==================== block 1
[config.mk]
export PLATFORM = sky130hd
export DESIGN_NAME = signed_mult32_seq
export DESIGN_NICKNAME = d
export VERILOG_FILES = /design/src/rtl/signed_mult32_seq.sv
export SDC_FILE = /design/constraint.sdc
export NUM_CORES = 1
export LEC_CHECK = 0
export CAP_MARGIN = 20
export CORE_MARGIN = 5
export CORE_UTILIZATION = 35
export CTS_CLUSTER_DIAMETER = 100
export DETAILED_ROUTE_END_ITERATION = 12
export GPL_TIMING_DRIVEN = 0
export PLACE_DENSITY = 0.53
export SLEW_MARGIN = 20
export SYNTH_ARGS = -nofsm -noshare
export SYNTH_HDL_FRONTEND = slang
export SYNTH_SLANG_ARGS = --single-unit
[constraint.sdc]
create_clock -name clk -period 32.8 [get_ports clk]
set_clock_uncertainty 0.15 [all_clocks]
set_input_delay 4.92 -clock clk [delete_from_list [all_inputs] [get_ports clk]]
set_output_delay 4.92 -clock clk [all_outputs]
set_load 0.1 [all_outputs]
[src/rtl/signed_mult32_seq.sv]
// ---------------------------------------------------------------------------
// signed_mult32_seq
//   Sequential 32x32 multiplier built around a single combinational 16x16
//   vedic core that is reused over four cycles. Operands are converted to
//   magnitudes on accept, the four partial products are accumulated into a
//   64-bit accumulator, and the sign is applied in a final fix-up cycle.
//
//   Parameter
//     SIGNED_MODE   1: two's complement operands/product, 0: unsigned
//
//   Optional build macro
//     MULT_ZERO_SKIP_EN  when defined, an accepted pair with a zero operand
//                        bypasses MUL/FIX and presents product 0 one cycle
//                        after acceptance. Undefined: every pair takes the
//                        full 6-cycle path and no zero detection exists.
//
//   Ports
//     clk        in   clock, rising edge
//     rst_n      in   asynchronous active-low reset
//     in_valid   in   operand pair valid
//     in_ready   out  block accepts an operand pair (registered)
//     a, b       in   32-bit multiplicand / multiplier
//     out_valid  out  product valid (registered)
//     out_ready  in   consumer takes the product
//     product    out  64-bit result (registered)
//     busy       out  high whenever the FSM is not idle
//
//   Helper modules in this file: vedic_mult_2bit/4bit/8bit/16bit (unsigned
//   vedic multipliers, each built from four of the next smaller size).
// ---------------------------------------------------------------------------

// 2x2 vedic cell: purely gate level
module vedic_mult_2bit (
  input  logic [1:0] i_a,
  input  logic [1:0] i_b,
  output logic [3:0] o_p
);
  logic w_c;

  assign o_p[0] = i_a[0] & i_b[0];
  assign o_p[1] = (i_a[1] & i_b[0]) ^ (i_a[0] & i_b[1]);
  assign w_c    = (i_a[1] & i_b[0]) & (i_a[0] & i_b[1]);
  assign o_p[2] = (i_a[1] & i_b[1]) ^ w_c;
  assign o_p[3] = (i_a[1] & i_b[1]) & w_c;
endmodule

// 4x4 from four 2x2 cells: {hh,ll} + (hl + lh) << 2
module vedic_mult_4bit (
  input  logic [3:0] i_a,
  input  logic [3:0] i_b,
  output logic [7:0] o_p
);
  logic [3:0] w_ll, w_hl, w_lh, w_hh;

  vedic_mult_2bit u_ll (.i_a(i_a[1:0]), .i_b(i_b[1:0]), .o_p(w_ll));
  vedic_mult_2bit u_hl (.i_a(i_a[3:2]), .i_b(i_b[1:0]), .o_p(w_hl));
  vedic_mult_2bit u_lh (.i_a(i_a[1:0]), .i_b(i_b[3:2]), .o_p(w_lh));
  vedic_mult_2bit u_hh (.i_a(i_a[3:2]), .i_b(i_b[3:2]), .o_p(w_hh));

  assign o_p = {w_hh, w_ll} + {2'b00, w_hl, 2'b00} + {2'b00, w_lh, 2'b00};
endmodule

module vedic_mult_8bit (
  input  logic [7:0]  i_a,
  input  logic [7:0]  i_b,
  output logic [15:0] o_p
);
  logic [7:0] w_ll, w_hl, w_lh, w_hh;

  vedic_mult_4bit u_ll (.i_a(i_a[3:0]), .i_b(i_b[3:0]), .o_p(w_ll));
  vedic_mult_4bit u_hl (.i_a(i_a[7:4]), .i_b(i_b[3:0]), .o_p(w_hl));
  vedic_mult_4bit u_lh (.i_a(i_a[3:0]), .i_b(i_b[7:4]), .o_p(w_lh));
  vedic_mult_4bit u_hh (.i_a(i_a[7:4]), .i_b(i_b[7:4]), .o_p(w_hh));

  assign o_p = {w_hh, w_ll} + {4'h0, w_hl, 4'h0} + {4'h0, w_lh, 4'h0};
endmodule

module vedic_mult_16bit (
  input  logic [15:0] i_a,
  input  logic [15:0] i_b,
  output logic [31:0] o_p
);
  logic [15:0] w_ll, w_hl, w_lh, w_hh;

  vedic_mult_8bit u_ll (.i_a(i_a[7:0]),  .i_b(i_b[7:0]),  .o_p(w_ll));
  vedic_mult_8bit u_hl (.i_a(i_a[15:8]), .i_b(i_b[7:0]),  .o_p(w_hl));
  vedic_mult_8bit u_lh (.i_a(i_a[7:0]),  .i_b(i_b[15:8]), .o_p(w_lh));
  vedic_mult_8bit u_hh (.i_a(i_a[15:8]), .i_b(i_b[15:8]), .o_p(w_hh));

  // The true product fits in 32 bits, so the sum cannot carry out.
  assign o_p = {w_hh, w_ll} + {8'h00, w_hl, 8'h00} + {8'h00, w_lh, 8'h00};
endmodule

// ---------------------------------------------------------------------------
// state | meaning
// IDLE  | waiting for an operand pair, in_ready high
// MUL   | four core passes, one partial product per cycle
// FIX   | apply sign to accumulator, load product
// DONE  | product presented, waiting for out_ready
// ---------------------------------------------------------------------------
module signed_mult32_seq #(
  parameter int SIGNED_MODE = 1
) (
  input  logic        clk,
  input  logic        rst_n,
  input  logic        in_valid,
  output logic        in_ready,
  input  logic [31:0] a,
  input  logic [31:0] b,
  output logic        out_valid,
  input  logic        out_ready,
  output logic [63:0] product,
  output logic        busy
);

  typedef enum logic [1:0] {
    IDLE = 2'd0,
    MUL  = 2'd1,
    FIX  = 2'd2,
    DONE = 2'd3
  } state_t;

  state_t      r_state;
  state_t      w_state_nxt;

  logic [31:0] r_mag_a;
  logic [31:0] r_mag_b;
  logic        r_sign;
  logic [63:0] r_acc;
  logic [1:0]  r_step;

  logic        w_accept;
  logic        w_zero_op;
  logic        w_out_hs;
  logic [31:0] w_mag_a;
  logic [31:0] w_mag_b;
  logic        w_sign;
  logic [15:0] w_core_a;
  logic [15:0] w_core_b;
  logic [31:0] w_core_p;
  logic [63:0] w_partial;

  assign w_accept = (r_state == IDLE) && in_valid && in_ready;
  assign w_out_hs = (r_state == DONE) && out_valid && out_ready;
  assign busy     = (r_state != IDLE);

`ifdef MULT_ZERO_SKIP_EN
  assign w_zero_op = (a == 32'd0) || (b == 32'd0);
`else
  assign w_zero_op = 1'b0;
`endif

  // Magnitudes: plain 32-bit negation, so -2^31 maps onto 0x8000_0000,
  // which is still the correct unsigned magnitude.
  assign w_mag_a = ((SIGNED_MODE != 0) && a[31]) ? (~a + 32'd1) : a;
  assign w_mag_b = ((SIGNED_MODE != 0) && b[31]) ? (~b + 32'd1) : b;
  assign w_sign  = (SIGNED_MODE != 0) ? (a[31] ^ b[31]) : 1'b0;

  // Step order: aL*bL, aL*bH, aH*bL, aH*bH
  assign w_core_a = r_step[1] ? r_mag_a[31:16] : r_mag_a[15:0];
  assign w_core_b = r_step[0] ? r_mag_b[31:16] : r_mag_b[15:0];

  vedic_mult_16bit u_core (
    .i_a (w_core_a),
    .i_b (w_core_b),
    .o_p (w_core_p)
  );

  always_comb begin
    w_partial = 64'd0;
    case (r_step)
      2'd0:    w_partial = {32'd0, w_core_p};
      2'd1,
      2'd2:    w_partial = {16'd0, w_core_p, 16'd0};
      default: w_partial = {w_core_p, 32'd0};
    endcase
  end

  always_comb begin
    w_state_nxt = r_state;
    case (r_state)
      IDLE: begin
        if (w_accept) begin
          w_state_nxt = w_zero_op ? DONE : MUL;
        end
      end
      MUL: begin
        if (r_step == 2'd3) begin
          w_state_nxt = FIX;
        end
      end
      FIX:  w_state_nxt = DONE;
      DONE: begin
        if (w_out_hs) begin
          w_state_nxt = IDLE;
        end
      end
      default: w_state_nxt = IDLE;
    endcase
  end

  always_ff @(posedge clk or negedge rst_n) begin
    if (!rst_n) begin
      r_state <= IDLE;
    end else begin
      r_state <= w_state_nxt;
    end
  end

  always_ff @(posedge clk or negedge rst_n) begin
    if (!rst_n) begin
      in_ready  <= 1'b0;
      out_valid <= 1'b0;
      product   <= 64'd0;
      r_acc     <= 64'd0;
      r_step    <= 2'd0;
      r_mag_a   <= 32'd0;
      r_mag_b   <= 32'd0;
      r_sign    <= 1'b0;
    end else begin
      case (r_state)
        IDLE: begin
          if (w_accept) begin
            in_ready <= 1'b0;
            r_mag_a  <= w_mag_a;
            r_mag_b  <= w_mag_b;
            r_sign   <= w_sign;
            r_acc    <= 64'd0;
            r_step   <= 2'd0;
            if (w_zero_op) begin
              product   <= 64'd0;
              out_valid <= 1'b1;
            end
          end else begin
            // First edge out of reset raises in_ready here.
            in_ready <= 1'b1;
          end
        end
        MUL: begin
          r_acc  <= r_acc + w_partial;
          r_step <= r_step + 2'd1;
        end
        FIX: begin
          product   <= r_sign ? (~r_acc + 64'd1) : r_acc;
          out_valid <= 1'b1;
        end
        DONE: begin
          if (w_out_hs) begin
            out_valid <= 1'b0;
            in_ready  <= 1'b1;
          end
        end
        default: begin
          in_ready  <= 1'b0;
          out_valid <= 1'b0;
        end
      endcase
    end
  end

endmodule

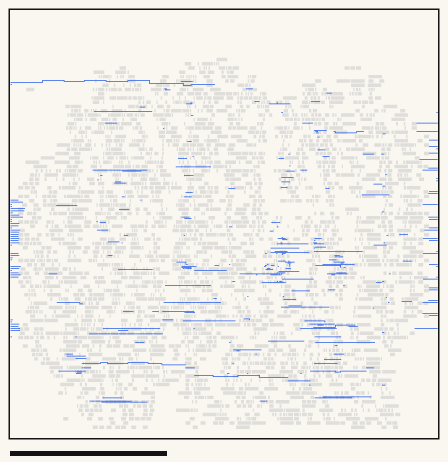
Fig. 1. Signal wires on met3 (block 1).
Bar = 100 um.
longest straight run: 46.7 um
wire length on this layer: 2250 um
main direction: horizontal
share of all routed wire: 3.1%
nets with wire on the layer: 213

==> out/results.ini <==
[status]
status=finished clean

[synth]
most_common_cell=nor2_1
synthArstFlopShare_pct=100

[route]
firstDrtPassIters=5
via_per_inst=5.23
drc=0
wl_um=72900

[flow_run]
maxCapViolations=0

[finish]
num-fill-cells=6937
diodes=0
seqCellArea_um2=4980

[hold_path]
hp-start=r_mag_b[3]
hold_class=reg2reg

[timing]
max_freq_mhz=73.0

[global_route]
grt_pass1_vias=21200

[clock_network]
postCtsSetupRepairBufs=0
cts_tree=done

[placement]
placed_area_um2=26600

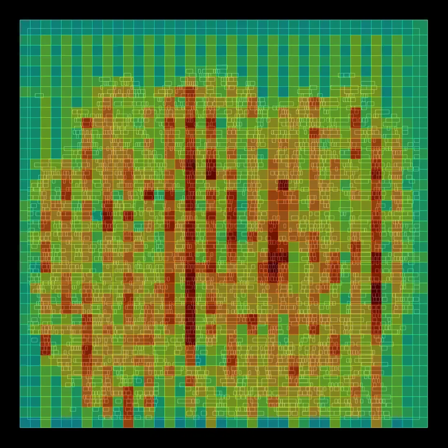
Fig. 2. Track usage over the die (block 1).
post-layout util: 39.8%
GRT busiest layer: met2
met2 GRT Util: 34.1%

layout make-up:
class / instances / area share, %
Clock inverter: 15 / 0.726
Tap cell: 882 / 4.05
Buffer: 110 / 1.52
Timing Repair Buffer: 137 / 5.17
Clock buffer: 17 / 1.56
Multi-Input combinational cell: 2286 / 64.3
Sequential cell: 199 / 18.3
Inverter: 315 / 4.34
logic make-up (layout without fill, tap and decap cells):
group,after synthesis,after routing,synth area share (%)
simple gates,818,818,15.2
mux,53,53,2.29
fa+ha+maj,447,447,27.4
xor+xnor,279,279,10.2
buf+inv,425,594,6.63
compound gates,689,689,17.7
flops,199,199,20.7
worst max-delay path, delay by kind of cell, from the launching register on:
family	cells	cell delay, ps
AND-OR/OR-AND	17	3820
XOR/XNOR	3	800
adder cells (fa/ha/maj)	9	3380
buffers and inverters	7	2080
flip-flops	1	560
multiplexers	2	990
AND/OR/NAND/NOR	10	1790

==================== block 2
`config.mk`:
```
export PLATFORM = sky130hd
export DESIGN_NAME = axis_elastic_buffer
export DESIGN_NICKNAME = d
export VERILOG_FILES = /design/src/rtl/axis_elastic_buffer.sv
export SDC_FILE = /design/constraint.sdc
export NUM_CORES = 1
export LEC_CHECK = 0
export ABC_AREA = 1
export CORE_ASPECT_RATIO = 1.1
export CORE_MARGIN = 1
export CORE_UTILIZATION = 35
export CTS_CLUSTER_DIAMETER = 60
export DETAILED_ROUTE_END_ITERATION = 16
export SYNTH_ARGS = -nofsm -noshare
export SYNTH_HDL_FRONTEND = slang
export SYNTH_SLANG_ARGS = --single-unit
export TNS_END_PERCENT = 30
```
`constraint.sdc`:
```
create_clock -name clk -period 12.66 [get_ports clk]
set_clock_uncertainty 0.2 [all_clocks]
set_input_delay 2.532 -clock clk [delete_from_list [all_inputs] [get_ports clk]]
set_output_delay 2.532 -clock clk [all_outputs]
set_load 0.005 [all_outputs]
```
`src/rtl/axis_elastic_buffer.sv`:
```
// rtl/axis_elastic_buffer.sv - DEPTH-entry AXI-Stream elastic buffer with registered outputs,
// occupancy count, synchronous flush and optional store-and-forward packet mode.
module axis_elastic_buffer #(
  parameter int DATA_WIDTH      = 32,
  parameter int DATA_BYTE_WIDTH = DATA_WIDTH / 8,
  parameter int BYTE_CNT_WD     = $clog2(DATA_BYTE_WIDTH),
  parameter int DEPTH           = 4,
  parameter bit PKT_MODE        = 1'b0,
  parameter int CNT_WD          = $clog2(DEPTH + 1)
) (
  input  logic                       clk,
  input  logic                       rst_n,
  input  logic                       flush,
  input  logic                       valid_in,
  input  logic [DATA_WIDTH-1:0]      data_in,
  input  logic [DATA_BYTE_WIDTH-1:0] keep_in,
  input  logic [BYTE_CNT_WD-1:0]     byte_insert_cnt_in,
  input  logic                       last_in,
  input  logic                       ready_in,
  output logic                       valid_out,
  output logic [DATA_WIDTH-1:0]      data_out,
  output logic [DATA_BYTE_WIDTH-1:0] keep_out,
  output logic [BYTE_CNT_WD-1:0]     byte_insert_cnt_out,
  output logic                       last_out,
  output logic                       ready_out,
  output logic [CNT_WD-1:0]          count
);
  localparam int BW  = DATA_WIDTH + DATA_BYTE_WIDTH + BYTE_CNT_WD + 1;
  localparam int SD  = DEPTH - 1;
  localparam int STW = (SD > 1) ? $clog2(SD) : 1;

  typedef enum logic {HOLD, FWD} state_e;

  state_e            state_q;
  logic              valid_q, ready_q;
  logic [CNT_WD-1:0] count_q, count_d, lasts_q, lasts_d;
  logic [BW-1:0]     head_q, beat_in;
  logic [BW-1:0]     mem_q [SD];
  logic [STW-1:0]    wr_q, rd_q;
  logic              push, pop, load_direct, load_mem, wr_mem;

  function automatic logic [STW-1:0] ptr_inc(input logic [STW-1:0] p);
    return (p == STW'(SD - 1)) ? '0 : p + STW'(1);
  endfunction

  assign beat_in = {data_in, keep_in, byte_insert_cnt_in, last_in};
  assign {data_out, keep_out, byte_insert_cnt_out, last_out} = head_q;
  assign valid_out = valid_q;
  assign ready_out = ready_q;
  assign count     = count_q;

  assign push = valid_in & ready_q & ~flush;
  assign pop  = valid_q & ready_in;

  // The head register takes the incoming beat directly when no stored beat is ahead of it.
  assign load_direct = push & ((count_q == '0) | (pop & (count_q == CNT_WD'(1))));
  assign load_mem    = pop & ~flush & (count_q > CNT_WD'(1));
  assign wr_mem      = push & ~load_direct;

  always_comb begin
    count_d = count_q + CNT_WD'(push) - CNT_WD'(pop);
    lasts_d = lasts_q + CNT_WD'(push & last_in) - CNT_WD'(pop & last_out);
    if (flush) begin
      count_d = '0;
      lasts_d = '0;
    end
  end

  always_ff @(posedge clk) begin
    if (wr_mem) mem_q[wr_q] <= beat_in;
  end

  always_ff @(posedge clk or negedge rst_n) begin
    if (!rst_n) begin
      head_q  <= '0;
      count_q <= '0;
      lasts_q <= '0;
      ready_q <= 1'b0;
      wr_q    <= '0;
      rd_q    <= '0;
    end else begin
      count_q <= count_d;
      lasts_q <= lasts_d;
      ready_q <= (count_d < CNT_WD'(DEPTH));
      if (load_direct) head_q <= beat_in;
      else if (load_mem) head_q <= mem_q[rd_q];
      if (flush) begin
        wr_q <= '0;
        rd_q <= '0;
      end else begin
        if (wr_mem) wr_q <= ptr_inc(wr_q);
        if (load_mem) rd_q <= ptr_inc(rd_q);
      end
    end
  end

  // HOLD->FWD on a complete packet, or on a full buffer so oversize packets cannot deadlock.
  always_ff @(posedge clk or negedge rst_n) begin
    if (!rst_n) begin
      state_q <= HOLD;
      valid_q <= 1'b0;
    end else if (!PKT_MODE) begin
      valid_q <= (count_d != '0);
    end else if (flush) begin
      state_q <= HOLD;
      valid_q <= 1'b0;
    end else begin
      case (state_q)
        HOLD: begin
          if ((lasts_d != '0) || (count_d == CNT_WD'(DEPTH))) begin
            state_q <= FWD;
            valid_q <= (count_d != '0);
          end else begin
            valid_q <= 1'b0;
          end
        end
        FWD: begin
          if (pop && last_out && (lasts_d == '0)) begin
            state_q <= HOLD;
            valid_q <= 1'b0;
          end else begin
            valid_q <= (count_d != '0);
          end
        end
      endcase
    end
  end
endmodule

```
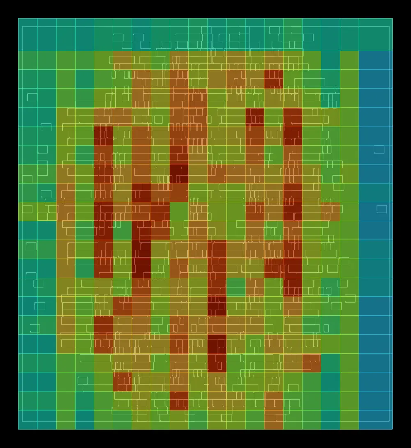
Fig. 3. Track usage over the die (block 2).
M3 GR Usage: 3.79%
GRT busiest layer: met2
WL/cell: 17.1 um
post-layout util: 44.5%

==> out/results.ini <==
[power_and_ir_drop]
peakVddDrop_v=0.000103
clock_net_power_uw=490

[critical_path]
arrival_ps=6040
r2r_end=head_q[36]
path_class=in2reg

[timing]
hold_viol_final=0
drv_slew=0

[synth]
synthCells=655
ys_sh_mux_pct=0
synth_area_per_cell_um2=10.6
simple_gate_area_share_pct=26.7

[finish]
fin_area_um2=8580

[status]
status=finished clean

[hold_path]
hp-start=head_q[38]
whs_path_depth=2

[global_route]
grt.overflow.total=0

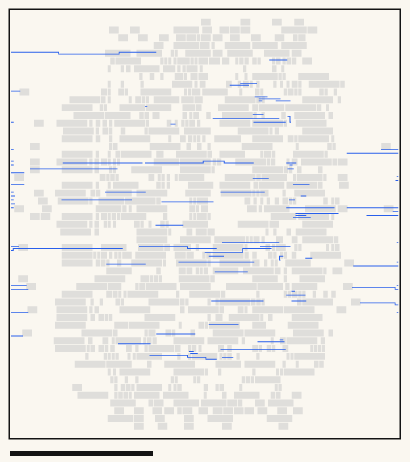
Fig. 4. Signal wires on met3 (block 2).
Bar = 50 um.
wire length on this layer: 823 um
nets with wire on the layer: 61
main direction: horizontal
longest straight run: 38.2 um

placed cells by master (no fill, tap or decap), drive strengths merged:
master         netlist  layout
clkdlybuf4s50        0      86
clkinvlp             0       6
a21oi                2       2
ha                   4       4
clkinv               0       3
xnor2                1       1
nor2                 9       9
nand2              249     249
edfxtp             117     117
nand3              120     120
bufinv               0       1
nor3                 1       1
clkbuf              21      21
o22ai                2       2
nand4               41      41
inv                 14      15
buf                 25       9
dfrtp               48      48
fa                   1       1
flip-flops by register name, summed over array words and instances (netlist names):
name	cells
count	3
rd_q	2
valid_out	1
ready_out	1
mem_q	117
head_q	39
wr_q	2
worst max-delay path: cells and delay by family:
kind                   cells  cell delay [ps]
buffers and inverters      1              460
and+or+nand+nor            6             3020
through the flow:
step / std cells / utilization, % / power [mW] / setup WS, ps / hold slack, ps
2_1_floorplan: 655 / - / 1.02 / 6200 / 299
3_3_place_gp: 951 / 41.5 / 1.25 / 6380 / 299
3_5_place_dp: 951 / 41.5 / 1.26 / 6320 / 295
4_1_cts: 983 / 44.5 / 1.75 / 6750 / 311
5_1_grt: 983 / 44.5 / 1.83 / 6430 / 338
6_report: 983 / 44.5 / 1.73 / 6780 / 310

==================== block 3
Fig. 5: block 3, supply network
Pins as bars on the die edge.
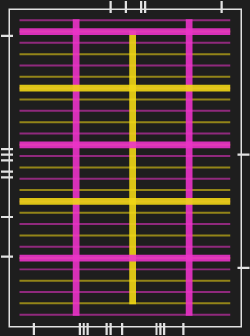
Fig. 6: block 3, track usage over the die
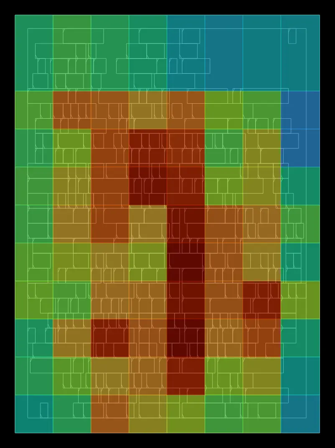
Fig. 7: block 3, signal wires on met3
Bar = 20 um.
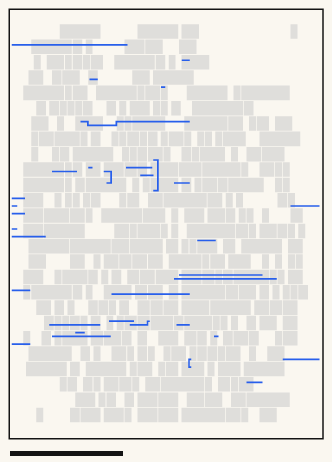
$ cat src/rtl/hdmi_pkg.sv
`default_nettype none
// ============================================================================
// Module      : hdmi_pkg
// Description : Shared island phases, packet type codes and timing defaults
//               for the HDMI data-island packet scheduler.
// Revision    : 1.0 - initial release
// ============================================================================
package hdmi_pkg;

  typedef enum logic [2:0] {
    PH_IDLE        = 3'd0,
    PH_PREAMBLE    = 3'd1,
    PH_GUARD_LEAD  = 3'd2,
    PH_PACKET      = 3'd3,
    PH_GUARD_TRAIL = 3'd4
  } phase_t;

  localparam logic [7:0] PKT_NULL     = 8'h00;
  localparam logic [7:0] PKT_ACR      = 8'h01;
  localparam logic [7:0] PKT_AUDIO    = 8'h02;
  localparam logic [7:0] PKT_GCP      = 8'h03;
  localparam logic [7:0] PKT_VENDOR   = 8'h81;
  localparam logic [7:0] PKT_AVI      = 8'h82;
  localparam logic [7:0] PKT_SPD      = 8'h83;
  localparam logic [7:0] PKT_AUDIO_IF = 8'h84;

  localparam int DEF_PACKET_CYCLES     = 32;
  localparam int DEF_PREAMBLE_CYCLES   = 8;
  localparam int DEF_GUARD_CYCLES      = 2;
  localparam int DEF_MAX_PACKETS       = 18;
  localparam int DEF_AVI_PERIOD_FRAMES = 1;
  localparam int DEF_SPD_PERIOD_FRAMES = 60;

endpackage
`default_nettype wire

$ cat src/rtl/hdmi_packet_priority.sv
`default_nettype none
// ============================================================================
// Module      : hdmi_packet_priority
// Description : Fixed-priority picker over pending packet requests.
//               Bit order: 0=ACR, 1=audio, 2=GCP, 3=AVI, 4=SPD.
// Revision    : 1.0 - initial release
// ============================================================================
module hdmi_packet_priority
  import hdmi_pkg::*;
(
  input  logic [4:0] pend,
  output logic [7:0] pkt_type,
  output logic [4:0] grant
);

  always_comb begin
    grant    = 5'b00000;
    pkt_type = PKT_NULL;
    if (pend[0]) begin
      grant    = 5'b00001;
      pkt_type = PKT_ACR;
    end else if (pend[1]) begin
      grant    = 5'b00010;
      pkt_type = PKT_AUDIO;
    end else if (pend[2]) begin
      grant    = 5'b00100;
      pkt_type = PKT_GCP;
    end else if (pend[3]) begin
      grant    = 5'b01000;
      pkt_type = PKT_AVI;
    end else if (pend[4]) begin
      grant    = 5'b10000;
      pkt_type = PKT_SPD;
    end
  end

endmodule
`default_nettype wire

$ cat src/rtl/hdmi_packet_scheduler.sv
`default_nettype none
// ============================================================================
// Module      : hdmi_packet_scheduler
// Description : Sequences HDMI data islands (preamble, guard bands, packet
//               slots) and chooses the auxiliary packet carried in each slot.
// Revision    : 1.0 - initial release
// ============================================================================
module hdmi_packet_scheduler
  import hdmi_pkg::*;
#(
  parameter int PACKET_CYCLES     = DEF_PACKET_CYCLES,
  parameter int PREAMBLE_CYCLES   = DEF_PREAMBLE_CYCLES,
  parameter int GUARD_CYCLES      = DEF_GUARD_CYCLES,
  parameter int MAX_PACKETS       = DEF_MAX_PACKETS,
  parameter int AVI_PERIOD_FRAMES = DEF_AVI_PERIOD_FRAMES,
  parameter int SPD_PERIOD_FRAMES = DEF_SPD_PERIOD_FRAMES
) (
  input  logic       CLK,
  input  logic       RST,
  input  logic       FRAME_START,
  input  logic       AVMUTE_CHANGE,
  input  logic       ACR_TICK,
  input  logic       AUDIO_PENDING,
  input  logic       ISLAND_REQ,
  input  logic [4:0] ISLAND_SLOTS,
  output logic [7:0] PACKETTYPE,
  output logic       PACKET_START,
  output logic       AUDIO_POP,
  output logic [2:0] PHASE,
  output logic       ISLAND_DONE
);

  localparam int AVI_W = (AVI_PERIOD_FRAMES > 1) ? $clog2(AVI_PERIOD_FRAMES) : 1;
  localparam int SPD_W = (SPD_PERIOD_FRAMES > 1) ? $clog2(SPD_PERIOD_FRAMES) : 1;
  localparam logic [4:0] MAX_SLOTS = 5'(MAX_PACKETS);

  phase_t           phase_q, phase_d;
  logic [7:0]       cnt_q, cnt_d;
  logic [4:0]       slots_left_q, slots_left_d;
  logic             acr_pend_q, acr_pend_d;
  logic             gcp_pend_q, gcp_pend_d;
  logic             avi_pend_q, avi_pend_d;
  logic             spd_pend_q, spd_pend_d;
  logic [AVI_W-1:0] avi_cnt_q, avi_cnt_d;
  logic [SPD_W-1:0] spd_cnt_q, spd_cnt_d;
  logic [7:0]       ptype_q, ptype_d;
  logic             pstart_q, pstart_d;
  logic             pop_q, pop_d;
  logic             done_q, done_d;

  logic [4:0] pend_vec;
  logic [4:0] grant;
  logic [7:0] pick_type;
  logic       any_pending;
  logic       pick_now;
  logic [4:0] clr;

  assign pend_vec    = {spd_pend_q, avi_pend_q, gcp_pend_q, AUDIO_PENDING, acr_pend_q};
  assign any_pending = |pend_vec;

  hdmi_packet_priority u_priority (
    .pend     (pend_vec),
    .pkt_type (pick_type),
    .grant    (grant)
  );

  always_comb begin
    phase_d      = phase_q;
    cnt_d        = cnt_q + 8'd1;
    slots_left_d = slots_left_q;
    ptype_d      = ptype_q;
    pstart_d     = 1'b0;
    pop_d        = 1'b0;
    pick_now     = 1'b0;
    clr          = 5'b00000;

    case (phase_q)
      PH_IDLE: begin
        cnt_d = 8'd0;
        if (ISLAND_REQ && (ISLAND_SLOTS != 5'd0) && any_pending) begin
          phase_d      = PH_PREAMBLE;
          slots_left_d = (ISLAND_SLOTS > MAX_SLOTS) ? MAX_SLOTS : ISLAND_SLOTS;
        end
      end
      PH_PREAMBLE: begin
        if (cnt_q == 8'(PREAMBLE_CYCLES - 1)) begin
          phase_d = PH_GUARD_LEAD;
          cnt_d   = 8'd0;
        end
      end
      PH_GUARD_LEAD: begin
        if (cnt_q == 8'(GUARD_CYCLES - 1)) begin
          phase_d  = PH_PACKET;
          cnt_d    = 8'd0;
          pick_now = 1'b1;
        end
      end
      PH_PACKET: begin
        if (cnt_q == 8'(PACKET_CYCLES - 1)) begin
          cnt_d        = 8'd0;
          slots_left_d = slots_left_q - 5'd1;
          if ((slots_left_q == 5'd1) || !any_pending) begin
            phase_d = PH_GUARD_TRAIL;
            ptype_d = PKT_NULL;
          end else begin
            pick_now = 1'b1;
          end
        end
      end
      PH_GUARD_TRAIL: begin
        if (cnt_q == 8'(GUARD_CYCLES - 1)) begin
          phase_d = PH_IDLE;
          cnt_d   = 8'd0;
        end
      end
      default: begin
        phase_d = PH_IDLE;
        cnt_d   = 8'd0;
      end
    endcase

    // An empty pick still opens the slot, carrying a null packet.
    if (pick_now) begin
      ptype_d  = pick_type;
      pstart_d = 1'b1;
      pop_d    = grant[1];
      clr      = grant;
    end

    done_d = (phase_d == PH_GUARD_TRAIL) && (cnt_d == 8'(GUARD_CYCLES - 1));

    // A fresh request beats the clear of a packet starting this cycle.
    acr_pend_d = ACR_TICK | (acr_pend_q & ~clr[0]);
    gcp_pend_d = FRAME_START | AVMUTE_CHANGE | (gcp_pend_q & ~clr[2]);
    avi_pend_d = (FRAME_START && (avi_cnt_q == '0)) | (avi_pend_q & ~clr[3]);
    spd_pend_d = (FRAME_START && (spd_cnt_q == '0)) | (spd_pend_q & ~clr[4]);

    avi_cnt_d = avi_cnt_q;
    spd_cnt_d = spd_cnt_q;
    if (FRAME_START) begin
      avi_cnt_d = (avi_cnt_q == AVI_W'(AVI_PERIOD_FRAMES - 1)) ? '0 : avi_cnt_q + 1'b1;
      spd_cnt_d = (spd_cnt_q == SPD_W'(SPD_PERIOD_FRAMES - 1)) ? '0 : spd_cnt_q + 1'b1;
    end
  end

  always_ff @(posedge CLK) begin
    if (RST) begin
      phase_q      <= PH_IDLE;
      cnt_q        <= 8'd0;
      slots_left_q <= 5'd0;
      acr_pend_q   <= 1'b0;
      gcp_pend_q   <= 1'b0;
      avi_pend_q   <= 1'b0;
      spd_pend_q   <= 1'b0;
      avi_cnt_q    <= '0;
      spd_cnt_q    <= '0;
      ptype_q      <= PKT_NULL;
      pstart_q     <= 1'b0;
      pop_q        <= 1'b0;
      done_q       <= 1'b0;
    end else begin
      phase_q      <= phase_d;
      cnt_q        <= cnt_d;
      slots_left_q <= slots_left_d;
      acr_pend_q   <= acr_pend_d;
      gcp_pend_q   <= gcp_pend_d;
      avi_pend_q   <= avi_pend_d;
      spd_pend_q   <= spd_pend_d;
      avi_cnt_q    <= avi_cnt_d;
      spd_cnt_q    <= spd_cnt_d;
      ptype_q      <= ptype_d;
      pstart_q     <= pstart_d;
      pop_q        <= pop_d;
      done_q       <= done_d;
    end
  end

  assign PHASE        = phase_q;
  assign PACKETTYPE   = ptype_q;
  assign PACKET_START = pstart_q;
  assign AUDIO_POP    = pop_q;
  assign ISLAND_DONE  = done_q;

endmodule
`default_nettype wire

$ cat config.mk
export PLATFORM = sky130hd
export DESIGN_NAME = hdmi_packet_scheduler
export DESIGN_NICKNAME = d
export VERILOG_FILES = /design/src/rtl/hdmi_pkg.sv /design/src/rtl/hdmi_packet_priority.sv /design/src/rtl/hdmi_packet_scheduler.sv
export SDC_FILE = /design/constraint.sdc
export NUM_CORES = 1
export LEC_CHECK = 0
export ABC_AREA = 1
export CAP_MARGIN = 15
export CORE_ASPECT_RATIO = 1.4
export CORE_MARGIN = 2
export CORE_UTILIZATION = 49
export CTS_CLUSTER_DIAMETER = 40
export CTS_CLUSTER_SIZE = 16
export DETAILED_ROUTE_END_ITERATION = 6
export PLACE_DENSITY = 0.76
export SYNTH_ARGS = -nofsm -noshare
export SYNTH_HDL_FRONTEND = slang
export SYNTH_SLANG_ARGS = --single-unit
$ cat constraint.sdc
create_clock -name CLK -period 1.5 [get_ports CLK]
set_clock_uncertainty 0.1 [all_clocks]
set_input_delay 0.3 -clock CLK [delete_from_list [all_inputs] [get_ports CLK]]
set_output_delay 0.3 -clock CLK [all_outputs]
set_load 0.005 [all_outputs]
==> out/results.ini <==
[status]
violations=negative setup slack
status=complete, but fails checks

[critical_path]
cp-start-kind=input port
worstPathMaxFanout=4
crit_start=AUDIO_PENDING
arrival_ps=1830
cp_slowest_cell=clkdlybuf4s50_1

[power_and_ir_drop]
p_leak_nw=1.23

[synth]
ys_sh_xor_pct=2.90
ys_cells=269

[placement]
hpwl_um=3170
dp_cells=361

[finish]
drive_above_1_share_pct=31.5
diodes=0
fin_nets=354
top_register=cnt_q
finalNonFillerCells=379

[timing]
rsz0062_at_grt=true
fin_ws_ps=-198
finalSetupViolCount=15
layout_min_cycle_time_ps=1700

[floorplan]
die_h_um=75.9
ios=26

[global_route]
grt_pass1_vias=1843
grt_use_total_pct=23.3
grt.overflow.total=0
grt_max_degree=18

[route]
vias=1922
firstDrtPassIters=5
top_layer=met4
ant_nets=0
wl_met2_um=2730

[hold_path]
whs_path_depth=2

[clock_network]
cts_max_level=2

Notes on Fig. 5 above:
| net | color |
|---|---|
| VDD | yellow |
| VSS | magenta |
signal pins: 26
met1 rails: 27
rows: 26

Notes on Fig. 6 above:
post-layout util: 73.5%
GRT busiest layer: met2
WL/cell: 12.9 um

Notes on Fig. 7 above:
wire length on this layer: 179 um
longest straight run: 20.2 um

==> what timing repair did <==
item,4_1_cts,5_1_grt
gates resized,17,47
cloned,1,0
setup endpoints to repair,30,21
pin swaps,2,19
buffers inserted,2,7
==> worst min-delay path, cell delays in order, from the launching register on <==
cell and delay, ps:
dfxtp_1 310, nand2_1 60, a21oi_1 60
==> cell usage in the layout (no fill, tap or decap), types with 6 or more instances in the layout <==
master | Yosys | layout
nand2_1 | 59 | 48
buf_4 | 5 | 38
dfxtp_2 | 0 | 7
inv_2 | 2 | 6
clkdlybuf4s50_1 | 0 | 11
o21ai_0 | 10 | 10
nor2_1 | 31 | 25
nand3_1 | 25 | 19
inv_1 | 39 | 34
dlygate4sd2_1 | 0 | 9
dfxtp_1 | 32 | 23
nand3_2 | 3 | 7
a21oi_1 | 18 | 17
nand2_2 | 1 | 12
nor3_1 | 7 | 7
clkbuf_8 | 0 | 6
==> layout make-up <==
type | count | area [um2]
multi-input cells | 193 | 1140
fillers | 292 | 948
flip-flops and latches | 32 | 657
repair buffers | 63 | 531
inverters | 41 | 156
clock buffers | 6 | 82.6
well taps | 42 | 52.6
clock inverters | 2 | 10.0

==================== block 4
Fig. 8: block 4, signal wires on met3
Bar = 20 um.
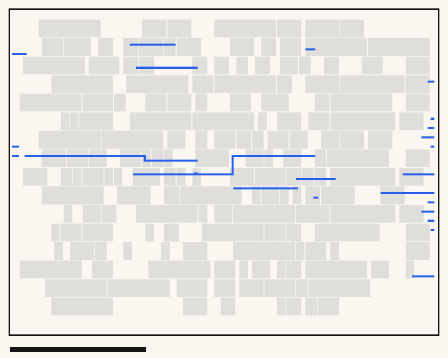
Fig. 9: block 4, gate-type map
Bar = 20 um.
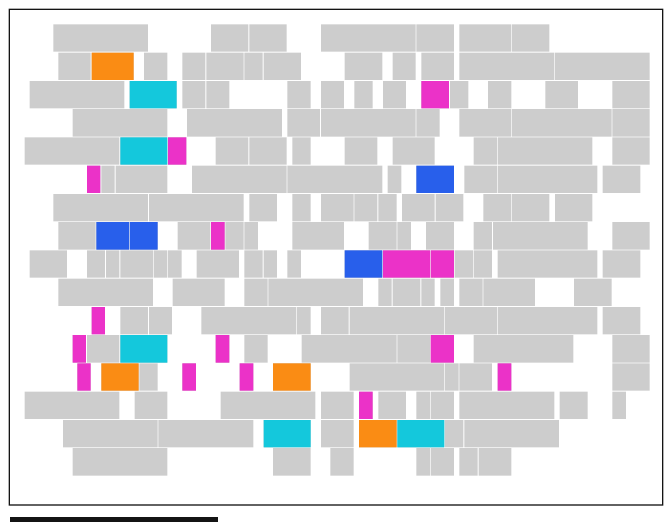
Fig. 10: block 4, supply network
Pins as bars on the die edge.
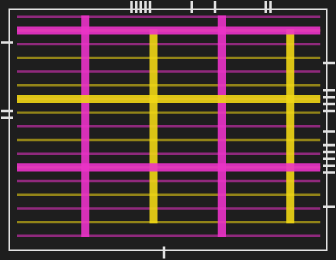
--- src/rtl/smart_home_annunciator_pkg.sv ---
// Shared types and constants for the smart-home annunciator: state encoding,
// controller-code decoding and seven-segment glyphs.
package smart_home_pkg;

  typedef enum logic [2:0] {
    IDLE   = 3'd0,
    DOOR_F = 3'd1,
    DOOR_R = 3'd2,
    ALARM  = 3'd3,
    WINDOW = 3'd4,
    HEAT   = 3'd5,
    COOL   = 3'd6
  } state_t;

  localparam logic [7:0] EVT_MAX = 8'hFF;

  // Seven-segment glyphs, active-high, bit order gfedcba.
  localparam logic [6:0] SEG_0 = 7'b0111111;
  localparam logic [6:0] SEG_1 = 7'b0000110;
  localparam logic [6:0] SEG_2 = 7'b1011011;
  localparam logic [6:0] SEG_3 = 7'b1001111;
  localparam logic [6:0] SEG_4 = 7'b1100110;
  localparam logic [6:0] SEG_5 = 7'b1101101;
  localparam logic [6:0] SEG_6 = 7'b1111101;

  // Controller display code to annunciator state; both cooler codes fold to COOL.
  function automatic state_t code_to_state(input logic [2:0] code);
    case (code)
      3'b000:  return IDLE;
      3'b001:  return DOOR_F;
      3'b010:  return DOOR_R;
      3'b011:  return ALARM;
      3'b100:  return WINDOW;
      3'b101:  return HEAT;
      default: return COOL;
    endcase
  endfunction

  // Decimal digit of the state on the display.
  function automatic logic [6:0] state_to_seg(input state_t s);
    case (s)
      IDLE:    return SEG_0;
      DOOR_F:  return SEG_1;
      DOOR_R:  return SEG_2;
      ALARM:   return SEG_3;
      WINDOW:  return SEG_4;
      HEAT:    return SEG_5;
      COOL:    return SEG_6;
      default: return SEG_0;
    endcase
  endfunction

endpackage

--- src/rtl/smart_home_annunciator_tone_gen.sv ---
// Buzzer square-wave generator: half-period of TONE_DIV cycles.
// en low holds the output low; clr restarts the phase with the output high.
module tone_gen #(
  parameter int TONE_DIV = 4
) (
  input  logic clk,
  input  logic Rst_n,
  input  logic en,
  input  logic clr,
  output logic tone
);

  localparam int CW = (TONE_DIV > 1) ? $clog2(TONE_DIV) : 1;
  localparam logic [CW-1:0] DIV_LAST = CW'(TONE_DIV - 1);

  logic [CW-1:0] div_cnt;

  // Divider and toggle flop; output is registered so buzz is glitch-free.
  always_ff @(posedge clk or negedge Rst_n) begin
    if (!Rst_n) begin
      div_cnt <= '0;
      tone    <= 1'b0;
    end else if (!en) begin
      div_cnt <= '0;
      tone    <= 1'b0;
    end else if (clr) begin
      div_cnt <= '0;
      tone    <= 1'b1;
    end else if (div_cnt == DIV_LAST) begin
      div_cnt <= '0;
      tone    <= ~tone;
    end else begin
      div_cnt <= div_cnt + 1'b1;
    end
  end

endmodule

--- src/rtl/smart_home_annunciator.sv ---
// Annunciator: turns the controller's display code into door pulses, a
// mutable buzzer tone (cadenced for the window alert), a seven-segment digit
// and a saturating change counter. All outputs are registered.
module smart_home_annunciator
  import smart_home_pkg::*;
#(
  parameter int DOOR_HOLD = 8,
  parameter int TONE_DIV  = 4,
  parameter int CADENCE   = 16
) (
  input  logic       clk,
  input  logic       Rst_n,
  input  logic [2:0] display_in,
  input  logic       ack,
  output logic       door_open_f,
  output logic       door_open_r,
  output logic       buzz,
  output logic [6:0] seg,
  output logic [7:0] evt_count,
  output logic       busy
);

  localparam int HW  = $clog2(DOOR_HOLD + 1);
  localparam int CDW = (CADENCE > 1) ? $clog2(CADENCE) : 1;
  localparam logic [HW-1:0]  HOLD_LAST = HW'(DOOR_HOLD - 1);
  localparam logic [CDW-1:0] CAD_LAST  = CDW'(CADENCE - 1);

  // Handshake-free block: display_in and ack are level inputs sampled every edge.
  state_t         state;
  state_t         ns;
  logic           change;
  logic [HW-1:0]  hold, hold_nx;
  logic [CDW-1:0] cad, cad_nx;
  logic           cad_off, cad_off_nx;
  logic           mute, mute_nx;
  logic           door_f_nx, door_r_nx;
  logic           sound_nx, tone_clr, busy_nx;

  // Next-state and next-output decode; everything lands in flops below.
  always_comb begin
    ns         = code_to_state(display_in);
    change     = (ns != state);
    mute_nx    = mute;
    hold_nx    = hold;
    door_f_nx  = door_open_f;
    door_r_nx  = door_open_r;
    cad_nx     = cad;
    cad_off_nx = cad_off;
    tone_clr   = change;

    // A change always wins over ack; ack only matters while a tone state is held.
    if (change) begin
      mute_nx = 1'b0;
    end else if (ack && (state == ALARM || state == WINDOW)) begin
      mute_nx = 1'b1;
    end

    // Door pulse: armed on entry, counts DOOR_HOLD cycles, never re-arms in place.
    if (change) begin
      hold_nx   = '0;
      door_f_nx = (ns == DOOR_F);
      door_r_nx = (ns == DOOR_R);
    end else if (door_open_f || door_open_r) begin
      if (hold == HOLD_LAST) begin
        door_f_nx = 1'b0;
        door_r_nx = 1'b0;
      end else begin
        hold_nx = hold + 1'b1;
      end
    end

    // Window cadence: on-window first; each new on-window restarts tone phase.
    if (change) begin
      cad_nx     = '0;
      cad_off_nx = 1'b0;
    end else if (state == WINDOW) begin
      if (cad == CAD_LAST) begin
        cad_nx     = '0;
        cad_off_nx = ~cad_off;
        tone_clr   = cad_off;
      end else begin
        cad_nx = cad + 1'b1;
      end
    end

    sound_nx = !mute_nx && (ns == ALARM || (ns == WINDOW && !cad_off_nx));
    busy_nx  = door_f_nx || door_r_nx ||
               (!mute_nx && (ns == ALARM || ns == WINDOW));
  end

  // State register and registered outputs.
  always_ff @(posedge clk or negedge Rst_n) begin
    if (!Rst_n) begin
      state       <= IDLE;
      hold        <= '0;
      cad         <= '0;
      cad_off     <= 1'b0;
      mute        <= 1'b0;
      door_open_f <= 1'b0;
      door_open_r <= 1'b0;
      busy        <= 1'b0;
      seg         <= SEG_0;
      evt_count   <= '0;
    end else begin
      state       <= ns;
      hold        <= hold_nx;
      cad         <= cad_nx;
      cad_off     <= cad_off_nx;
      mute        <= mute_nx;
      door_open_f <= door_f_nx;
      door_open_r <= door_r_nx;
      busy        <= busy_nx;
      seg         <= state_to_seg(ns);
      if (change && evt_count != EVT_MAX) begin
        evt_count <= evt_count + 8'd1;
      end
    end
  end

  tone_gen #(.TONE_DIV(TONE_DIV)) u_tone (
    .clk   (clk),
    .Rst_n (Rst_n),
    .en    (sound_nx),
    .clr   (tone_clr),
    .tone  (buzz)
  );

endmodule

--- config.mk ---
export PLATFORM = sky130hd
export DESIGN_NAME = smart_home_annunciator
export DESIGN_NICKNAME = d
export VERILOG_FILES = /design/src/rtl/smart_home_annunciator_pkg.sv /design/src/rtl/smart_home_annunciator_tone_gen.sv /design/src/rtl/smart_home_annunciator.sv
export SDC_FILE = /design/constraint.sdc
export NUM_CORES = 1
export LEC_CHECK = 0
export CORE_ASPECT_RATIO = 0.75
export CORE_UTILIZATION = 56
export CTS_CLUSTER_SIZE = 14
export DETAILED_ROUTE_END_ITERATION = 10
export GPL_TIMING_DRIVEN = 0
export PLACE_DENSITY = 0.82
export RECOVER_POWER = 50
export SLEW_MARGIN = 20
export SYNTH_ARGS = -nofsm -noshare
export SYNTH_HDL_FRONTEND = slang
export SYNTH_SLANG_ARGS = --single-unit
--- constraint.sdc ---
create_clock -name clk -period 3.8 [get_ports clk]
set_input_delay 0.76 -clock clk [delete_from_list [all_inputs] [get_ports clk]]
set_output_delay 0.76 -clock clk [all_outputs]
set_load 0.1 [all_outputs]
==> out/results.ini <==
[status]
status=complete, but fails checks
violations=max-capacitance violations, max-slew violations

[critical_path]
crit_chain=buf_4 -> clkdlybuf4s50_1
max_stage_delay_ps=1110

[timing]
drv_slew=34
hold_viol_final=0
fin_hold_ws_ps=445

[synth]
top_logic_kind=simple AND/OR/NAND/NOR gates
fp_nets=151
netlist.area_leader.share_pct=45.2
ys_seq_share_pct=53.6
synth.distinct_cells=45
synthArstFlopShare_pct=100

[floorplan]
coreArea_um2=2620
rows=16

[route]
ant_nets=0

[global_route]
grt_pass1_vias=1015
antenna_found_initial=0

[clock_network]
cts.sinks=33
cts.clk_slew.worst_paths_ps=70

[hold_path]
min_to=u_tone.div_cnt[0]

[placement]
place.gp.congestion=0.883

[flow_run]
maxCapViolations=1

## Picture notes: Fig. 8
longest straight run: 17.5 um
main direction: horizontal
share of all routed wire: 3.8%
wire length on this layer: 111 um

## Picture notes: Fig. 9
| family | color | cells |
|---|---|---|
| non-inverting ao/oa cells | blue | 4 |
| nor cells | magenta | 15 |
| fa/ha/maj cells | cyan | 5 |
| mux cells | orange | 4 |

## Picture notes: Fig. 10
| net | color |
|---|---|
| VDD | yellow |
| VSS | magenta |
met4 straps: 4
met1 rails: 17
signal pins: 25

## where the power goes
| part | switching [mW] | internal, mW |
|---|---|---|
| logic | 0.439 | 0.142 |
| clock network | 0.120 | 0.163 |
| registers | 0.0496 | 0.405 |
## flip-flops by register name, indices dropped and copies added (netlist names)
register,flops
door_open_f,1
u_tone.div_cnt,2
hold,4
cad,4
state,3
busy,1
evt_count,8
mute,1
door_open_r,1
seg,6
cad_off,1
u_tone.tone,1
## layout by cell type, fill, tap and decap left out, types with 5 or more instances in the layout
| cell | count |
|---|---|
| dfrtp_1 | 28 |
| clkdlybuf4s50_1 | 21 |
| nand2_1 | 11 |
| nor2_1 | 10 |
| xor2_1 | 8 |
| clkbuf_8 | 7 |
| and3_1 | 5 |
| a21oi_1 | 5 |
| xnor2_1 | 5 |
| ha_1 | 5 |
| dfstp_2 | 5 |
## per-layer routing
layer  global-route usage (%)  wire length [um]
met5                        0                 0
met4                     9.77                36
met3                     5.95               111
met2                     36.7              1360
met1                     27.8              1420
## area by class of cell
class	instances	area share [%]
multi-input cells	98	34.5
clock buffers	7	4.99
well taps	36	2.33
clock inverters	1	0.259
inverters	3	0.583
flip-flops and latches	33	43.1
plain buffers	6	2.20
repair buffers	24	12.1

==================== block 5
Fig. 11: block 5, signal wires on met1
Bar = 200 um. Supply wires on this layer in gray.
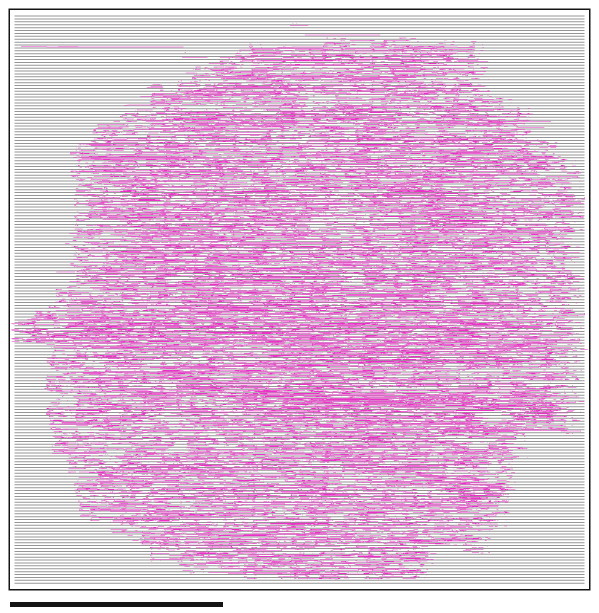
Fig. 12: block 5, track usage over the die
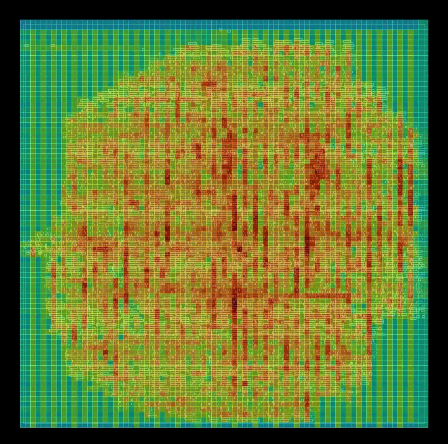
## config.mk

```make
export PLATFORM = sky130hd
export DESIGN_NAME = vga_scan
export DESIGN_NICKNAME = d
export VERILOG_FILES = /design/src/rtl/vga_scan.sv
export SDC_FILE = /design/constraint.sdc
export NUM_CORES = 2
export LEC_CHECK = 0
export CAP_MARGIN = 20
export CORE_MARGIN = 4
export CORE_UTILIZATION = 35
export DETAILED_ROUTE_END_ITERATION = 16
export PLACE_DENSITY = 0.48
export SETUP_SLACK_MARGIN = 0.2
export SLEW_MARGIN = 0
export SYNTH_ARGS = -nofsm -noshare
export SYNTH_HDL_FRONTEND = slang
export SYNTH_SLANG_ARGS = --single-unit
```

## constraint.sdc

```tcl
create_clock -name vga_clk -period 5.2 [get_ports vga_clk]
set_input_delay 0.52 -clock vga_clk [delete_from_list [all_inputs] [get_ports vga_clk]]
set_output_delay 0.52 -clock vga_clk [all_outputs]
set_load 0.01 [all_outputs]
```

## src/rtl/vga_scan.sv

```systemverilog
// vga_scan: 640x480@60 scan counters, pixel coordinates and tile-map lookup.
// hsync/vsync/de run through a short delay line to meet the draw register.
module vga_scan #(
  parameter int H_ACTIVE  = 640,
  parameter int H_FP      = 16,
  parameter int H_SYNC    = 96,
  parameter int H_BP      = 48,
  parameter int V_ACTIVE  = 480,
  parameter int V_FP      = 10,
  parameter int V_SYNC    = 2,
  parameter int V_BP      = 33,
  parameter int TILE_LOG2 = 4,
  parameter int MAP_W     = 40,
  parameter int MAP_H     = 30,
  parameter int SYNC_DLY  = 1
) (
  input  logic       vga_clk,
  input  logic       reset,
  input  logic       map_we,
  input  logic [5:0] map_wx,
  input  logic [4:0] map_wy,
  input  logic [1:0] map_wdata,
  output logic [9:0] x,
  output logic [8:0] y,
  output logic [1:0] entity,
  output logic       video_on,
  output logic       frame_start,
  output logic       hsync,
  output logic       vsync,
  output logic       de
);

  localparam int H_TOT = H_ACTIVE + H_FP + H_SYNC + H_BP;
  localparam int V_TOT = V_ACTIVE + V_FP + V_SYNC + V_BP;
  localparam int DEPTH = MAP_W * MAP_H;
  localparam int AW    = $clog2(DEPTH);
  localparam int RW    = AW + 1;

  localparam logic [9:0] H_LAST = 10'(H_TOT - 1);
  localparam logic [9:0] V_LAST = 10'(V_TOT - 1);
  localparam logic [9:0] H_ACT  = 10'(H_ACTIVE);
  localparam logic [9:0] V_ACT  = 10'(V_ACTIVE);
  localparam logic [9:0] HS_BEG = 10'(H_ACTIVE + H_FP);
  localparam logic [9:0] HS_END = 10'(H_ACTIVE + H_FP + H_SYNC);
  localparam logic [9:0] VS_BEG = 10'(V_ACTIVE + V_FP);
  localparam logic [9:0] VS_END = 10'(V_ACTIVE + V_FP + V_SYNC);

  logic [9:0] h_cnt;
  logic [9:0] v_cnt;

  always_ff @(posedge vga_clk) begin
    if (reset) begin
      h_cnt <= '0;
      v_cnt <= '0;
    end else if (h_cnt == H_LAST) begin
      h_cnt <= '0;
      v_cnt <= (v_cnt == V_LAST) ? '0 : v_cnt + 10'd1;
    end else begin
      h_cnt <= h_cnt + 10'd1;
    end
  end

  logic active;
  logic hs_raw;
  logic vs_raw;

  always_comb begin
    active = (h_cnt < H_ACT) && (v_cnt < V_ACT);
    hs_raw = !((h_cnt >= HS_BEG) && (h_cnt < HS_END));
    vs_raw = !((v_cnt >= VS_BEG) && (v_cnt < VS_END));
  end

  logic [1:0]    mem [DEPTH];
  logic [RW-1:0] raddr;
  logic [AW-1:0] waddr;
  logic [1:0]    rdata;
  logic          wr_ok;

  // blanking addresses can run past the map, so reads are range-guarded
  always_comb begin
    raddr = RW'(int'(v_cnt >> TILE_LOG2) * MAP_W
              + int'(h_cnt >> TILE_LOG2));
    rdata = '0;
    if (raddr < RW'(DEPTH))
      rdata = mem[raddr[AW-1:0]];
    waddr = AW'(int'(map_wy) * MAP_W + int'(map_wx));
    wr_ok = map_we
         && (map_wx < 6'(MAP_W))
         && (map_wy < 5'(MAP_H));
  end

  // read-first: stage 1 samples the old word on the same edge as a write
  always_ff @(posedge vga_clk) begin
    if (wr_ok)
      mem[waddr] <= map_wdata;
  end

  logic hs1;
  logic vs1;

  always_ff @(posedge vga_clk) begin
    if (reset) begin
      x           <= '0;
      y           <= '0;
      entity      <= '0;
      video_on    <= 1'b0;
      frame_start <= 1'b0;
      hs1         <= 1'b1;
      vs1         <= 1'b1;
    end else begin
      x           <= active ? h_cnt : '0;
      y           <= active ? v_cnt[8:0] : '0;
      entity      <= active ? rdata : '0;
      video_on    <= active;
      frame_start <= (h_cnt == '0) && (v_cnt == '0);
      hs1         <= hs_raw;
      vs1         <= vs_raw;
    end
  end

  logic [SYNC_DLY-1:0] hs_d;
  logic [SYNC_DLY-1:0] vs_d;
  logic [SYNC_DLY-1:0] de_d;

  always_ff @(posedge vga_clk) begin
    if (reset) begin
      hs_d <= '1;
      vs_d <= '1;
      de_d <= '0;
    end else begin
      hs_d[0] <= hs1;
      vs_d[0] <= vs1;
      de_d[0] <= video_on;
      for (int i = 1; i < SYNC_DLY; i++) begin
        hs_d[i] <= hs_d[i-1];
        vs_d[i] <= vs_d[i-1];
        de_d[i] <= de_d[i-1];
      end
    end
  end

  assign hsync = hs_d[SYNC_DLY-1];
  assign vsync = vs_d[SYNC_DLY-1];
  assign de    = de_d[SYNC_DLY-1];

endmodule

```

==> out/results.ini <==
[synth]
synth_top_cell_by_area=edfxtp_1
ys_area_um2=101000
yosys_warnings=0
ys.flops=2448
synth_area_per_cell_um2=17.0

[critical_path]
r2r_cells=11
cp-start-kind=flop
critical_path_depth=11
crit_end=entity[0]
r2r_end=entity[0]
cp-end-kind=flop
crit_top_cell=ha_1
max_stage_delay_ps=670

[finish]
utilization_pct=40.3
lay_top_count=edfxtp_1

[clock_network]
clk_latency_ps=860
cts.clk_slew.worst_paths_ps=60

[status]
status=finished clean

[power_and_ir_drop]
peakVddDrop_v=0.000261
switching_share_pct=21.2

[floorplan]
coreArea_um2=286000

[timing]
drv_slew=0
max_freq_mhz=204
finalCritPeriodShare_pct=94.2

[global_route]
grt_max_degree=224

[route]
met1_length_um=140000

## Picture notes: Fig. 11
longest straight run: 166 um
nets with wire on the layer: 6024

## Picture notes: Fig. 12
met2 GRT Util: 33.5%
WL/cell: 31.7 um
met1 Usage GRT: 31.0%

[flip-flops by register name, summed over array words and instances, names as in the netlist]
register and cells:
entity 2, x 10, frame_start 1, y 9
video_on 1, hs1 1, vs1 1, de 1
hsync 1, h_cnt 10, vsync 1, v_cnt 10
mem 2400
[logic make-up (layout without fill, tap and decap cells)]
kind of cell	Yosys count	in the layout	synth area share, %
xor gates and xnor gates	27	27	0.235
buffers and inverters	489	846	2.56
AOI/OAI and AO/OA	501	501	3.64
other	0	9	0
adders and majority gates	28	28	0.378
muxes	772	772	13.9
DFF	2448	2448	72.6
and+or+nand+nor	1671	1671	6.73
[cell type report]
| type | count | area [um2] | share of cell area (%) |
|---|---|---|---|
| well taps | 3762 | 4710 | 4.09 |
| flip-flops and latches | 2448 | 73000 | 63.5 |
| multi-input cells | 2999 | 25400 | 22.1 |
| diodes | 9 | 22.5 | 0.0196 |
| clock buffers | 362 | 7530 | 6.55 |
| repair buffers | 346 | 3310 | 2.87 |
| inverters | 18 | 75.1 | 0.0652 |
| clock inverters | 120 | 938 | 0.816 |

==================== block 6
Fig. 13: block 6, zoomed window
Bar = 10 um. Window x 46 to 86, y 2 to 42 um. Cells in gray, sequential cells in the stronger gray; small squares are vias.
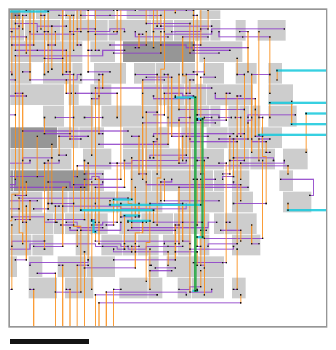
Fig. 14: block 6, signal wires on met1
Bar = 20 um. Supply wires on this layer in gray.
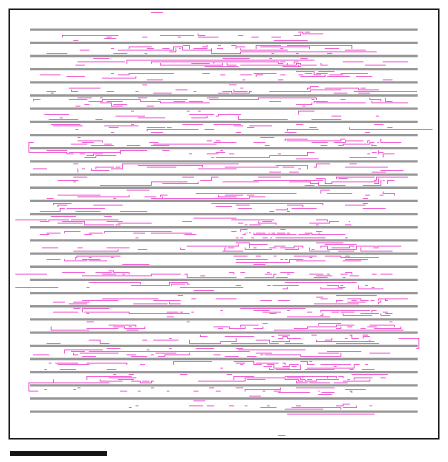
Fig. 15: block 6, gate-type map
Bar = 20 um.
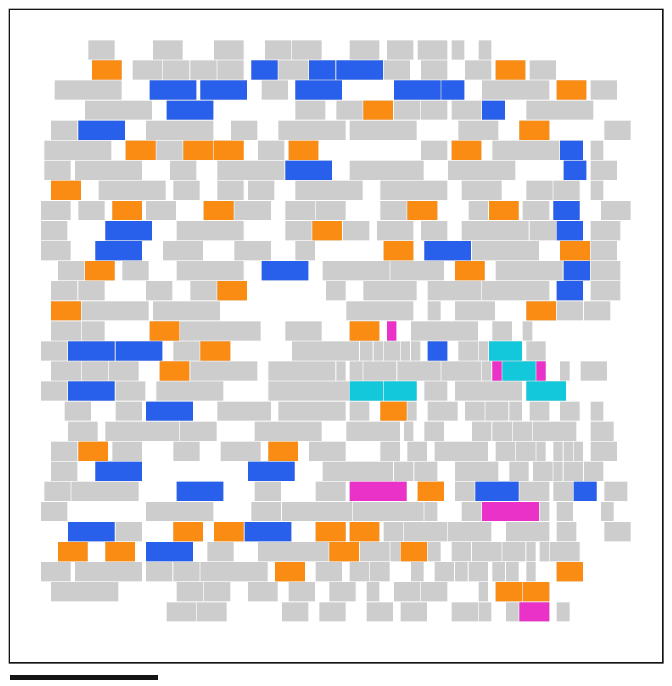
### src/rtl/regfile_write_arbiter.sv
// Shares the register file write port between the writeback stage and a one-entry long-latency result buffer, with bounded-wait forcing and x0 filtering.
// Optional: define REGFILE_WAW_SQUASH_EN so that a WB write to the buffered register drops the older buffered value (default: drain LL first, then WB).
module regfile_write_arbiter #(
   parameter int BIT_COUNT      = 32,
   parameter int REGISTER_COUNT = 32,
   parameter int MAX_WAIT       = 4
) (
   input  logic                              clk,
   input  logic                              reset,
   input  logic                              WbValid,
   input  logic [$clog2(REGISTER_COUNT)-1:0] WbAdr,
   input  logic [BIT_COUNT-1:0]              WbData,
   output logic                              WbReady,
   input  logic                              LlValid,
   input  logic [$clog2(REGISTER_COUNT)-1:0] LlAdr,
   input  logic [BIT_COUNT-1:0]              LlData,
   output logic                              LlReady,
   output logic                              WriteEnable,
   output logic [$clog2(REGISTER_COUNT)-1:0] rd1Adr,
   output logic [BIT_COUNT-1:0]              Rd1,
   output logic                              LlPending
);

   localparam int ADR_W  = $clog2(REGISTER_COUNT);
   localparam int WAIT_W = $clog2(MAX_WAIT + 1);

   localparam logic [1:0] IDLE  = 2'd0;
   localparam logic [1:0] HELD  = 2'd1;
   localparam logic [1:0] FORCE = 2'd2;

   logic [1:0]           state_q,   state_d;
   logic [WAIT_W-1:0]    wait_q,    wait_d;
   logic [ADR_W-1:0]     buf_adr_q, buf_adr_d;
   logic [BIT_COUNT-1:0] buf_dat_q, buf_dat_d;

   logic                 sel_wb;
   logic                 sel_buf;
   logic                 wb_ready;
   logic                 conflict;
   logic [ADR_W-1:0]     wr_adr;
   logic [BIT_COUNT-1:0] wr_dat;
   logic                 wr_en;

   assign conflict = (state_q == HELD) && WbValid &&
                     (WbAdr == buf_adr_q) && (WbAdr != '0);

   always_comb begin
      state_d   = state_q;
      wait_d    = wait_q;
      buf_adr_d = buf_adr_q;
      buf_dat_d = buf_dat_q;
      sel_wb    = 1'b0;
      sel_buf   = 1'b0;
      wb_ready  = 1'b1;
      case (state_q)
         IDLE: begin
            sel_wb = WbValid;
            if (LlValid) begin
               buf_adr_d = LlAdr;
               buf_dat_d = LlData;
               wait_d    = '0;
               state_d   = HELD;
            end
         end
         HELD: begin
            if (conflict) begin
`ifdef REGFILE_WAW_SQUASH_EN
               // Younger WB value wins; the buffered entry is discarded unwritten.
               sel_wb  = 1'b1;
`else
               // Older LL value goes first; WB retries next cycle.
               wb_ready = 1'b0;
               sel_buf  = 1'b1;
`endif
               wait_d  = '0;
               state_d = IDLE;
            end else if (!WbValid) begin
               sel_buf = 1'b1;
               wait_d  = '0;
               state_d = IDLE;
            end else begin
               sel_wb = 1'b1;
               if (wait_q == WAIT_W'(MAX_WAIT - 1)) begin
                  state_d = FORCE;
               end else begin
                  wait_d = wait_q + WAIT_W'(1);
               end
            end
         end
         FORCE: begin
            wb_ready = 1'b0;
            sel_buf  = 1'b1;
            wait_d   = '0;
            state_d  = IDLE;
         end
         default: begin
            wait_d  = '0;
            state_d = IDLE;
         end
      endcase
   end

   assign wr_adr = sel_buf ? buf_adr_q : WbAdr;
   assign wr_dat = sel_buf ? buf_dat_q : WbData;
   // x0 writes still complete their handshake/drain but never strobe the file.
   assign wr_en  = (sel_wb || sel_buf) && (wr_adr != '0);

   assign WriteEnable = wr_en;
   assign rd1Adr      = wr_en ? wr_adr : '0;
   assign Rd1         = wr_en ? wr_dat : '0;
   assign WbReady     = wb_ready;
   assign LlReady     = (state_q == IDLE);
   assign LlPending   = (state_q != IDLE);

   always_ff @(posedge clk or negedge reset) begin
      if (!reset) begin
         state_q   <= IDLE;
         wait_q    <= '0;
         buf_adr_q <= '0;
         buf_dat_q <= '0;
      end else begin
         state_q   <= state_d;
         wait_q    <= wait_d;
         buf_adr_q <= buf_adr_d;
         buf_dat_q <= buf_dat_d;
      end
   end

`ifndef SYNTHESIS
   a_force_one_cycle: assert property (@(posedge clk) disable iff (!reset)
      (state_q == FORCE) |=> (state_q == IDLE));
   a_wait_bounded: assert property (@(posedge clk) disable iff (!reset)
      int'(wait_q) < MAX_WAIT);
   a_no_x0_write: assert property (@(posedge clk) disable iff (!reset)
      WriteEnable |-> (rd1Adr != '0));
   a_state_legal: assert property (@(posedge clk) disable iff (!reset)
      state_q != 2'd3);
`endif

endmodule
### config.mk
export PLATFORM = sky130hd
export DESIGN_NAME = regfile_write_arbiter
export DESIGN_NICKNAME = d
export VERILOG_FILES = /design/src/rtl/regfile_write_arbiter.sv
export SDC_FILE = /design/constraint.sdc
export NUM_CORES = 1
export LEC_CHECK = 0
export CAP_MARGIN = 10
export CORE_MARGIN = 4
export CORE_UTILIZATION = 36
export DETAILED_ROUTE_END_ITERATION = 10
export PLACE_DENSITY_LB_ADDON = 0.1
export SLEW_MARGIN = 20
export SYNTH_ARGS = -nofsm -noshare
export SYNTH_HDL_FRONTEND = slang
export SYNTH_SLANG_ARGS = --single-unit
### constraint.sdc
create_clock -name clk -period 1.9 [get_ports clk]
set_clock_uncertainty 0.1 [all_clocks]
set_input_delay 0.19 -clock clk [delete_from_list [all_inputs] [get_ports clk]]
set_output_delay 0.19 -clock clk [all_outputs]
set_load 0.01 [all_outputs]
==> out/results.ini <==
[route]
vias=2142

[timing]
finalSetupViolCount=43
fin_ws_ps=-682
hold_viol_final=0
finalCritPeriodShare_pct=136

[clock_network]
cts.clk_slew.worst_paths_ps=80

[finish]
flop-count=42
lay_top_count=clkdlybuf4s50_1
signal_buffers=168

[placement]
hpwl_um=4980

[critical_path]
cp-start-kind=flop
max_stage_delay_ps=430
crit_required_ps=1610
crit_chain=buf_6 -> xor2_2 -> nor4_4 -> buf_4 -> a21bo_4 -> a21oi_4 -> buf_12 -> buf_16 -> or2_4 -> buf_6

[status]
violations=negative setup slack
status=complete, but fails checks

[floorplan]
fp_util_pct=36.8

[synth]
top_cells_by_area=dfrtp_1, mux2_2, a22o_2
top_cells_by_count=dfrtp_1, mux2_2, a22o_2
most_common_cell=dfrtp_1

[power_and_ir_drop]
switchingPower_mw=1.96

[hold_path]
hold_class=in2async

About Fig. 13:
| layer | color |
|---|---|
| M4 | green |
| M2 | orange |
| M3 | cyan |
| M1 | purple |
sequential cells in the window: 3
most frequent: buf_4 (25), nand2_1 (8)
cells with their middle in the window: 107
netlist names of flops here include: `buf_adr_q` (2), `state_q` (1)

About Fig. 14:
longest straight run: 38.6 um
wire length on this layer: 2840 um
main direction: horizontal
nets with wire on the layer: 374
share of all routed wire: 40%

About Fig. 15:
| family | color | cells |
|---|---|---|
| mux cells | orange | 43 |
| nor cells | magenta | 6 |
| fa/ha/maj cells | cyan | 5 |
| non-inverting ao/oa cells | blue | 35 |

==> per-stage QoR <==
stage                     cell area (um2)  utilization [%]  setup WS [ps]  hold slack, ps  TNS, ps
final                                4460             70.6           -682             204   -24880
after global routing                 4460             70.6           -776             225   -29520
after CTS                            4420             70.0           -693             204   -23660
after detailed placement             3860             61.1           -933           -13.1   -35390
after global placement               3860             61.1           -906           -12.4   -34880
after floorplan                      2390                -          -81.3            -206    -2360
==> layer usage <==
layer | vias to the layer above | global-route usage (%) | wire [um]
met5 | - | 0 | 0
met4 | 0 | 4.53 | 91
met3 | 9 | 5.49 | 573
met2 | 81 | 32.6 | 3670
met1 | 1022 | 23.6 | 2840
li1 | 1030 | - | -
==> power groups by stage <==
stage | clock (mW) | sequential (mW) | combinational [mW]
after global placement | 0 | 1.63 | 2.74
final | 0.875 | 1.65 | 3.43
after global routing | 0.922 | 1.70 | 3.70
after detailed placement | 0 | 1.64 | 2.78
after floorplan | 0 | 1.56 | 1.53
after CTS | 0.891 | 1.63 | 3.43
==> state kept, by name, indices dropped and copies added, names as in the netlist <==
name / cells
buf_dat_q: 32
wait_q: 3
buf_adr_q: 5
state_q: 2

==================== block 7
Fig. 16: block 7, signal wires on met1
Bar = 20 um. Supply wires on this layer in gray.
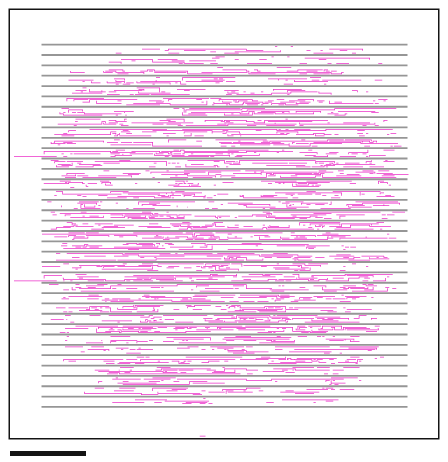
### src/rtl/counter_pkg.sv
// Shared encodings for the mode counter: boundary modes and one-hot FSM states.
package counter_pkg;

  typedef enum logic [1:0] {
    MODE_WRAP   = 2'b00,
    MODE_SAT    = 2'b01,
    MODE_STICKY = 2'b10
  } mode_t;

  typedef enum logic [3:0] {
    IDLE  = 4'b0001,
    CNTUP = 4'b0010,
    CNTDN = 4'b0100,
    FAULT = 4'b1000
  } state_t;

  // Mode 2'b11 behaves as STICKY, so only the upper mode bit selects sticky.
  function automatic logic is_sticky(input logic [1:0] mode);
    return mode[1];
  endfunction

endpackage

### src/rtl/counter_next.sv
// Combinational next-count datapath: applies one step of size s in the given
// direction and flags upper/lower boundary events. Holds count in sticky mode.
module counter_next
  import counter_pkg::*;
#(
  parameter int WIDTH = 8
) (
  input  logic [WIDTH-1:0] count,
  input  logic [WIDTH:0]   s,
  input  logic [WIDTH-1:0] limit,
  input  logic             up,
  input  logic [1:0]       mode,
  output logic [WIDTH-1:0] next,
  output logic             ovf_evt,
  output logic             unf_evt
);

  logic [WIDTH:0]   sum_ext;
  logic             above_limit;
  logic             step_zero;
  logic [WIDTH-1:0] s_lo;

  // sum_ext is exact at WIDTH+1 bits; the wrapped results are computed modulo
  // 2^WIDTH, which is exact because the true result always lies in 0..limit.
  assign sum_ext     = {1'b0, count} + s;
  assign above_limit = count > limit;
  assign step_zero   = (s == '0);
  assign s_lo        = s[WIDTH-1:0];

  // Select next value and classify the boundary event.
  always_comb begin
    next    = count;
    ovf_evt = 1'b0;
    unf_evt = 1'b0;
    if (!step_zero) begin
      if (above_limit) begin
        // Limit was lowered beneath the count: overflow in either direction.
        ovf_evt = 1'b1;
        if (!is_sticky(mode)) next = limit;
      end else if (up) begin
        if (sum_ext > {1'b0, limit}) begin
          ovf_evt = 1'b1;
          if (mode == MODE_WRAP)     next = count + s_lo - limit - WIDTH'(1);
          else if (mode == MODE_SAT) next = limit;
        end else begin
          next = count + s_lo;
        end
      end else begin
        if ({1'b0, count} < s) begin
          unf_evt = 1'b1;
          if (mode == MODE_WRAP)     next = count + limit + WIDTH'(1) - s_lo;
          else if (mode == MODE_SAT) next = '0;
        end else begin
          next = count - s_lo;
        end
      end
    end
  end

endmodule

### src/rtl/mode_counter.sv
// Up/down counter with programmable inclusive limit, variable step, load and
// wrap/saturate/sticky-fault boundary handling.
//   state | meaning
//   IDLE  | no step this cycle (or just loaded / fault cleared); count held
//   CNTUP | last cycle stepped up
//   CNTDN | last cycle stepped down
//   FAULT | sticky boundary event seen; only clr_fault is honoured
module mode_counter
  import counter_pkg::*;
#(
  parameter int WIDTH      = 8,
  parameter int STEP_WIDTH = 4
) (
  input  logic                  clk,
  input  logic                  rst,
  input  logic                  act,
  input  logic                  up_dwn_n,
  input  logic [STEP_WIDTH-1:0] step,
  input  logic [WIDTH-1:0]      limit,
  input  logic [1:0]            mode,
  input  logic                  load,
  input  logic [WIDTH-1:0]      load_val,
  input  logic                  clr_fault,
  output logic [WIDTH-1:0]      count,
  output logic                  ovflw,
  output logic                  unflw,
  output logic                  fault
);

  state_t           state, state_nxt;
  logic [WIDTH-1:0] count_nxt;
  logic             ovf_nxt, unf_nxt;

  logic [WIDTH:0]   lim1;
  logic [WIDTH:0]   step_ext;
  logic [WIDTH:0]   s;
  logic [WIDTH-1:0] step_val;
  logic             ovf_evt, unf_evt;

  // Effective step is clamped to limit+1 so one step never exceeds a full lap.
  assign lim1     = {1'b0, limit} + (WIDTH+1)'(1);
  assign step_ext = {{(WIDTH+1-STEP_WIDTH){1'b0}}, step};
  assign s        = (step_ext > lim1) ? lim1 : step_ext;

  counter_next #(.WIDTH(WIDTH)) u_next (
    .count   (count),
    .s       (s),
    .limit   (limit),
    .up      (up_dwn_n),
    .mode    (mode),
    .next    (step_val),
    .ovf_evt (ovf_evt),
    .unf_evt (unf_evt)
  );

  // State, count and event pulse registers.
  always_ff @(posedge clk or posedge rst) begin
    if (rst) begin
      state <= IDLE;
      count <= '0;
      ovflw <= 1'b0;
      unflw <= 1'b0;
    end else begin
      state <= state_nxt;
      count <= count_nxt;
      ovflw <= ovf_nxt;
      unflw <= unf_nxt;
    end
  end

  // Priority: fault handling, then load, then act.
  always_comb begin
    state_nxt = state;
    count_nxt = count;
    ovf_nxt   = 1'b0;
    unf_nxt   = 1'b0;
    if (state == FAULT) begin
      if (clr_fault) begin
        count_nxt = '0;
        state_nxt = IDLE;
      end
    end else if (load) begin
      count_nxt = (load_val > limit) ? limit : load_val;
      state_nxt = IDLE;
    end else if (act) begin
      count_nxt = step_val;
      ovf_nxt   = ovf_evt;
      unf_nxt   = unf_evt;
      if (is_sticky(mode) && (ovf_evt || unf_evt)) state_nxt = FAULT;
      else if (up_dwn_n)                            state_nxt = CNTUP;
      else                                          state_nxt = CNTDN;
    end else begin
      state_nxt = IDLE;
    end
  end

  assign fault = (state == FAULT);

endmodule

### config.mk
export PLATFORM = sky130hd
export DESIGN_NAME = mode_counter
export DESIGN_NICKNAME = d
export VERILOG_FILES = /design/src/rtl/counter_pkg.sv /design/src/rtl/counter_next.sv /design/src/rtl/mode_counter.sv
export SDC_FILE = /design/constraint.sdc
export NUM_CORES = 1
export LEC_CHECK = 0
export CELL_PAD_IN_SITES_DETAIL_PLACEMENT = 1
export CELL_PAD_IN_SITES_GLOBAL_PLACEMENT = 2
export CORE_MARGIN = 8
export CORE_UTILIZATION = 35
export DETAILED_ROUTE_END_ITERATION = 10
export PLACE_DENSITY_LB_ADDON = 0.15
export SLEW_MARGIN = 20
export SYNTH_ARGS = -nofsm -noshare
export SYNTH_HDL_FRONTEND = slang
export SYNTH_SLANG_ARGS = --single-unit
### constraint.sdc
create_clock -name clk -period 4.32 [get_ports clk]
set_input_delay 0.864 -clock clk [delete_from_list [all_inputs] [get_ports clk]]
set_output_delay 0.864 -clock clk [all_outputs]
set_load 0.05 [all_outputs]
==> out/results.ini <==
[status]
status=complete, but fails checks
violations=negative setup slack

[clock_network]
cts_buffer_depth=2
clk_latency_ps=260
cts_tree=done

[synth]
synthCells=399
synthArstFlopShare_pct=100
synth_top_cell_by_area=ha_1

[floorplan]
die_h_um=112
die_w_um=112
rows=35

[power_and_ir_drop]
top_power_group=combinational logic

[critical_path]
crit_end=count[2]
arrival_ps=5790
r2r_start=count[4]
cp-start-kind=input port

[finish]
fin_area_um2=4990

[global_route]
grt.overflow.total=0

[timing]
finalCritPeriodShare_pct=131
hold_viol_final=0
fin_ws_ps=-1330
finalSetupViolCount=12

[route]
wl_met2_um=7430
met1_length_um=6110
via_per_inst=5.71

## Picture notes: Fig. 16
longest straight run: 39.6 um
nets with wire on the layer: 603

## through the flow
step / hold WS, ps / utilization, % / std cells
2_1_floorplan: 545 / - / 405
3_3_place_gp: 589 / 49.7 / 639
3_5_place_dp: 593 / 49.7 / 639
4_1_cts: 602 / 53.3 / 663
5_1_grt: 649 / 54.5 / 665
6_report: 598 / 54.5 / 665
## placed cells by master (no fill, tap or decap), types with 5 or more instances in the layout
cell	count
o211ai_1	7
nand4_1	7
a211oi_1	5
a32o_1	6
or2_2	5
conb_1	8
a21oi_1	26
inv_1	35
a21o_1	10
dfrtp_1	13
ha_1	53
o22ai_1	7
nand3_1	7
mux2i_1	7
fa_1	6
xor2_1	10
nor3_1	6
nand2_1	22
o21ai_0	14
xnor2_1	8
buf_4	108
clkdlybuf4s50_1	30
buf_6	8
nor2_1	20
ha_4	6
## tightest hold or removal path, stage by stage (launching register included)
cell,delay (ps)
dfrtp_1,320
or4b_2,160
o2bb2ai_1,80
## cell families after synthesis
group	after synthesis	share of synthesized area, %
compound gates	133	30.0
xor+xnor	21	5.65
fa+ha+maj	66	27.0
buf+inv	46	5.76
flops	14	10.8
mux	9	2.84
other cells	2	0.231
simple gates	108	17.7

==================== block 8
File: src/rtl/mips_pkg.sv
// Shared definitions for the MIPS-32 front end: opcode constants used by the
// fetch unit and the control decoder, and the fetch state encoding.
package mips_pkg;

  localparam int INSTR_W = 32;

  localparam logic [5:0] OP_RTYPE = 6'b000000;
  localparam logic [5:0] OP_LW    = 6'b100011;
  localparam logic [5:0] OP_SW    = 6'b101011;
  localparam logic [5:0] OP_BEQ   = 6'b000100;

  typedef enum logic [1:0] {
    ST_IDLE  = 2'd0,
    ST_FETCH = 2'd1,
    ST_ISSUE = 2'd2,
    ST_DRAIN = 2'd3
  } fetch_state_t;

  function automatic logic [31:0] word_align(input logic [31:0] addr);
    return addr & ~32'h3;
  endfunction

endpackage

File: src/rtl/instr_fetch.sv
// Instruction fetch unit: owns the PC, handshakes with instruction memory and
// presents one instruction at a time to the decoder with stall/redirect/flush.
module instr_fetch
  import mips_pkg::*;
#(
  parameter logic [31:0] RESET_PC = 32'h0000_0000
) (
  input  logic               clk,
  input  logic               rst_n,
  output logic               imem_req,
  output logic [31:0]        imem_addr,
  input  logic               imem_ack,
  input  logic [INSTR_W-1:0] imem_rdata,
  output logic               instr_valid,
  output logic [INSTR_W-1:0] instr,
  output logic [5:0]         op,
  output logic [5:0]         funct,
  output logic [31:0]        pc,
  output logic               illegal_op,
  input  logic               stall,
  input  logic               branch_taken,
  input  logic [31:0]        branch_target,
  input  logic               flush,
  input  logic [31:0]        flush_pc
);

  fetch_state_t       state, state_d;
  logic [31:0]        fetch_pc, fetch_pc_d;
  logic [31:0]        redirect_pc, redirect_pc_d;
  logic [INSTR_W-1:0] instr_p1, instr_d;
  logic [31:0]        pc_p1, pc_d;

  always_comb begin
    state_d       = state;
    fetch_pc_d    = fetch_pc;
    redirect_pc_d = redirect_pc;
    instr_d       = instr_p1;
    pc_d          = pc_p1;
    case (state)
      ST_IDLE: begin
        state_d = ST_FETCH;
        if (flush) fetch_pc_d = word_align(flush_pc);
      end
      ST_FETCH: begin
        if (flush) begin
          // An ack arriving with the flush closes the old request, so the
          // new address can go out immediately; otherwise it must drain.
          if (imem_ack) begin
            fetch_pc_d = word_align(flush_pc);
          end else begin
            redirect_pc_d = word_align(flush_pc);
            state_d       = ST_DRAIN;
          end
        end else if (imem_ack) begin
          instr_d = imem_rdata;
          pc_d    = fetch_pc;
          state_d = ST_ISSUE;
        end
      end
      ST_ISSUE: begin
        if (flush) begin
          fetch_pc_d = word_align(flush_pc);
          state_d    = ST_FETCH;
        end else if (!stall) begin
          fetch_pc_d = branch_taken ? word_align(branch_target) : pc_p1 + 32'd4;
          state_d    = ST_FETCH;
        end
      end
      ST_DRAIN: begin
        if (imem_ack) begin
          fetch_pc_d = flush ? word_align(flush_pc) : redirect_pc;
          state_d    = ST_FETCH;
        end else if (flush) begin
          redirect_pc_d = word_align(flush_pc);
        end
      end
      default: state_d = ST_IDLE;
    endcase
  end

  // Stage p1: architectural fetch state and the issued instruction
  always_ff @(posedge clk or negedge rst_n) begin
    if (!rst_n) begin
      state       <= ST_IDLE;
      fetch_pc    <= word_align(RESET_PC);
      redirect_pc <= word_align(RESET_PC);
      instr_p1    <= '0;
      pc_p1       <= word_align(RESET_PC);
    end else begin
      state       <= state_d;
      fetch_pc    <= fetch_pc_d;
      redirect_pc <= redirect_pc_d;
      instr_p1    <= instr_d;
      pc_p1       <= pc_d;
    end
  end

  assign imem_req    = (state == ST_FETCH) || (state == ST_DRAIN);
  assign imem_addr   = fetch_pc;
  assign instr_valid = (state == ST_ISSUE);
  assign instr       = instr_p1;
  assign pc          = pc_p1;
  assign op          = instr_p1[31:26];
  assign funct       = instr_p1[5:0];
  assign illegal_op  = instr_valid &&
                       !(op == OP_RTYPE || op == OP_LW || op == OP_SW || op == OP_BEQ);

endmodule

File: config.mk
export PLATFORM = sky130hd
export DESIGN_NAME = instr_fetch
export DESIGN_NICKNAME = d
export VERILOG_FILES = /design/src/rtl/mips_pkg.sv /design/src/rtl/instr_fetch.sv
export SDC_FILE = /design/constraint.sdc
export NUM_CORES = 1
export LEC_CHECK = 0
export CORE_ASPECT_RATIO = 0.5
export CORE_UTILIZATION = 47
export DETAILED_ROUTE_END_ITERATION = 12
export HOLD_SLACK_MARGIN = 0.03
export PLACE_DENSITY_LB_ADDON = 0.3
export REMOVE_ABC_BUFFERS = 1
export SETUP_SLACK_MARGIN = 0.02
export SYNTH_ARGS = -nofsm -noshare
export SYNTH_HDL_FRONTEND = slang
export SYNTH_SLANG_ARGS = --single-unit
File: constraint.sdc
create_clock -name clk -period 2.8 [get_ports clk]
set_clock_uncertainty 0.15 [all_clocks]
set_input_delay 0.84 -clock clk [delete_from_list [all_inputs] [get_ports clk]]
set_output_delay 0.84 -clock clk [all_outputs]
set_load 0.05 [all_outputs]
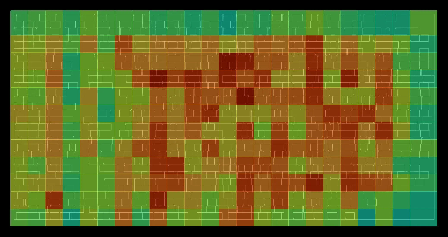
Fig. 17. Track usage over the die (block 8).
post-layout util: 71.5%
GRT busiest layer: met2
met1 Usage GRT: 35.6%
met2 GRT Util: 46.8%
WL/cell: 19.3 um

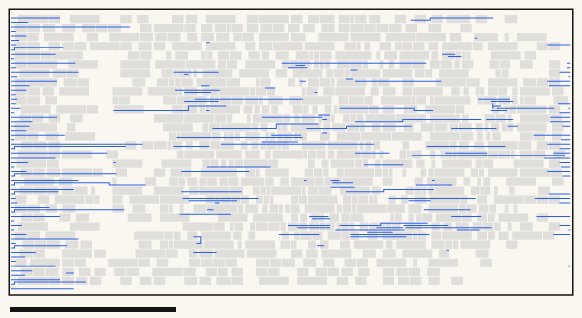
Fig. 18. Signal wires on met3 (block 8).
Bar = 50 um.
nets with wire on the layer: 149
main direction: horizontal

==> out/results.ini <==
[global_route]
antenna_found_initial=0

[timing]
max_slew.worst_pin.slew_ps=600
rsz0062_at_grt=true
finalSetupViolCount=0
hold_viol_final=0

[synth]
top_cells_by_area=dfrtp_1, mux2_2, nand2_1
top_logic_kind=multiplexers
ys_area_um2=6590
edf_count=0
ys_seq_share_pct=49.4
ys_sh_xor_pct=2.79
ys.flops=130

[floorplan]
die_h_um=85.7
die_w_um=169

[route]
drtIter0Drc=509
ant_nets=0

[critical_path]
worstPathMaxFanout=8
crit_chain=clkdlybuf4s50_1
crit_required_ps=1810

[placement]
place_ws_ps=42.0

[clock_network]
cts_buffer_depth=2

[status]
status=finished clean

[power_and_ir_drop]
power_frac_clock_pct=22.3

[finish]
diodes=0
lay_top_count=clkdlybuf4s50_1

[state kept, by name, summed over array words and instances, names as in the netlist]
register and cells:
pc 32, state 2, imem_addr 32, redirect_pc 32
instr 32
[how the worst max path moves through the flow]
| stage | from | to | slack, ps | cells after the start |
|---|---|---|---|---|
| 2_1_floorplan | state[0] | instr[0] | -680 | 2 |
| 3_3_place_gp | flush | imem_addr[30] | 50 | 8 |
| 3_5_place_dp | flush | imem_addr[30] | 40 | 8 |
| 4_1_cts | instr[27] | illegal_op | 30 | 4 |
| 5_1_grt | instr[27] | illegal_op | 10 | 4 |
| 6_report | pc[8] | pc[8] | 40 | 1 |
[area by class of cell]
cell class / instances / area, um2
clock buffers: 19 / 433
clock inverters: 13 / 161
fillers: 958 / 3880
inverters: 13 / 48.8
multi-input cells: 409 / 3050
flip-flops and latches: 130 / 3250
well taps: 192 / 240
repair buffers: 251 / 2560
[cell families (layout without fill, tap and decap cells)]
kind of cell	count (synthesis)	in the layout
fa+ha+maj	2	2
xor+xnor	21	21
compound gates	125	125
simple gates	167	167
flops	130	130
mux	94	94
buf+inv	66	296
[layer usage]
metal  up-vias  wire, um
li1       2680         -
met1      2896      8100
met2       274      9530
met3        25      1900
met4         0       248
met5         -         0

==================== block 9
<file path="src/rtl/riscv_pkg.sv">
// Shared definitions for the fetch stage of the single-cycle core.
//   NOP_INSTR        : canonical addi x0,x0,0 presented when no instruction is valid
//   RESET_PC_DEFAULT : default PC loaded on reset
//   fetch_state_t    : fetch FSM encoding
//   addr_misaligned  : word-alignment check on the two address LSBs
package riscv_pkg;

  localparam logic [31:0] NOP_INSTR        = 32'h0000_0013;
  localparam logic [31:0] RESET_PC_DEFAULT = 32'h0000_0000;

  typedef enum logic [2:0] {
    ST_REQ   = 3'd0,
    ST_WAIT  = 3'd1,
    ST_VALID = 3'd2,
    ST_DROP  = 3'd3,
    ST_HALT  = 3'd4
  } fetch_state_t;

  function automatic logic addr_misaligned(input logic [1:0] i_lsb);
    return (i_lsb != 2'b00);
  endfunction

endpackage

</file>
<file path="src/rtl/pc_next_sel.sv">
// Combinational next-PC selection for the fetch stage.
//   i_pc          : PC of the instruction being retired
//   i_pc_src      : taken jump/branch
//   i_jalr        : register-based target (uses i_alu_result with bit 0 cleared)
//   i_pc_target   : pc + imm target for branches and jal
//   i_alu_result  : rs1 + imm target for jalr
//   o_pc_next     : selected next PC
//   o_pc_plus4    : i_pc + 4 (wraps modulo 2^XLEN)
//   o_misaligned  : o_pc_next is not word aligned
module pc_next_sel
  import riscv_pkg::*;
#(
  parameter int XLEN = 32
) (
  input  logic [XLEN-1:0] i_pc,
  input  logic            i_pc_src,
  input  logic            i_jalr,
  input  logic [XLEN-1:0] i_pc_target,
  input  logic [XLEN-1:0] i_alu_result,
  output logic [XLEN-1:0] o_pc_next,
  output logic [XLEN-1:0] o_pc_plus4,
  output logic            o_misaligned
);

  logic [XLEN-1:0] w_pc_next;
  logic [XLEN-1:0] w_pc_plus4;
  // jalr clears bit 0 of the target, so the LSB of the ALU result never matters
  logic            w_unused_alu_lsb;

  assign w_unused_alu_lsb = i_alu_result[0];

  // Next-PC mux: sequential, pc-relative or register-based target
  always_comb begin
    w_pc_plus4 = i_pc + XLEN'(3'd4);
    if (!i_pc_src) begin
      w_pc_next = w_pc_plus4;
    end else if (i_jalr) begin
      w_pc_next = {i_alu_result[XLEN-1:1], 1'b0};
    end else begin
      w_pc_next = i_pc_target;
    end
  end

  assign o_pc_next    = w_pc_next;
  assign o_pc_plus4   = w_pc_plus4;
  assign o_misaligned = addr_misaligned(w_pc_next[1:0]);

endmodule

</file>
<file path="src/rtl/fetch_unit.sv">
// Instruction-fetch stage: holds the PC, fetches from a req/gnt/rvalid memory,
// presents one instruction until it retires and then moves to the next PC.
//   clk, rst_n               : clock, asynchronous active-low reset
//   imem_req/addr/gnt        : request channel, request held until granted
//   imem_rvalid/rdata/err    : in-order response channel, one per grant
//   instr_o/instr_valid      : instruction to control_path (NOP when not valid)
//   instr_ready              : valid & ready retires the instruction
//   pc_o/pc_plus4_o          : PC of instr_o and its link value
//   pc_src/jalr/pc_target/alu_result : next-PC decision from the core
//   flush_i/flush_pc         : redirect, abandons the current instruction
//   fetch_err                : sticky bus error / misaligned target, core halts
module fetch_unit
  import riscv_pkg::*;
#(
  parameter int              XLEN     = 32,
  parameter logic [XLEN-1:0] RESET_PC = XLEN'(RESET_PC_DEFAULT)
) (
  input  logic            clk,
  input  logic            rst_n,
  output logic            imem_req,
  output logic [XLEN-1:0] imem_addr,
  input  logic            imem_gnt,
  input  logic            imem_rvalid,
  input  logic [31:0]     imem_rdata,
  input  logic            imem_err,
  output logic [31:0]     instr_o,
  output logic            instr_valid,
  input  logic            instr_ready,
  output logic [XLEN-1:0] pc_o,
  output logic [XLEN-1:0] pc_plus4_o,
  input  logic            pc_src,
  input  logic            jalr,
  input  logic [XLEN-1:0] pc_target,
  input  logic [XLEN-1:0] alu_result,
  input  logic            flush_i,
  input  logic [XLEN-1:0] flush_pc,
  output logic            fetch_err
);

  fetch_state_t    r_state;
  fetch_state_t    w_state_nxt;
  logic [XLEN-1:0] r_pc;
  logic [XLEN-1:0] w_pc_nxt;
  logic [31:0]     r_instr;
  logic [31:0]     w_instr_nxt;
  logic            r_valid;
  logic            w_valid_nxt;
  logic            r_req;
  logic            w_req_nxt;
  logic            r_err;
  logic            w_err_nxt;

  logic [XLEN-1:0] w_pc_next;
  logic [XLEN-1:0] w_pc_plus4;
  logic            w_next_misaligned;
  logic            w_flush_bad;

  pc_next_sel #(
    .XLEN (XLEN)
  ) u_pc_next_sel (
    .i_pc         (r_pc),
    .i_pc_src     (pc_src),
    .i_jalr       (jalr),
    .i_pc_target  (pc_target),
    .i_alu_result (alu_result),
    .o_pc_next    (w_pc_next),
    .o_pc_plus4   (w_pc_plus4),
    .o_misaligned (w_next_misaligned)
  );

  assign w_flush_bad = addr_misaligned(flush_pc[1:0]);

  // State, PC, instruction and output registers
  always_ff @(posedge clk or negedge rst_n) begin
    if (!rst_n) begin
      r_state <= ST_REQ;
      r_pc    <= RESET_PC;
      r_instr <= NOP_INSTR;
      r_valid <= 1'b0;
      r_req   <= 1'b0;
      r_err   <= 1'b0;
    end else begin
      r_state <= w_state_nxt;
      r_pc    <= w_pc_nxt;
      r_instr <= w_instr_nxt;
      r_valid <= w_valid_nxt;
      r_req   <= w_req_nxt;
      r_err   <= w_err_nxt;
    end
  end

  // Next-state, next-PC and captured-instruction logic
  always_comb begin
    w_state_nxt = r_state;
    w_pc_nxt    = r_pc;
    w_instr_nxt = r_instr;

    case (r_state)
      ST_REQ: begin
        // r_req is low for the first cycle after reset, so a grant there
        // cannot belong to this request.
        if (flush_i) begin
          w_pc_nxt = flush_pc;
          if (w_flush_bad) begin
            w_state_nxt = ST_HALT;
          end else if (r_req && imem_gnt) begin
            w_state_nxt = ST_DROP;
          end else begin
            w_state_nxt = ST_REQ;
          end
        end else if (r_req && imem_gnt) begin
          w_state_nxt = ST_WAIT;
        end else begin
          w_state_nxt = ST_REQ;
        end
      end

      ST_WAIT: begin
        if (flush_i) begin
          w_pc_nxt = flush_pc;
          if (w_flush_bad) begin
            w_state_nxt = ST_HALT;
          end else if (imem_rvalid) begin
            w_state_nxt = ST_REQ;
          end else begin
            w_state_nxt = ST_DROP;
          end
        end else if (imem_rvalid) begin
          if (imem_err) begin
            w_state_nxt = ST_HALT;
          end else begin
            w_instr_nxt = imem_rdata;
            w_state_nxt = ST_VALID;
          end
        end else begin
          w_state_nxt = ST_WAIT;
        end
      end

      ST_DROP: begin
        // The owed response is consumed and thrown away, error included
        if (flush_i) begin
          w_pc_nxt = flush_pc;
        end else begin
          w_pc_nxt = r_pc;
        end
        if (flush_i && w_flush_bad) begin
          w_state_nxt = ST_HALT;
        end else if (imem_rvalid) begin
          w_state_nxt = ST_REQ;
        end else begin
          w_state_nxt = ST_DROP;
        end
      end

      ST_VALID: begin
        // A redirect wins over a retire in the same cycle
        if (flush_i) begin
          w_pc_nxt    = flush_pc;
          w_state_nxt = w_flush_bad ? ST_HALT : ST_REQ;
        end else if (instr_ready) begin
          w_pc_nxt    = w_pc_next;
          w_state_nxt = w_next_misaligned ? ST_HALT : ST_REQ;
        end else begin
          w_state_nxt = ST_VALID;
        end
      end

      ST_HALT: begin
        w_state_nxt = ST_HALT;
      end

      default: begin
        w_state_nxt = ST_HALT;
      end
    endcase

    // Outputs are decoded from the next state so they come straight off flops
    if (w_state_nxt == ST_VALID) begin
      w_valid_nxt = 1'b1;
    end else begin
      w_valid_nxt = 1'b0;
      w_instr_nxt = NOP_INSTR;
    end
    w_req_nxt = (w_state_nxt == ST_REQ);
    w_err_nxt = r_err | (w_state_nxt == ST_HALT);
  end

  assign imem_req    = r_req;
  assign imem_addr   = r_pc;
  assign instr_o     = r_instr;
  assign instr_valid = r_valid;
  assign pc_o        = r_pc;
  assign pc_plus4_o  = w_pc_plus4;
  assign fetch_err   = r_err;

endmodule
</file>
<file path="config.mk">
export PLATFORM = sky130hd
export DESIGN_NAME = fetch_unit
export DESIGN_NICKNAME = d
export VERILOG_FILES = /design/src/rtl/riscv_pkg.sv /design/src/rtl/pc_next_sel.sv /design/src/rtl/fetch_unit.sv
export SDC_FILE = /design/constraint.sdc
export NUM_CORES = 1
export LEC_CHECK = 0
export ABC_AREA = 1
export ABC_CLOCK_PERIOD_IN_PS = 2000
export CAP_MARGIN = 20
export CORE_MARGIN = 2
export CORE_UTILIZATION = 41
export CTS_BUF_LIST = sky130_fd_sc_hd__clkbuf_4
export DETAILED_ROUTE_END_ITERATION = 12
export PLACE_DENSITY = 0.84
export SYNTH_ARGS = -nofsm -noshare
export SYNTH_HDL_FRONTEND = slang
export SYNTH_SLANG_ARGS = --single-unit
</file>
<file path="constraint.sdc">
create_clock -name clk -period 2 [get_ports clk]
set_clock_uncertainty 0.05 [all_clocks]
set_input_delay 0.5 -clock clk [delete_from_list [all_inputs] [get_ports clk]]
set_output_delay 0.5 -clock clk [all_outputs]
set_load 0.1 [all_outputs]
</file>
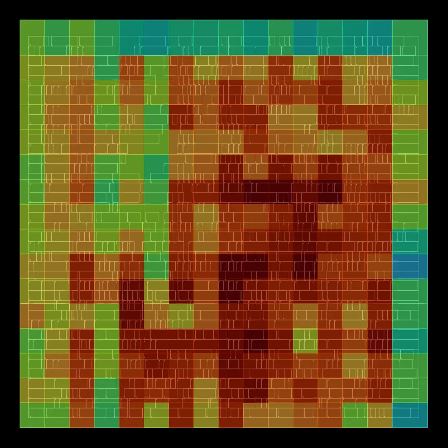
Fig. 19. Track usage over the die (block 9).
GRT Total Usage: 33.9%
GRT busiest layer: met2
met1 Usage GRT: 34.0%
post-layout util: 89.7%
met2 GRT Util: 62.0%

==> out/results.ini <==
[status]
violations=negative setup slack
status=complete, but fails checks

[finish]
drive_above_1_share_pct=33.0

[synth]
synth_area_um2=4900
synth.distinct_cells=36
ys_cells=760

[hold_path]
hold_class=in2async

[timing]
finalCritPeriodShare_pct=135
max_slew.worst_pin.slew_ps=537
relSlewSlack_pct=64.2
drv_slew=0
fin_ws_ps=-699
finalSetupViolCount=29

[clock_network]
cts.clk_slew.worst_paths_ps=170

[critical_path]
crit_required_ps=1450

[floorplan]
coreArea_um2=11500
die_h_um=113
die_area_um2=12800

[power_and_ir_drop]
peakVddDrop_v=0.00149

[flow_run]
maxCapViolations=0

worst reg2reg max path: cells and delay by family, from the launching register on:
family,cells,cell delay (ps)
buf+inv,1,100
simple gates,10,1290
flops,1,490
registers in the layout, indices dropped and copies added (netlist names):
signal       cells
fetch_err        1
imem_addr       32
imem_req         1
instr_valid      1
instr_o         32
r_state          3
logic make-up after synthesis:
group	count (synthesis)
adder cells (fa/ha/maj)	1
multiplexers	3
AND/OR/NAND/NOR	443
AND-OR/OR-AND	97
buffers and inverters	130
XOR/XNOR	16
flip-flops	70
layer usage:
layer / vias up / track usage [%]
met1: 3170 / 34.0
met3: 173 / 11.3
met5: - / 0
met4: 0 / 17.6
li1: 2916 / -
met2: 508 / 62.0
through the flow:
| stage | TNS, ps | hold WS [ps] | instances |
|---|---|---|---|
| after floorplan | -13300 | 154 | 760 |
| after global placement | -557 | 444 | 1184 |
| after detailed placement | -3200 | 442 | 1184 |
| after CTS | -12970 | 514 | 1205 |
| after global routing | -16900 | 529 | 1211 |
| final | -15270 | 506 | 1211 |
power breakdown:
part           switching, mW  internal, mW
clock network          0.611         0.511
logic                   10.6          5.66
registers              0.504          1.89
total                   11.8          8.06

==================== block 10
Fig. 20: block 10, gate-type map
Bar = 20 um.
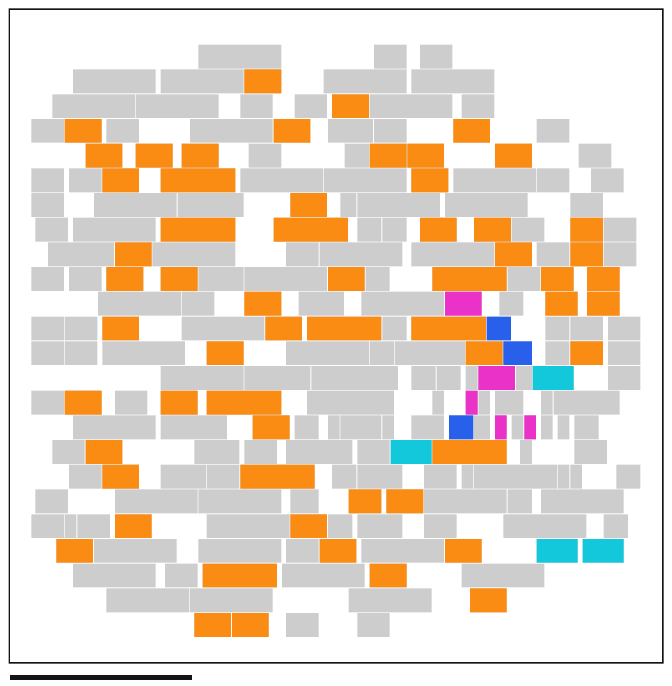
Fig. 21: block 10, zoomed window
Bar = 10 um. Window x 32 to 72, y 0 to 40 um. Cells in gray, sequential cells in the stronger gray; small squares are vias.
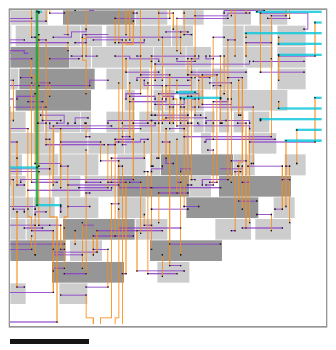
## src/rtl/tetris_pkg.sv

```systemverilog
// Shared tetris definitions: board geometry, collision-check FSM states and
// a cell-bounds helper used by the shape, board and collision-check blocks.
// No ports; import with tetris_pkg::*.
package tetris_pkg;

   localparam int BOARD_W = 10;   // board width in cells (one bit per cell in a row word)
   localparam int BOARD_H = 20;   // board height in rows
   localparam int CELLS   = 4;    // cells per tetromino
   localparam int COORD_W = 5;    // width of each x/y coordinate

   typedef enum logic [1:0] {
      IDLE = 2'd0,
      REQ  = 2'd1,
      CHK  = 2'd2,
      DONE = 2'd3
   } chk_state_e;

   // True when a cell lies outside a w x h board. Coordinates are unsigned,
   // so values that wrapped in upstream adders land here as large numbers.
   function automatic logic cell_oob(input logic [COORD_W-1:0] x,
                                     input logic [COORD_W-1:0] y,
                                     input int                 w,
                                     input int                 h);
      return (int'(x) >= w) || (int'(y) >= h);
   endfunction

endpackage

```

## src/rtl/piece_collision_check.sv

```systemverilog
// Purpose : checks the four cells of a candidate tetromino placement against
//           the board bounds and the board occupancy, one cell at a time.
// Latency : start in cycle 0 -> done in cycle 9 when free; 2i+3 on an occupied
//           cell i, 2i+2 on an out-of-bounds cell i.
// Backpressure: none; start is ignored while busy_o is high.
// Ports   : clk/rst (async active-high), start_i, xpos_i/ypos_i (4 x 5-bit cell
//           coordinates), row_rd_o/row_addr_o board read request, row_data_i
//           (valid one cycle after row_rd_o), busy_o, done_o (1-cycle pulse),
//           collide_o (held until the next accepted start).
module piece_collision_check #(
   parameter int BOARD_W = tetris_pkg::BOARD_W,
   parameter int BOARD_H = tetris_pkg::BOARD_H
) (
   input  logic                clk,
   input  logic                rst,
   input  logic                start_i,
   input  logic [3:0][4:0]     xpos_i,
   input  logic [3:0][4:0]     ypos_i,
   output logic                row_rd_o,
   output logic [4:0]          row_addr_o,
   input  logic [BOARD_W-1:0]  row_data_i,
   output logic                busy_o,
   output logic                done_o,
   output logic                collide_o
);
   import tetris_pkg::*;

   chk_state_e         state_q;
   logic [1:0]         idx_q;
   logic               collide_q;
   logic [3:0][4:0]    x_q;
   logic [3:0][4:0]    y_q;

   logic [4:0]         x_cur;
   logic [4:0]         y_cur;
   logic               cur_oob;
   logic [BOARD_W-1:0] row_shifted;
   logic               cur_hit;

   assign x_cur   = x_q[idx_q];
   assign y_cur   = y_q[idx_q];
   assign cur_oob = cell_oob(x_cur, y_cur, BOARD_W, BOARD_H);

   // Shift rather than index: x_cur is wider than a BOARD_W bit index, and in
   // CHK it is already known to be in range.
   assign row_shifted = row_data_i >> x_cur;
   assign cur_hit     = row_shifted[0];

   always_ff @(posedge clk or posedge rst) begin
      if (rst) begin
         state_q   <= IDLE;
         idx_q     <= 2'd0;
         collide_q <= 1'b0;
         x_q       <= '0;
         y_q       <= '0;
      end else begin
         case (state_q)
            IDLE, DONE: begin
               if (start_i) begin
                  x_q       <= xpos_i;
                  y_q       <= ypos_i;
                  collide_q <= 1'b0;
                  idx_q     <= 2'd0;
                  state_q   <= REQ;
               end else begin
                  state_q   <= IDLE;
               end
            end
            REQ: begin
               if (cur_oob) begin
                  collide_q <= 1'b1;
                  state_q   <= DONE;
               end else begin
                  state_q   <= CHK;
               end
            end
            CHK: begin
               if (cur_hit) begin
                  collide_q <= 1'b1;
                  state_q   <= DONE;
               end else if (idx_q == 2'd3) begin
                  state_q   <= DONE;
               end else begin
                  idx_q     <= idx_q + 2'd1;
                  state_q   <= REQ;
               end
            end
            default: state_q <= IDLE;
         endcase
      end
   end

   // Outputs are pure decodes of registered state; the read is suppressed for
   // an out-of-bounds cell so the board is never addressed past its last row.
   assign busy_o     = (state_q == REQ) || (state_q == CHK);
   assign done_o     = (state_q == DONE);
   assign row_rd_o   = (state_q == REQ) && !cur_oob;
   assign row_addr_o = y_cur;
   assign collide_o  = collide_q;

endmodule
```

## config.mk

```make
export PLATFORM = sky130hd
export DESIGN_NAME = piece_collision_check
export DESIGN_NICKNAME = d
export VERILOG_FILES = /design/src/rtl/tetris_pkg.sv /design/src/rtl/piece_collision_check.sv
export SDC_FILE = /design/constraint.sdc
export NUM_CORES = 1
export LEC_CHECK = 0
export CORE_MARGIN = 2
export CORE_UTILIZATION = 47
export DETAILED_ROUTE_END_ITERATION = 6
export PLACE_DENSITY = 0.8
export SLEW_MARGIN = 10
export SYNTH_ARGS = -nofsm -noshare
export SYNTH_HDL_FRONTEND = slang
export SYNTH_SLANG_ARGS = --single-unit
```

## constraint.sdc

```tcl
create_clock -name clk -period 2.83 [get_ports clk]
set_input_delay 0.7075 -clock clk [delete_from_list [all_inputs] [get_ports clk]]
set_output_delay 0.7075 -clock clk [all_outputs]
set_load 0.1 [all_outputs]
```

==> out/results.ini <==
[timing]
max_slew.worst_pin.slew_ps=819
finalSetupViolCount=0
finalCritPeriodShare_pct=96.8
hold_viol_final=0

[route]
via_per_inst=5.29

[synth]
synthCells=146
simple_gate_area_share_pct=2.14
synth.distinct_cells=22

[critical_path]
cp-start-kind=flop
r2r_end=idx_q[0]
crit_top_cell=nor2_4
cpLargestDelayFamily=multiplexers
max_stage_delay_ps=520

[status]
status=finished clean

[placement]
place.gp.congestion=0.820
hpwl_um=3450

[flow_run]
warnings=29

[global_route]
grt.overflow.total=0
antenna_found_initial=0
globalRouteMet1Util_pct=24.6

[hold_path]
hp-start=y_q[10]

[floorplan]
rows=24
nWellTaps=52

[finish]
seqCellArea_um2=1130
logic_gates=84
top_area_cell_class=flip-flops and latches
diodes=0

About Fig. 20:
| family | color | cells |
|---|---|---|
| mux cells | orange | 59 |
| non-inverting ao/oa cells | blue | 3 |
| nor cells | magenta | 5 |
| fa/ha/maj cells | cyan | 4 |

About Fig. 21:
| layer | color |
|---|---|
| M2 | orange |
| M4 | green |
| M1 | purple |
| M3 | cyan |
netlist names of flops here include: `x_q` (6), `idx_q` (2), `state_q` (2)
most frequent: buf_4 (12), clkdlybuf4s50_1 (11), dfrtp_1 (10)
cells with their middle in the window: 88
sequential cells in the window: 12

==> worst reg2reg max path: cells and delay by family, from the launching register on <==
family,cells,cell delay (ps)
flip-flops,1,430
AND-OR/OR-AND,2,420
multiplexers,5,1260
buffers and inverters,1,140
==> report_power, final <==
part	internal, mW	switching (mW)
logic	1.03	1.23
registers	0.967	0.172
clock network	0.221	0.204
total	2.22	1.60
==> how the worst max path moves through the flow <==
stage          slack (ps)  cells after the start        to      from
2_1_floorplan         -50                      5  row_rd_o  idx_q[0]
3_3_place_gp          120                      7  row_rd_o  idx_q[0]
3_5_place_dp           80                      6  row_rd_o  idx_q[0]
4_1_cts                20                      6  row_rd_o  idx_q[1]
5_1_grt              -0.9                      6  row_rd_o  idx_q[1]
6_report               90                      6  row_rd_o  idx_q[1]
==> synth_stat cells <==
cell type / instances
o21a_1: 2
a211o_1: 1
ha_1: 4
buf_6: 1
o21ai_1: 1
buf_2: 2
o22ai_2: 1
clkbuf_1: 4
inv_1: 10
nor2_1: 4
mux2i_1: 8
o211ai_4: 1
a21oi_1: 1
o21ai_0: 1
a221oi_1: 1
dfrtp_1: 45
nor2_2: 1
nand2_1: 4
mux2_2: 41
nand3_2: 1
a211oi_1: 2
mux4_2: 10

==================== block 11
Fig. 22: block 11, zoomed window
Bar = 10 um. Window x 79 to 119, y 13 to 53 um. Cells in gray, sequential cells in the stronger gray; small squares are vias.
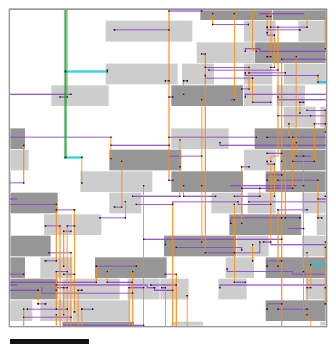
Fig. 23: block 11, gate-type map
Bar = 50 um.
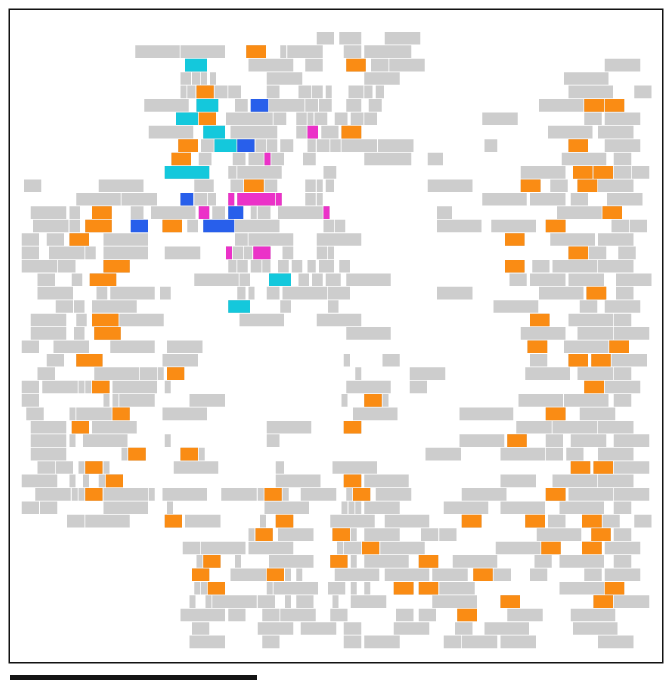
<file path="src/rtl/tqvp_bus_initiator.sv">
// Host-side initiator for the TinyQV peripheral bus: turns one command at a time
// into write/read strobes and returns the result on a response channel.
module tqvp_bus_initiator #(
  parameter int TIMEOUT_CYCLES = 255
) (
  input  logic        clk,
  input  logic        rst_n,
  input  logic        cmd_valid,
  output logic        cmd_ready,
  input  logic        cmd_write,
  input  logic [1:0]  cmd_size,
  input  logic [5:0]  cmd_addr,
  input  logic [31:0] cmd_wdata,
  output logic        rsp_valid,
  input  logic        rsp_ready,
  output logic [31:0] rsp_rdata,
  output logic        rsp_err,
  output logic [5:0]  p_address,
  output logic [31:0] p_data_in,
  output logic [1:0]  p_data_write_n,
  output logic [1:0]  p_data_read_n,
  input  logic [31:0] p_data_out,
  input  logic        p_data_ready
);

  // Handshakes: a command transfers on a rising edge where cmd_valid && cmd_ready;
  // a response transfers on a rising edge where rsp_valid && rsp_ready, and
  // rsp_rdata/rsp_err stay stable while rsp_valid is high and not yet taken.

  localparam logic [1:0] ST_IDLE  = 2'd0;
  localparam logic [1:0] ST_WRITE = 2'd1;
  localparam logic [1:0] ST_READ  = 2'd2;
  localparam logic [1:0] ST_RESP  = 2'd3;

  localparam int CW = (TIMEOUT_CYCLES > 1) ? $clog2(TIMEOUT_CYCLES) : 1;
  localparam logic [CW-1:0] CNT_LAST = CW'(TIMEOUT_CYCLES - 1);
  localparam logic [1:0] STROBE_IDLE = 2'b11;
  localparam logic [1:0] SIZE_ILLEGAL = 2'b11;

  logic [1:0]    state;
  logic [1:0]    size_q;
  logic [CW-1:0] count;

  assign cmd_ready = (state == ST_IDLE);

  function automatic logic [31:0] mask_data(input logic [1:0] size, input logic [31:0] data);
    case (size)
      2'b00:   mask_data = {24'b0, data[7:0]};
      2'b01:   mask_data = {16'b0, data[15:0]};
      default: mask_data = data;
    endcase
  endfunction

  always_ff @(posedge clk or negedge rst_n) begin
    if (!rst_n) begin
      state          <= ST_IDLE;
      size_q         <= 2'b00;
      count          <= '0;
      rsp_valid      <= 1'b0;
      rsp_err        <= 1'b0;
      rsp_rdata      <= 32'b0;
      p_address      <= 6'b0;
      p_data_in      <= 32'b0;
      p_data_write_n <= STROBE_IDLE;
      p_data_read_n  <= STROBE_IDLE;
    end else begin
      case (state)
        ST_IDLE: begin
          if (cmd_valid) begin
            size_q <= cmd_size;
            if (cmd_size == SIZE_ILLEGAL) begin
              // Illegal size never touches the bus; answer with an error directly.
              rsp_err   <= 1'b1;
              rsp_rdata <= 32'b0;
              state     <= ST_RESP;
            end else begin
              p_address <= cmd_addr;
              if (cmd_write) begin
                p_data_in      <= cmd_wdata;
                p_data_write_n <= cmd_size;
                state          <= ST_WRITE;
              end else begin
                p_data_read_n <= cmd_size;
                count         <= '0;
                state         <= ST_READ;
              end
            end
          end
        end
        ST_WRITE: begin
          p_data_write_n <= STROBE_IDLE;
          rsp_err        <= 1'b0;
          rsp_rdata      <= 32'b0;
          state          <= ST_RESP;
        end
        ST_READ: begin
          if (p_data_ready) begin
            rsp_rdata     <= mask_data(size_q, p_data_out);
            rsp_err       <= 1'b0;
            p_data_read_n <= STROBE_IDLE;
            state         <= ST_RESP;
          end else if (count == CNT_LAST) begin
            rsp_rdata     <= 32'b0;
            rsp_err       <= 1'b1;
            p_data_read_n <= STROBE_IDLE;
            state         <= ST_RESP;
          end else begin
            count <= count + 1'b1;
          end
        end
        ST_RESP: begin
          // First RESP cycle raises rsp_valid; it then holds until consumed.
          if (!rsp_valid) begin
            rsp_valid <= 1'b1;
          end else if (rsp_ready) begin
            rsp_valid <= 1'b0;
            state     <= ST_IDLE;
          end
        end
        default: state <= ST_IDLE;
      endcase
    end
  end

endmodule
</file>
<file path="config.mk">
export PLATFORM = sky130hd
export DESIGN_NAME = tqvp_bus_initiator
export DESIGN_NICKNAME = d
export VERILOG_FILES = /design/src/rtl/tqvp_bus_initiator.sv
export SDC_FILE = /design/constraint.sdc
export NUM_CORES = 1
export LEC_CHECK = 0
export CELL_PAD_IN_SITES_DETAIL_PLACEMENT = 0
export CELL_PAD_IN_SITES_GLOBAL_PLACEMENT = 2
export CORE_MARGIN = 2
export CORE_UTILIZATION = 24
export CTS_CLUSTER_DIAMETER = 80
export DETAILED_ROUTE_END_ITERATION = 12
export PLACE_DENSITY = 0.84
export REMOVE_ABC_BUFFERS = 1
export SLEW_MARGIN = 20
export SYNTH_ARGS = -nofsm -noshare
export SYNTH_HDL_FRONTEND = slang
export SYNTH_SLANG_ARGS = --single-unit
</file>
<file path="constraint.sdc">
create_clock -name clk -period 2.05 [get_ports clk]
set_clock_uncertainty 0.1 [all_clocks]
set_input_delay 0.5125 -clock clk [delete_from_list [all_inputs] [get_ports clk]]
set_output_delay 0.5125 -clock clk [all_outputs]
set_load 0.1 [all_outputs]
</file>
==> out/results.ini <==
[synth]
synth_top_cell_by_area=dfrtp_1
edf_count=0
ys.flops=88
synthCells=318
synth.distinct_cells=36

[global_route]
grt_pass1_wl_um=17800

[clock_network]
cts.clk_slew.worst_paths_ps=70
cts_buffer_depth=2

[finish]
drive_above_1_share_pct=38.9
comb_area_um2=1580
fin_area_um2=7150
lay_top_count=buf_12
seqCellArea_um2=2210
signal_buffers=189

[critical_path]
crit_end=p_data_in[28]
cpLargestDelayFamily=buffers and inverters
r2r_end=p_data_in[28]
cp_slowest_cell=dfrtp_1
crit_required_ps=2160

[placement]
place.gp.congestion=0.742
place_ws_ps=-330
portBuffers=154

[timing]
finalSetupViolCount=0
final.setup.tns_ps=0
drv_slew=0

[route]
wl_um=11000
via_per_inst=4.34
drtIter0Drc=106

[status]
status=finished clean

[flow_run]
warnings=31

[floorplan]
nWellTaps=216

About Fig. 22:
| layer | color |
|---|---|
| M3 | cyan |
| M1 | purple |
| M2 | orange |
| M4 | green |
most frequent: dfrtp_1 (15), mux2_2 (13), clkdlybuf4s50_1 (10)
netlist names of flops here include: `p_data_in` (15)
cells with their middle in the window: 47
sequential cells in the window: 15

About Fig. 23:
| family | color | cells |
|---|---|---|
| mux cells | orange | 79 |
| non-inverting ao/oa cells | blue | 6 |
| fa/ha/maj cells | cyan | 8 |
| nor cells | magenta | 9 |

[state kept, by name, summed over array words and instances (netlist names)]
| register | flops |
|---|---|
| state | 2 |
| p_data_read_n | 2 |
| size_q | 2 |
| rsp_rdata | 32 |
| p_address | 6 |
| count | 8 |
| p_data_write_n | 2 |
| rsp_valid | 1 |
| p_data_in | 32 |
| rsp_err | 1 |
[per-layer routing]
layer  GRT usage (%)  vias to the layer above
met5               0                        -
met4            4.30                        0
met3            3.84                       12
met2            21.0                      136
met1            15.9                     1533
li1                -                     1466
[logic make-up (layout without fill, tap and decap cells)]
kind of cell               count (synthesis)  count (layout)  synth area share [%]
AOI/OAI and AO/OA                         32              33                  5.58
and+or+nand+nor                           66              66                  8.56
buffers and inverters                     45             235                  5.07
muxes                                     79              79                  22.3
adders and majority gates                  8               8                  2.54
DFF                                       88              88                  55.9
[timing repair]
item                                   CTS  global route
pin swaps                                0             1
setup endpoints to repair               41            42
gates cloned                             0             1
buffers inserted                         0             5
hold buffers                             0             0
endpoints found under the hold margin    0             0
gates resized                            3             6

==================== block 12
--- src/rtl/spi_slave_counter_rx_if.sv ---
// SPI pins plus the decoded-value outputs of the counter receiver.
// The master modport is the far-end SPI master / consumer view, slave is the receiver.
interface spi_slave_counter_rx_if #(
  parameter int DATA_W = 14
);
  logic              sclk;
  logic              mosi;
  logic              ss;
  logic              miso;
  logic [DATA_W-1:0] o_data;
  logic              o_valid;
  logic              o_frame_err;
  logic              o_busy;

  modport master (
    output sclk, mosi, ss,
    input  miso, o_data, o_valid, o_frame_err, o_busy
  );

  modport slave (
    input  sclk, mosi, ss,
    output miso, o_data, o_valid, o_frame_err, o_busy
  );
endinterface

--- src/rtl/spi_slave_counter_rx.sv ---
// SPI slave receiver for the 14-bit counter link (CPOL=0/CPHA=0, MSB first).
// SCLK/MOSI/SS are synchronized into clk, a 16-bit frame is deserialized while
// SS is low, validated when SS rises, and the last good value is echoed on MISO.
//
// state | meaning
// IDLE  | waiting for a fresh SS falling edge
// RECV  | SS low, sampling MOSI on SCLK rise, shifting echo on SCLK fall
// CHECK | one cycle: validate bit count and padding, update output or flag error
module spi_slave_counter_rx #(
  parameter int SYNC_STAGES = 2,
  parameter int DATA_W      = 14
) (
  input logic clk,
  input logic reset,
  spi_slave_counter_rx_if.slave bus
);

  localparam int FRAME_W = 16;
  localparam int PAD_W   = FRAME_W - DATA_W;
  localparam logic [4:0] CNT_FULL    = 5'd16;
  localparam logic [4:0] CNT_OVERRUN = 5'd17;
  localparam logic [1:0] FILL_DONE   = 2'(SYNC_STAGES);

  typedef enum logic [1:0] {IDLE, RECV, CHECK} state_t;

  logic [SYNC_STAGES-1:0] sclk_sync, mosi_sync, ss_sync;
  logic sclk_s, mosi_s, ss_s;
  logic sclk_d, mosi_d, ss_d;
  logic sclk_rise, sclk_fall, ss_rise, ss_fall;
  logic [1:0] fill_cnt;
  logic armed;

  state_t             state;
  logic [FRAME_W-1:0] shift_reg;
  logic [FRAME_W-1:0] echo_reg;
  logic [FRAME_W-1:0] echo_load;
  logic [4:0]         bit_cnt;
  logic [DATA_W-1:0]  data_r;
  logic               valid_r, err_r, busy_r, miso_r;

  assign sclk_s    = sclk_sync[SYNC_STAGES-1];
  assign mosi_s    = mosi_sync[SYNC_STAGES-1];
  assign ss_s      = ss_sync[SYNC_STAGES-1];
  assign echo_load = {{PAD_W{1'b0}}, data_r};

  // Synchronizer chains; reset to the idle bus levels.
  always_ff @(posedge clk or posedge reset) begin
    if (reset) begin
      sclk_sync <= '0;
      mosi_sync <= '0;
      ss_sync   <= '1;
    end else begin
      sclk_sync <= {sclk_sync[SYNC_STAGES-2:0], bus.sclk};
      mosi_sync <= {mosi_sync[SYNC_STAGES-2:0], bus.mosi};
      ss_sync   <= {ss_sync[SYNC_STAGES-2:0], bus.ss};
    end
  end

  // Edge detection with registered single-cycle strobes; MOSI delayed to stay aligned.
  always_ff @(posedge clk or posedge reset) begin
    if (reset) begin
      sclk_d    <= 1'b0;
      mosi_d    <= 1'b0;
      ss_d      <= 1'b1;
      sclk_rise <= 1'b0;
      sclk_fall <= 1'b0;
      ss_rise   <= 1'b0;
      ss_fall   <= 1'b0;
    end else begin
      sclk_d    <= sclk_s;
      mosi_d    <= mosi_s;
      ss_d      <= ss_s;
      sclk_rise <= sclk_s & ~sclk_d;
      sclk_fall <= ~sclk_s & sclk_d;
      ss_rise   <= ss_s & ~ss_d;
      ss_fall   <= ~ss_s & ss_d;
    end
  end

  // Arm only after the sync chain has refilled from the pin and SS is seen high,
  // so an SS already low at reset release cannot fake a falling edge.
  always_ff @(posedge clk or posedge reset) begin
    if (reset) begin
      fill_cnt <= '0;
      armed    <= 1'b0;
    end else begin
      if (fill_cnt != FILL_DONE) fill_cnt <= fill_cnt + 2'd1;
      if (fill_cnt == FILL_DONE && ss_s) armed <= 1'b1;
    end
  end

  // Receive FSM with registered outputs.
  always_ff @(posedge clk or posedge reset) begin
    if (reset) begin
      state     <= IDLE;
      shift_reg <= '0;
      echo_reg  <= '0;
      bit_cnt   <= '0;
      data_r    <= '0;
      valid_r   <= 1'b0;
      err_r     <= 1'b0;
      busy_r    <= 1'b0;
      miso_r    <= 1'b0;
    end else begin
      valid_r <= 1'b0;
      err_r   <= 1'b0;
      case (state)
        IDLE: begin
          if (ss_fall && armed) begin
            state     <= RECV;
            busy_r    <= 1'b1;
            bit_cnt   <= '0;
            shift_reg <= '0;
            echo_reg  <= echo_load;
            miso_r    <= echo_load[FRAME_W-1];
          end
        end
        RECV: begin
          if (sclk_rise) begin
            shift_reg <= {shift_reg[FRAME_W-2:0], mosi_d};
            if (bit_cnt != CNT_OVERRUN) bit_cnt <= bit_cnt + 5'd1;
          end
          if (sclk_fall) begin
            echo_reg <= {echo_reg[FRAME_W-2:0], 1'b0};
            miso_r   <= echo_reg[FRAME_W-2];
          end
          // A sample taken in this same cycle lands before CHECK looks at it.
          if (ss_rise) begin
            state  <= CHECK;
            busy_r <= 1'b0;
            miso_r <= 1'b0;
          end
        end
        CHECK: begin
          state <= IDLE;
          if (bit_cnt == CNT_FULL && shift_reg[FRAME_W-1:DATA_W] == '0) begin
            data_r  <= shift_reg[DATA_W-1:0];
            valid_r <= 1'b1;
          end else begin
            err_r <= 1'b1;
          end
        end
        default: state <= IDLE;
      endcase
    end
  end

  assign bus.o_data      = data_r;
  assign bus.o_valid     = valid_r;
  assign bus.o_frame_err = err_r;
  assign bus.o_busy      = busy_r;
  assign bus.miso        = miso_r;

endmodule

--- src/flat_wrapper.sv ---
// flat-port wrapper written by rule: the top's interface ports become plain ports
module spi_slave_counter_rx_flat 
#(
  parameter int SYNC_STAGES = 2,
  parameter int DATA_W      = 14
)
  (clk, reset, bus_sclk, bus_mosi, bus_ss, bus_miso, bus_o_data, bus_o_valid, bus_o_frame_err, bus_o_busy);
  spi_slave_counter_rx_if #(.DATA_W(DATA_W)) bus_i ();
  input logic clk;
  input logic reset;
  input wire logic [$bits(bus_i.sclk)-1:0] bus_sclk;
  input wire logic [$bits(bus_i.mosi)-1:0] bus_mosi;
  input wire logic [$bits(bus_i.ss)-1:0] bus_ss;
  output wire logic [$bits(bus_i.miso)-1:0] bus_miso;
  output wire logic [$bits(bus_i.o_data)-1:0] bus_o_data;
  output wire logic [$bits(bus_i.o_valid)-1:0] bus_o_valid;
  output wire logic [$bits(bus_i.o_frame_err)-1:0] bus_o_frame_err;
  output wire logic [$bits(bus_i.o_busy)-1:0] bus_o_busy;
  assign bus_i.sclk = bus_sclk;
  assign bus_i.mosi = bus_mosi;
  assign bus_i.ss = bus_ss;
  assign bus_miso = bus_i.miso;
  assign bus_o_data = bus_i.o_data;
  assign bus_o_valid = bus_i.o_valid;
  assign bus_o_frame_err = bus_i.o_frame_err;
  assign bus_o_busy = bus_i.o_busy;
  spi_slave_counter_rx #(.SYNC_STAGES(SYNC_STAGES), .DATA_W(DATA_W)) u_core (.clk(clk), .reset(reset), .bus(bus_i));
endmodule
--- config.mk ---
export PLATFORM = sky130hd
export DESIGN_NAME = spi_slave_counter_rx_flat
export DESIGN_NICKNAME = d
export VERILOG_FILES = /design/src/rtl/spi_slave_counter_rx_if.sv /design/src/rtl/spi_slave_counter_rx.sv /design/src/flat_wrapper.sv
export SDC_FILE = /design/constraint.sdc
export NUM_CORES = 1
export LEC_CHECK = 0
export CAP_MARGIN = 0
export CORE_MARGIN = 5
export CORE_UTILIZATION = 45
export CTS_BUF_LIST = sky130_fd_sc_hd__clkbuf_16
export DETAILED_ROUTE_END_ITERATION = 8
export GPL_TIMING_DRIVEN = 0
export PLACE_DENSITY_LB_ADDON = 0.3
export REMOVE_ABC_BUFFERS = 1
export SYNTH_ARGS = -nofsm -noshare
export SYNTH_HDL_FRONTEND = slang
export SYNTH_SLANG_ARGS = --single-unit
--- constraint.sdc ---
create_clock -name clk -period 2.4 [get_ports clk]
set_input_delay 0.72 -clock clk [delete_from_list [all_inputs] [get_ports clk]]
set_output_delay 0.72 -clock clk [all_outputs]
set_load 0.01 [all_outputs]
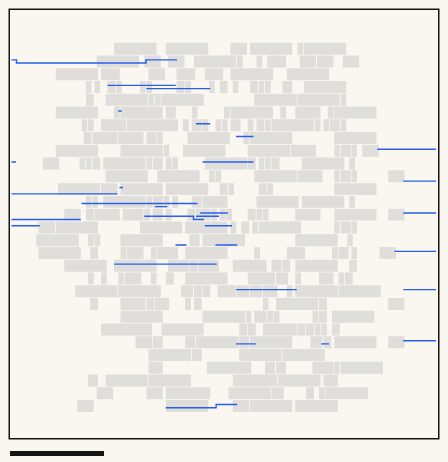
Fig. 24. Signal wires on met3 (block 12).
Bar = 20 um.
wire length on this layer: 289 um
share of all routed wire: 5.5%
longest straight run: 27.6 um

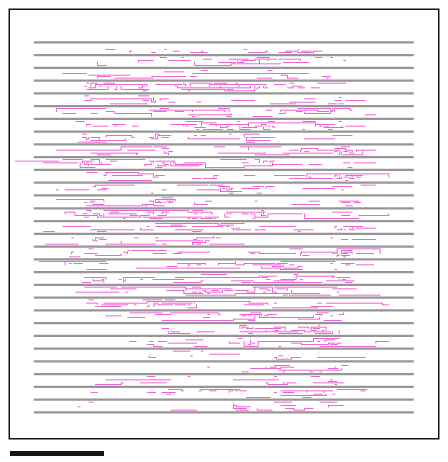
Fig. 25. Signal wires on met1 (block 12).
Bar = 20 um. Supply wires on this layer in gray.
longest straight run: 24.8 um
nets with wire on the layer: 269
share of all routed wire: 46%
wire length on this layer: 2430 um
main direction: horizontal

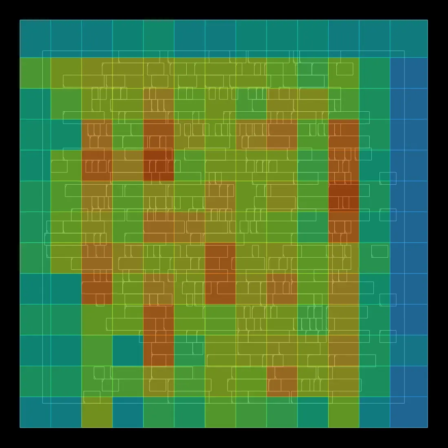
Fig. 26. Track usage over the die (block 12).
GRT busiest layer: met2
M3 GR Usage: 4.05%
WL/cell: 14.0 um
post-layout util: 55.5%
met2 GRT Util: 20.6%

==> out/results.ini <==
[status]
status=finished clean

[finish]
drive_above_1_share_pct=13.9
final-clk-cell-share_pct=8.87
seqCellArea_um2=1810
finalNonFillerCells=373

[critical_path]
critical_path_depth=1
crit_chain=clkdlybuf4s50_1

[route]
met1_length_um=2430
ant_nets=0

[synth]
synth_area_per_cell_um2=11.0
yosys_warnings=0
top_cells_by_area=dfrtp_1, nand2_1, mux2_4

[hold_path]
whs_path_depth=0
hold_class=reg2reg

[floorplan]
ios=23

[power_and_ir_drop]
pwr-share-seq_pct=44.7

[global_route]
grt_use_total_pct=13.7
grt_pass1_wl_um=9090

[timing]
layout_min_cycle_time_ps=1990

[placement]
place_ws_ps=397

[clock_network]
numCtsBuffers=9

## kinds of logic (layout without fill, tap and decap cells)
family	count (synthesis)	in the layout	synth area share, %
DFF	72	72	60.8
muxes	16	16	7.12
AOI/OAI and AO/OA	34	34	7.34
buffers and inverters	22	47	3.58
and+or+nand+nor	122	122	19.1
adders and majority gates	4	4	1.69
xor gates and xnor gates	1	1	0.295
## cells in the final DEF, fill, tap and decap left out, drive strengths merged, types with 5 or more instances in the layout
master,count
nor2,19
clkbuf,9
a21oi,5
dfrtp,69
mux2,14
nand2,66
o21ai,10
clkdlybuf4s50,22
a31oi,13
inv,9
nor2b,6
nand3,22
## synthesized netlist by cell type (all sizes together)
cell     n
dfrtp   69
nand2   66
nand3   22
nor2    19
mux2    14
a31oi   13
o21ai   10
buf      9
inv      8
nor2b    6
a21oi    5
clkbuf   5
ha       4
nand3b   4
dfstp    3
a21o     2
mux2i    2
nor3b    2
a22oi    1
and2     1
and3     1
nand2b   1
o22ai    1
o31a     1
o41ai    1
xnor2    1
## worst register-to-register path: stages, from the launching register on
cell and delay [ps]:
dfrtp_1 530, nor2b_2 730, nand3_1 260, nand2_2 190
mux2i_1 190


==> screenshots <==
Track usage over the die.
shot_01.png
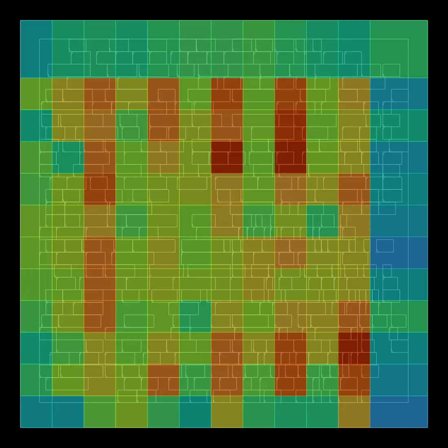
shot_02.png
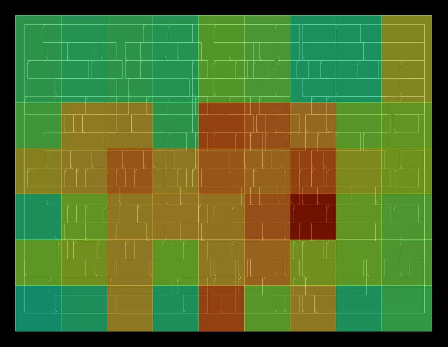
shot_03.png
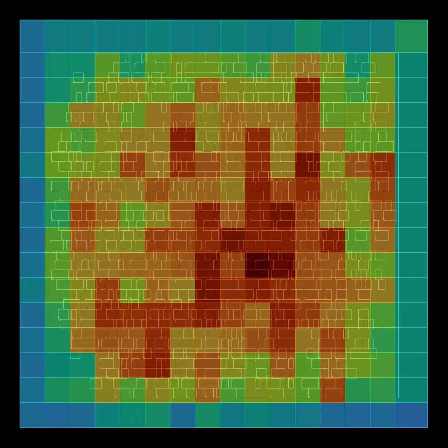
shot_04.png
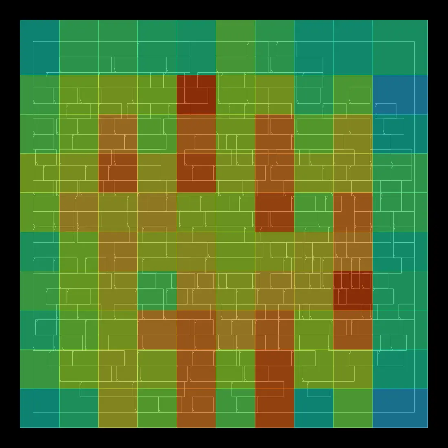
shot_05.png
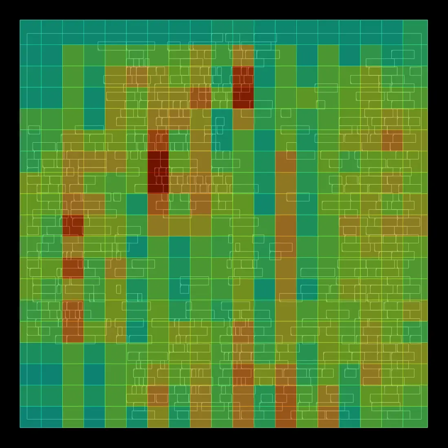
- block 7 = shot_03.png
- block 4 = shot_02.png
- block 10 = shot_04.png
- block 11 = shot_05.png
- block 6 = shot_01.png
Of these, lowest utilization: shot_05.png
Of these, most wire per cell: shot_03.png


==> screenshots <==
Signal wires on met1.
panel A
Bar = 100 um. Supply wires on this layer in gray.
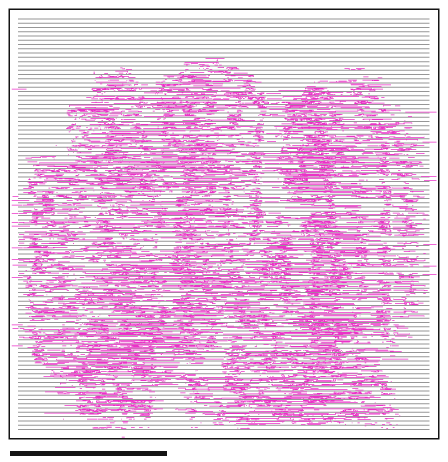
panel B
Bar = 20 um. Supply wires on this layer in gray.
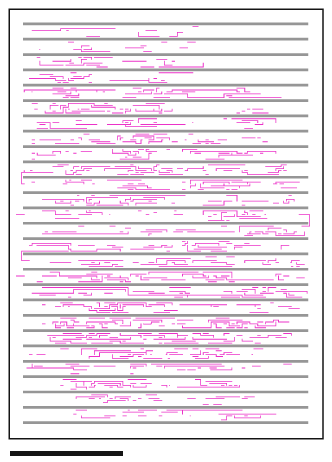
panel C
Bar = 50 um. Supply wires on this layer in gray.
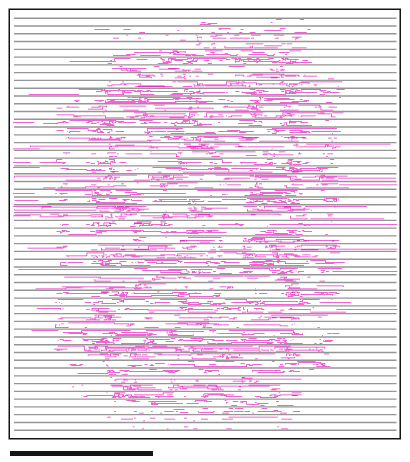
panel D
Bar = 20 um. Supply wires on this layer in gray.
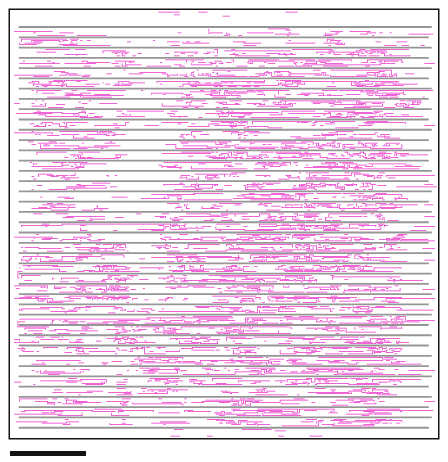
panel E
Bar = 50 um. Supply wires on this layer in gray.
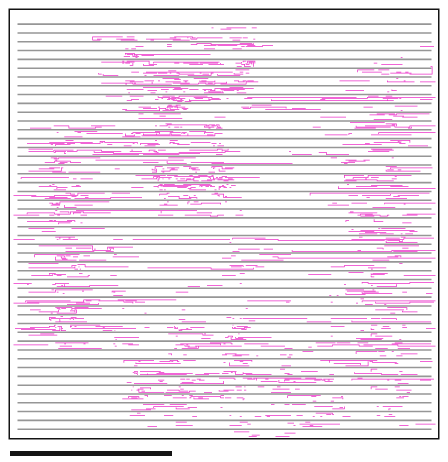
panel F
Bar = 20 um. Supply wires on this layer in gray.
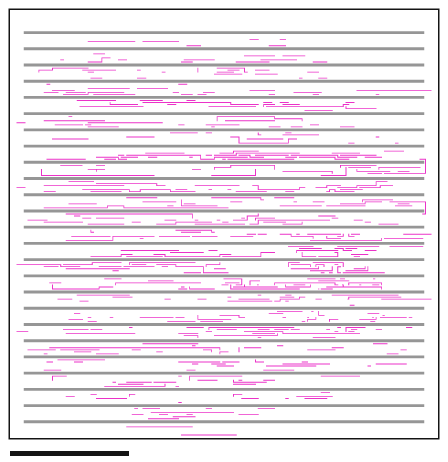
For block 11, see panel E.
For block 1, see panel A.
For block 10, see panel F.
For block 9, see panel D.
For block 3, see panel B.
For block 2, see panel C.

Key to panel F:
main direction: horizontal
share of all routed wire: 42%
wire length on this layer: 1870 um
nets with wire on the layer: 231

Power is estimated from default activity; no workload was simulated.
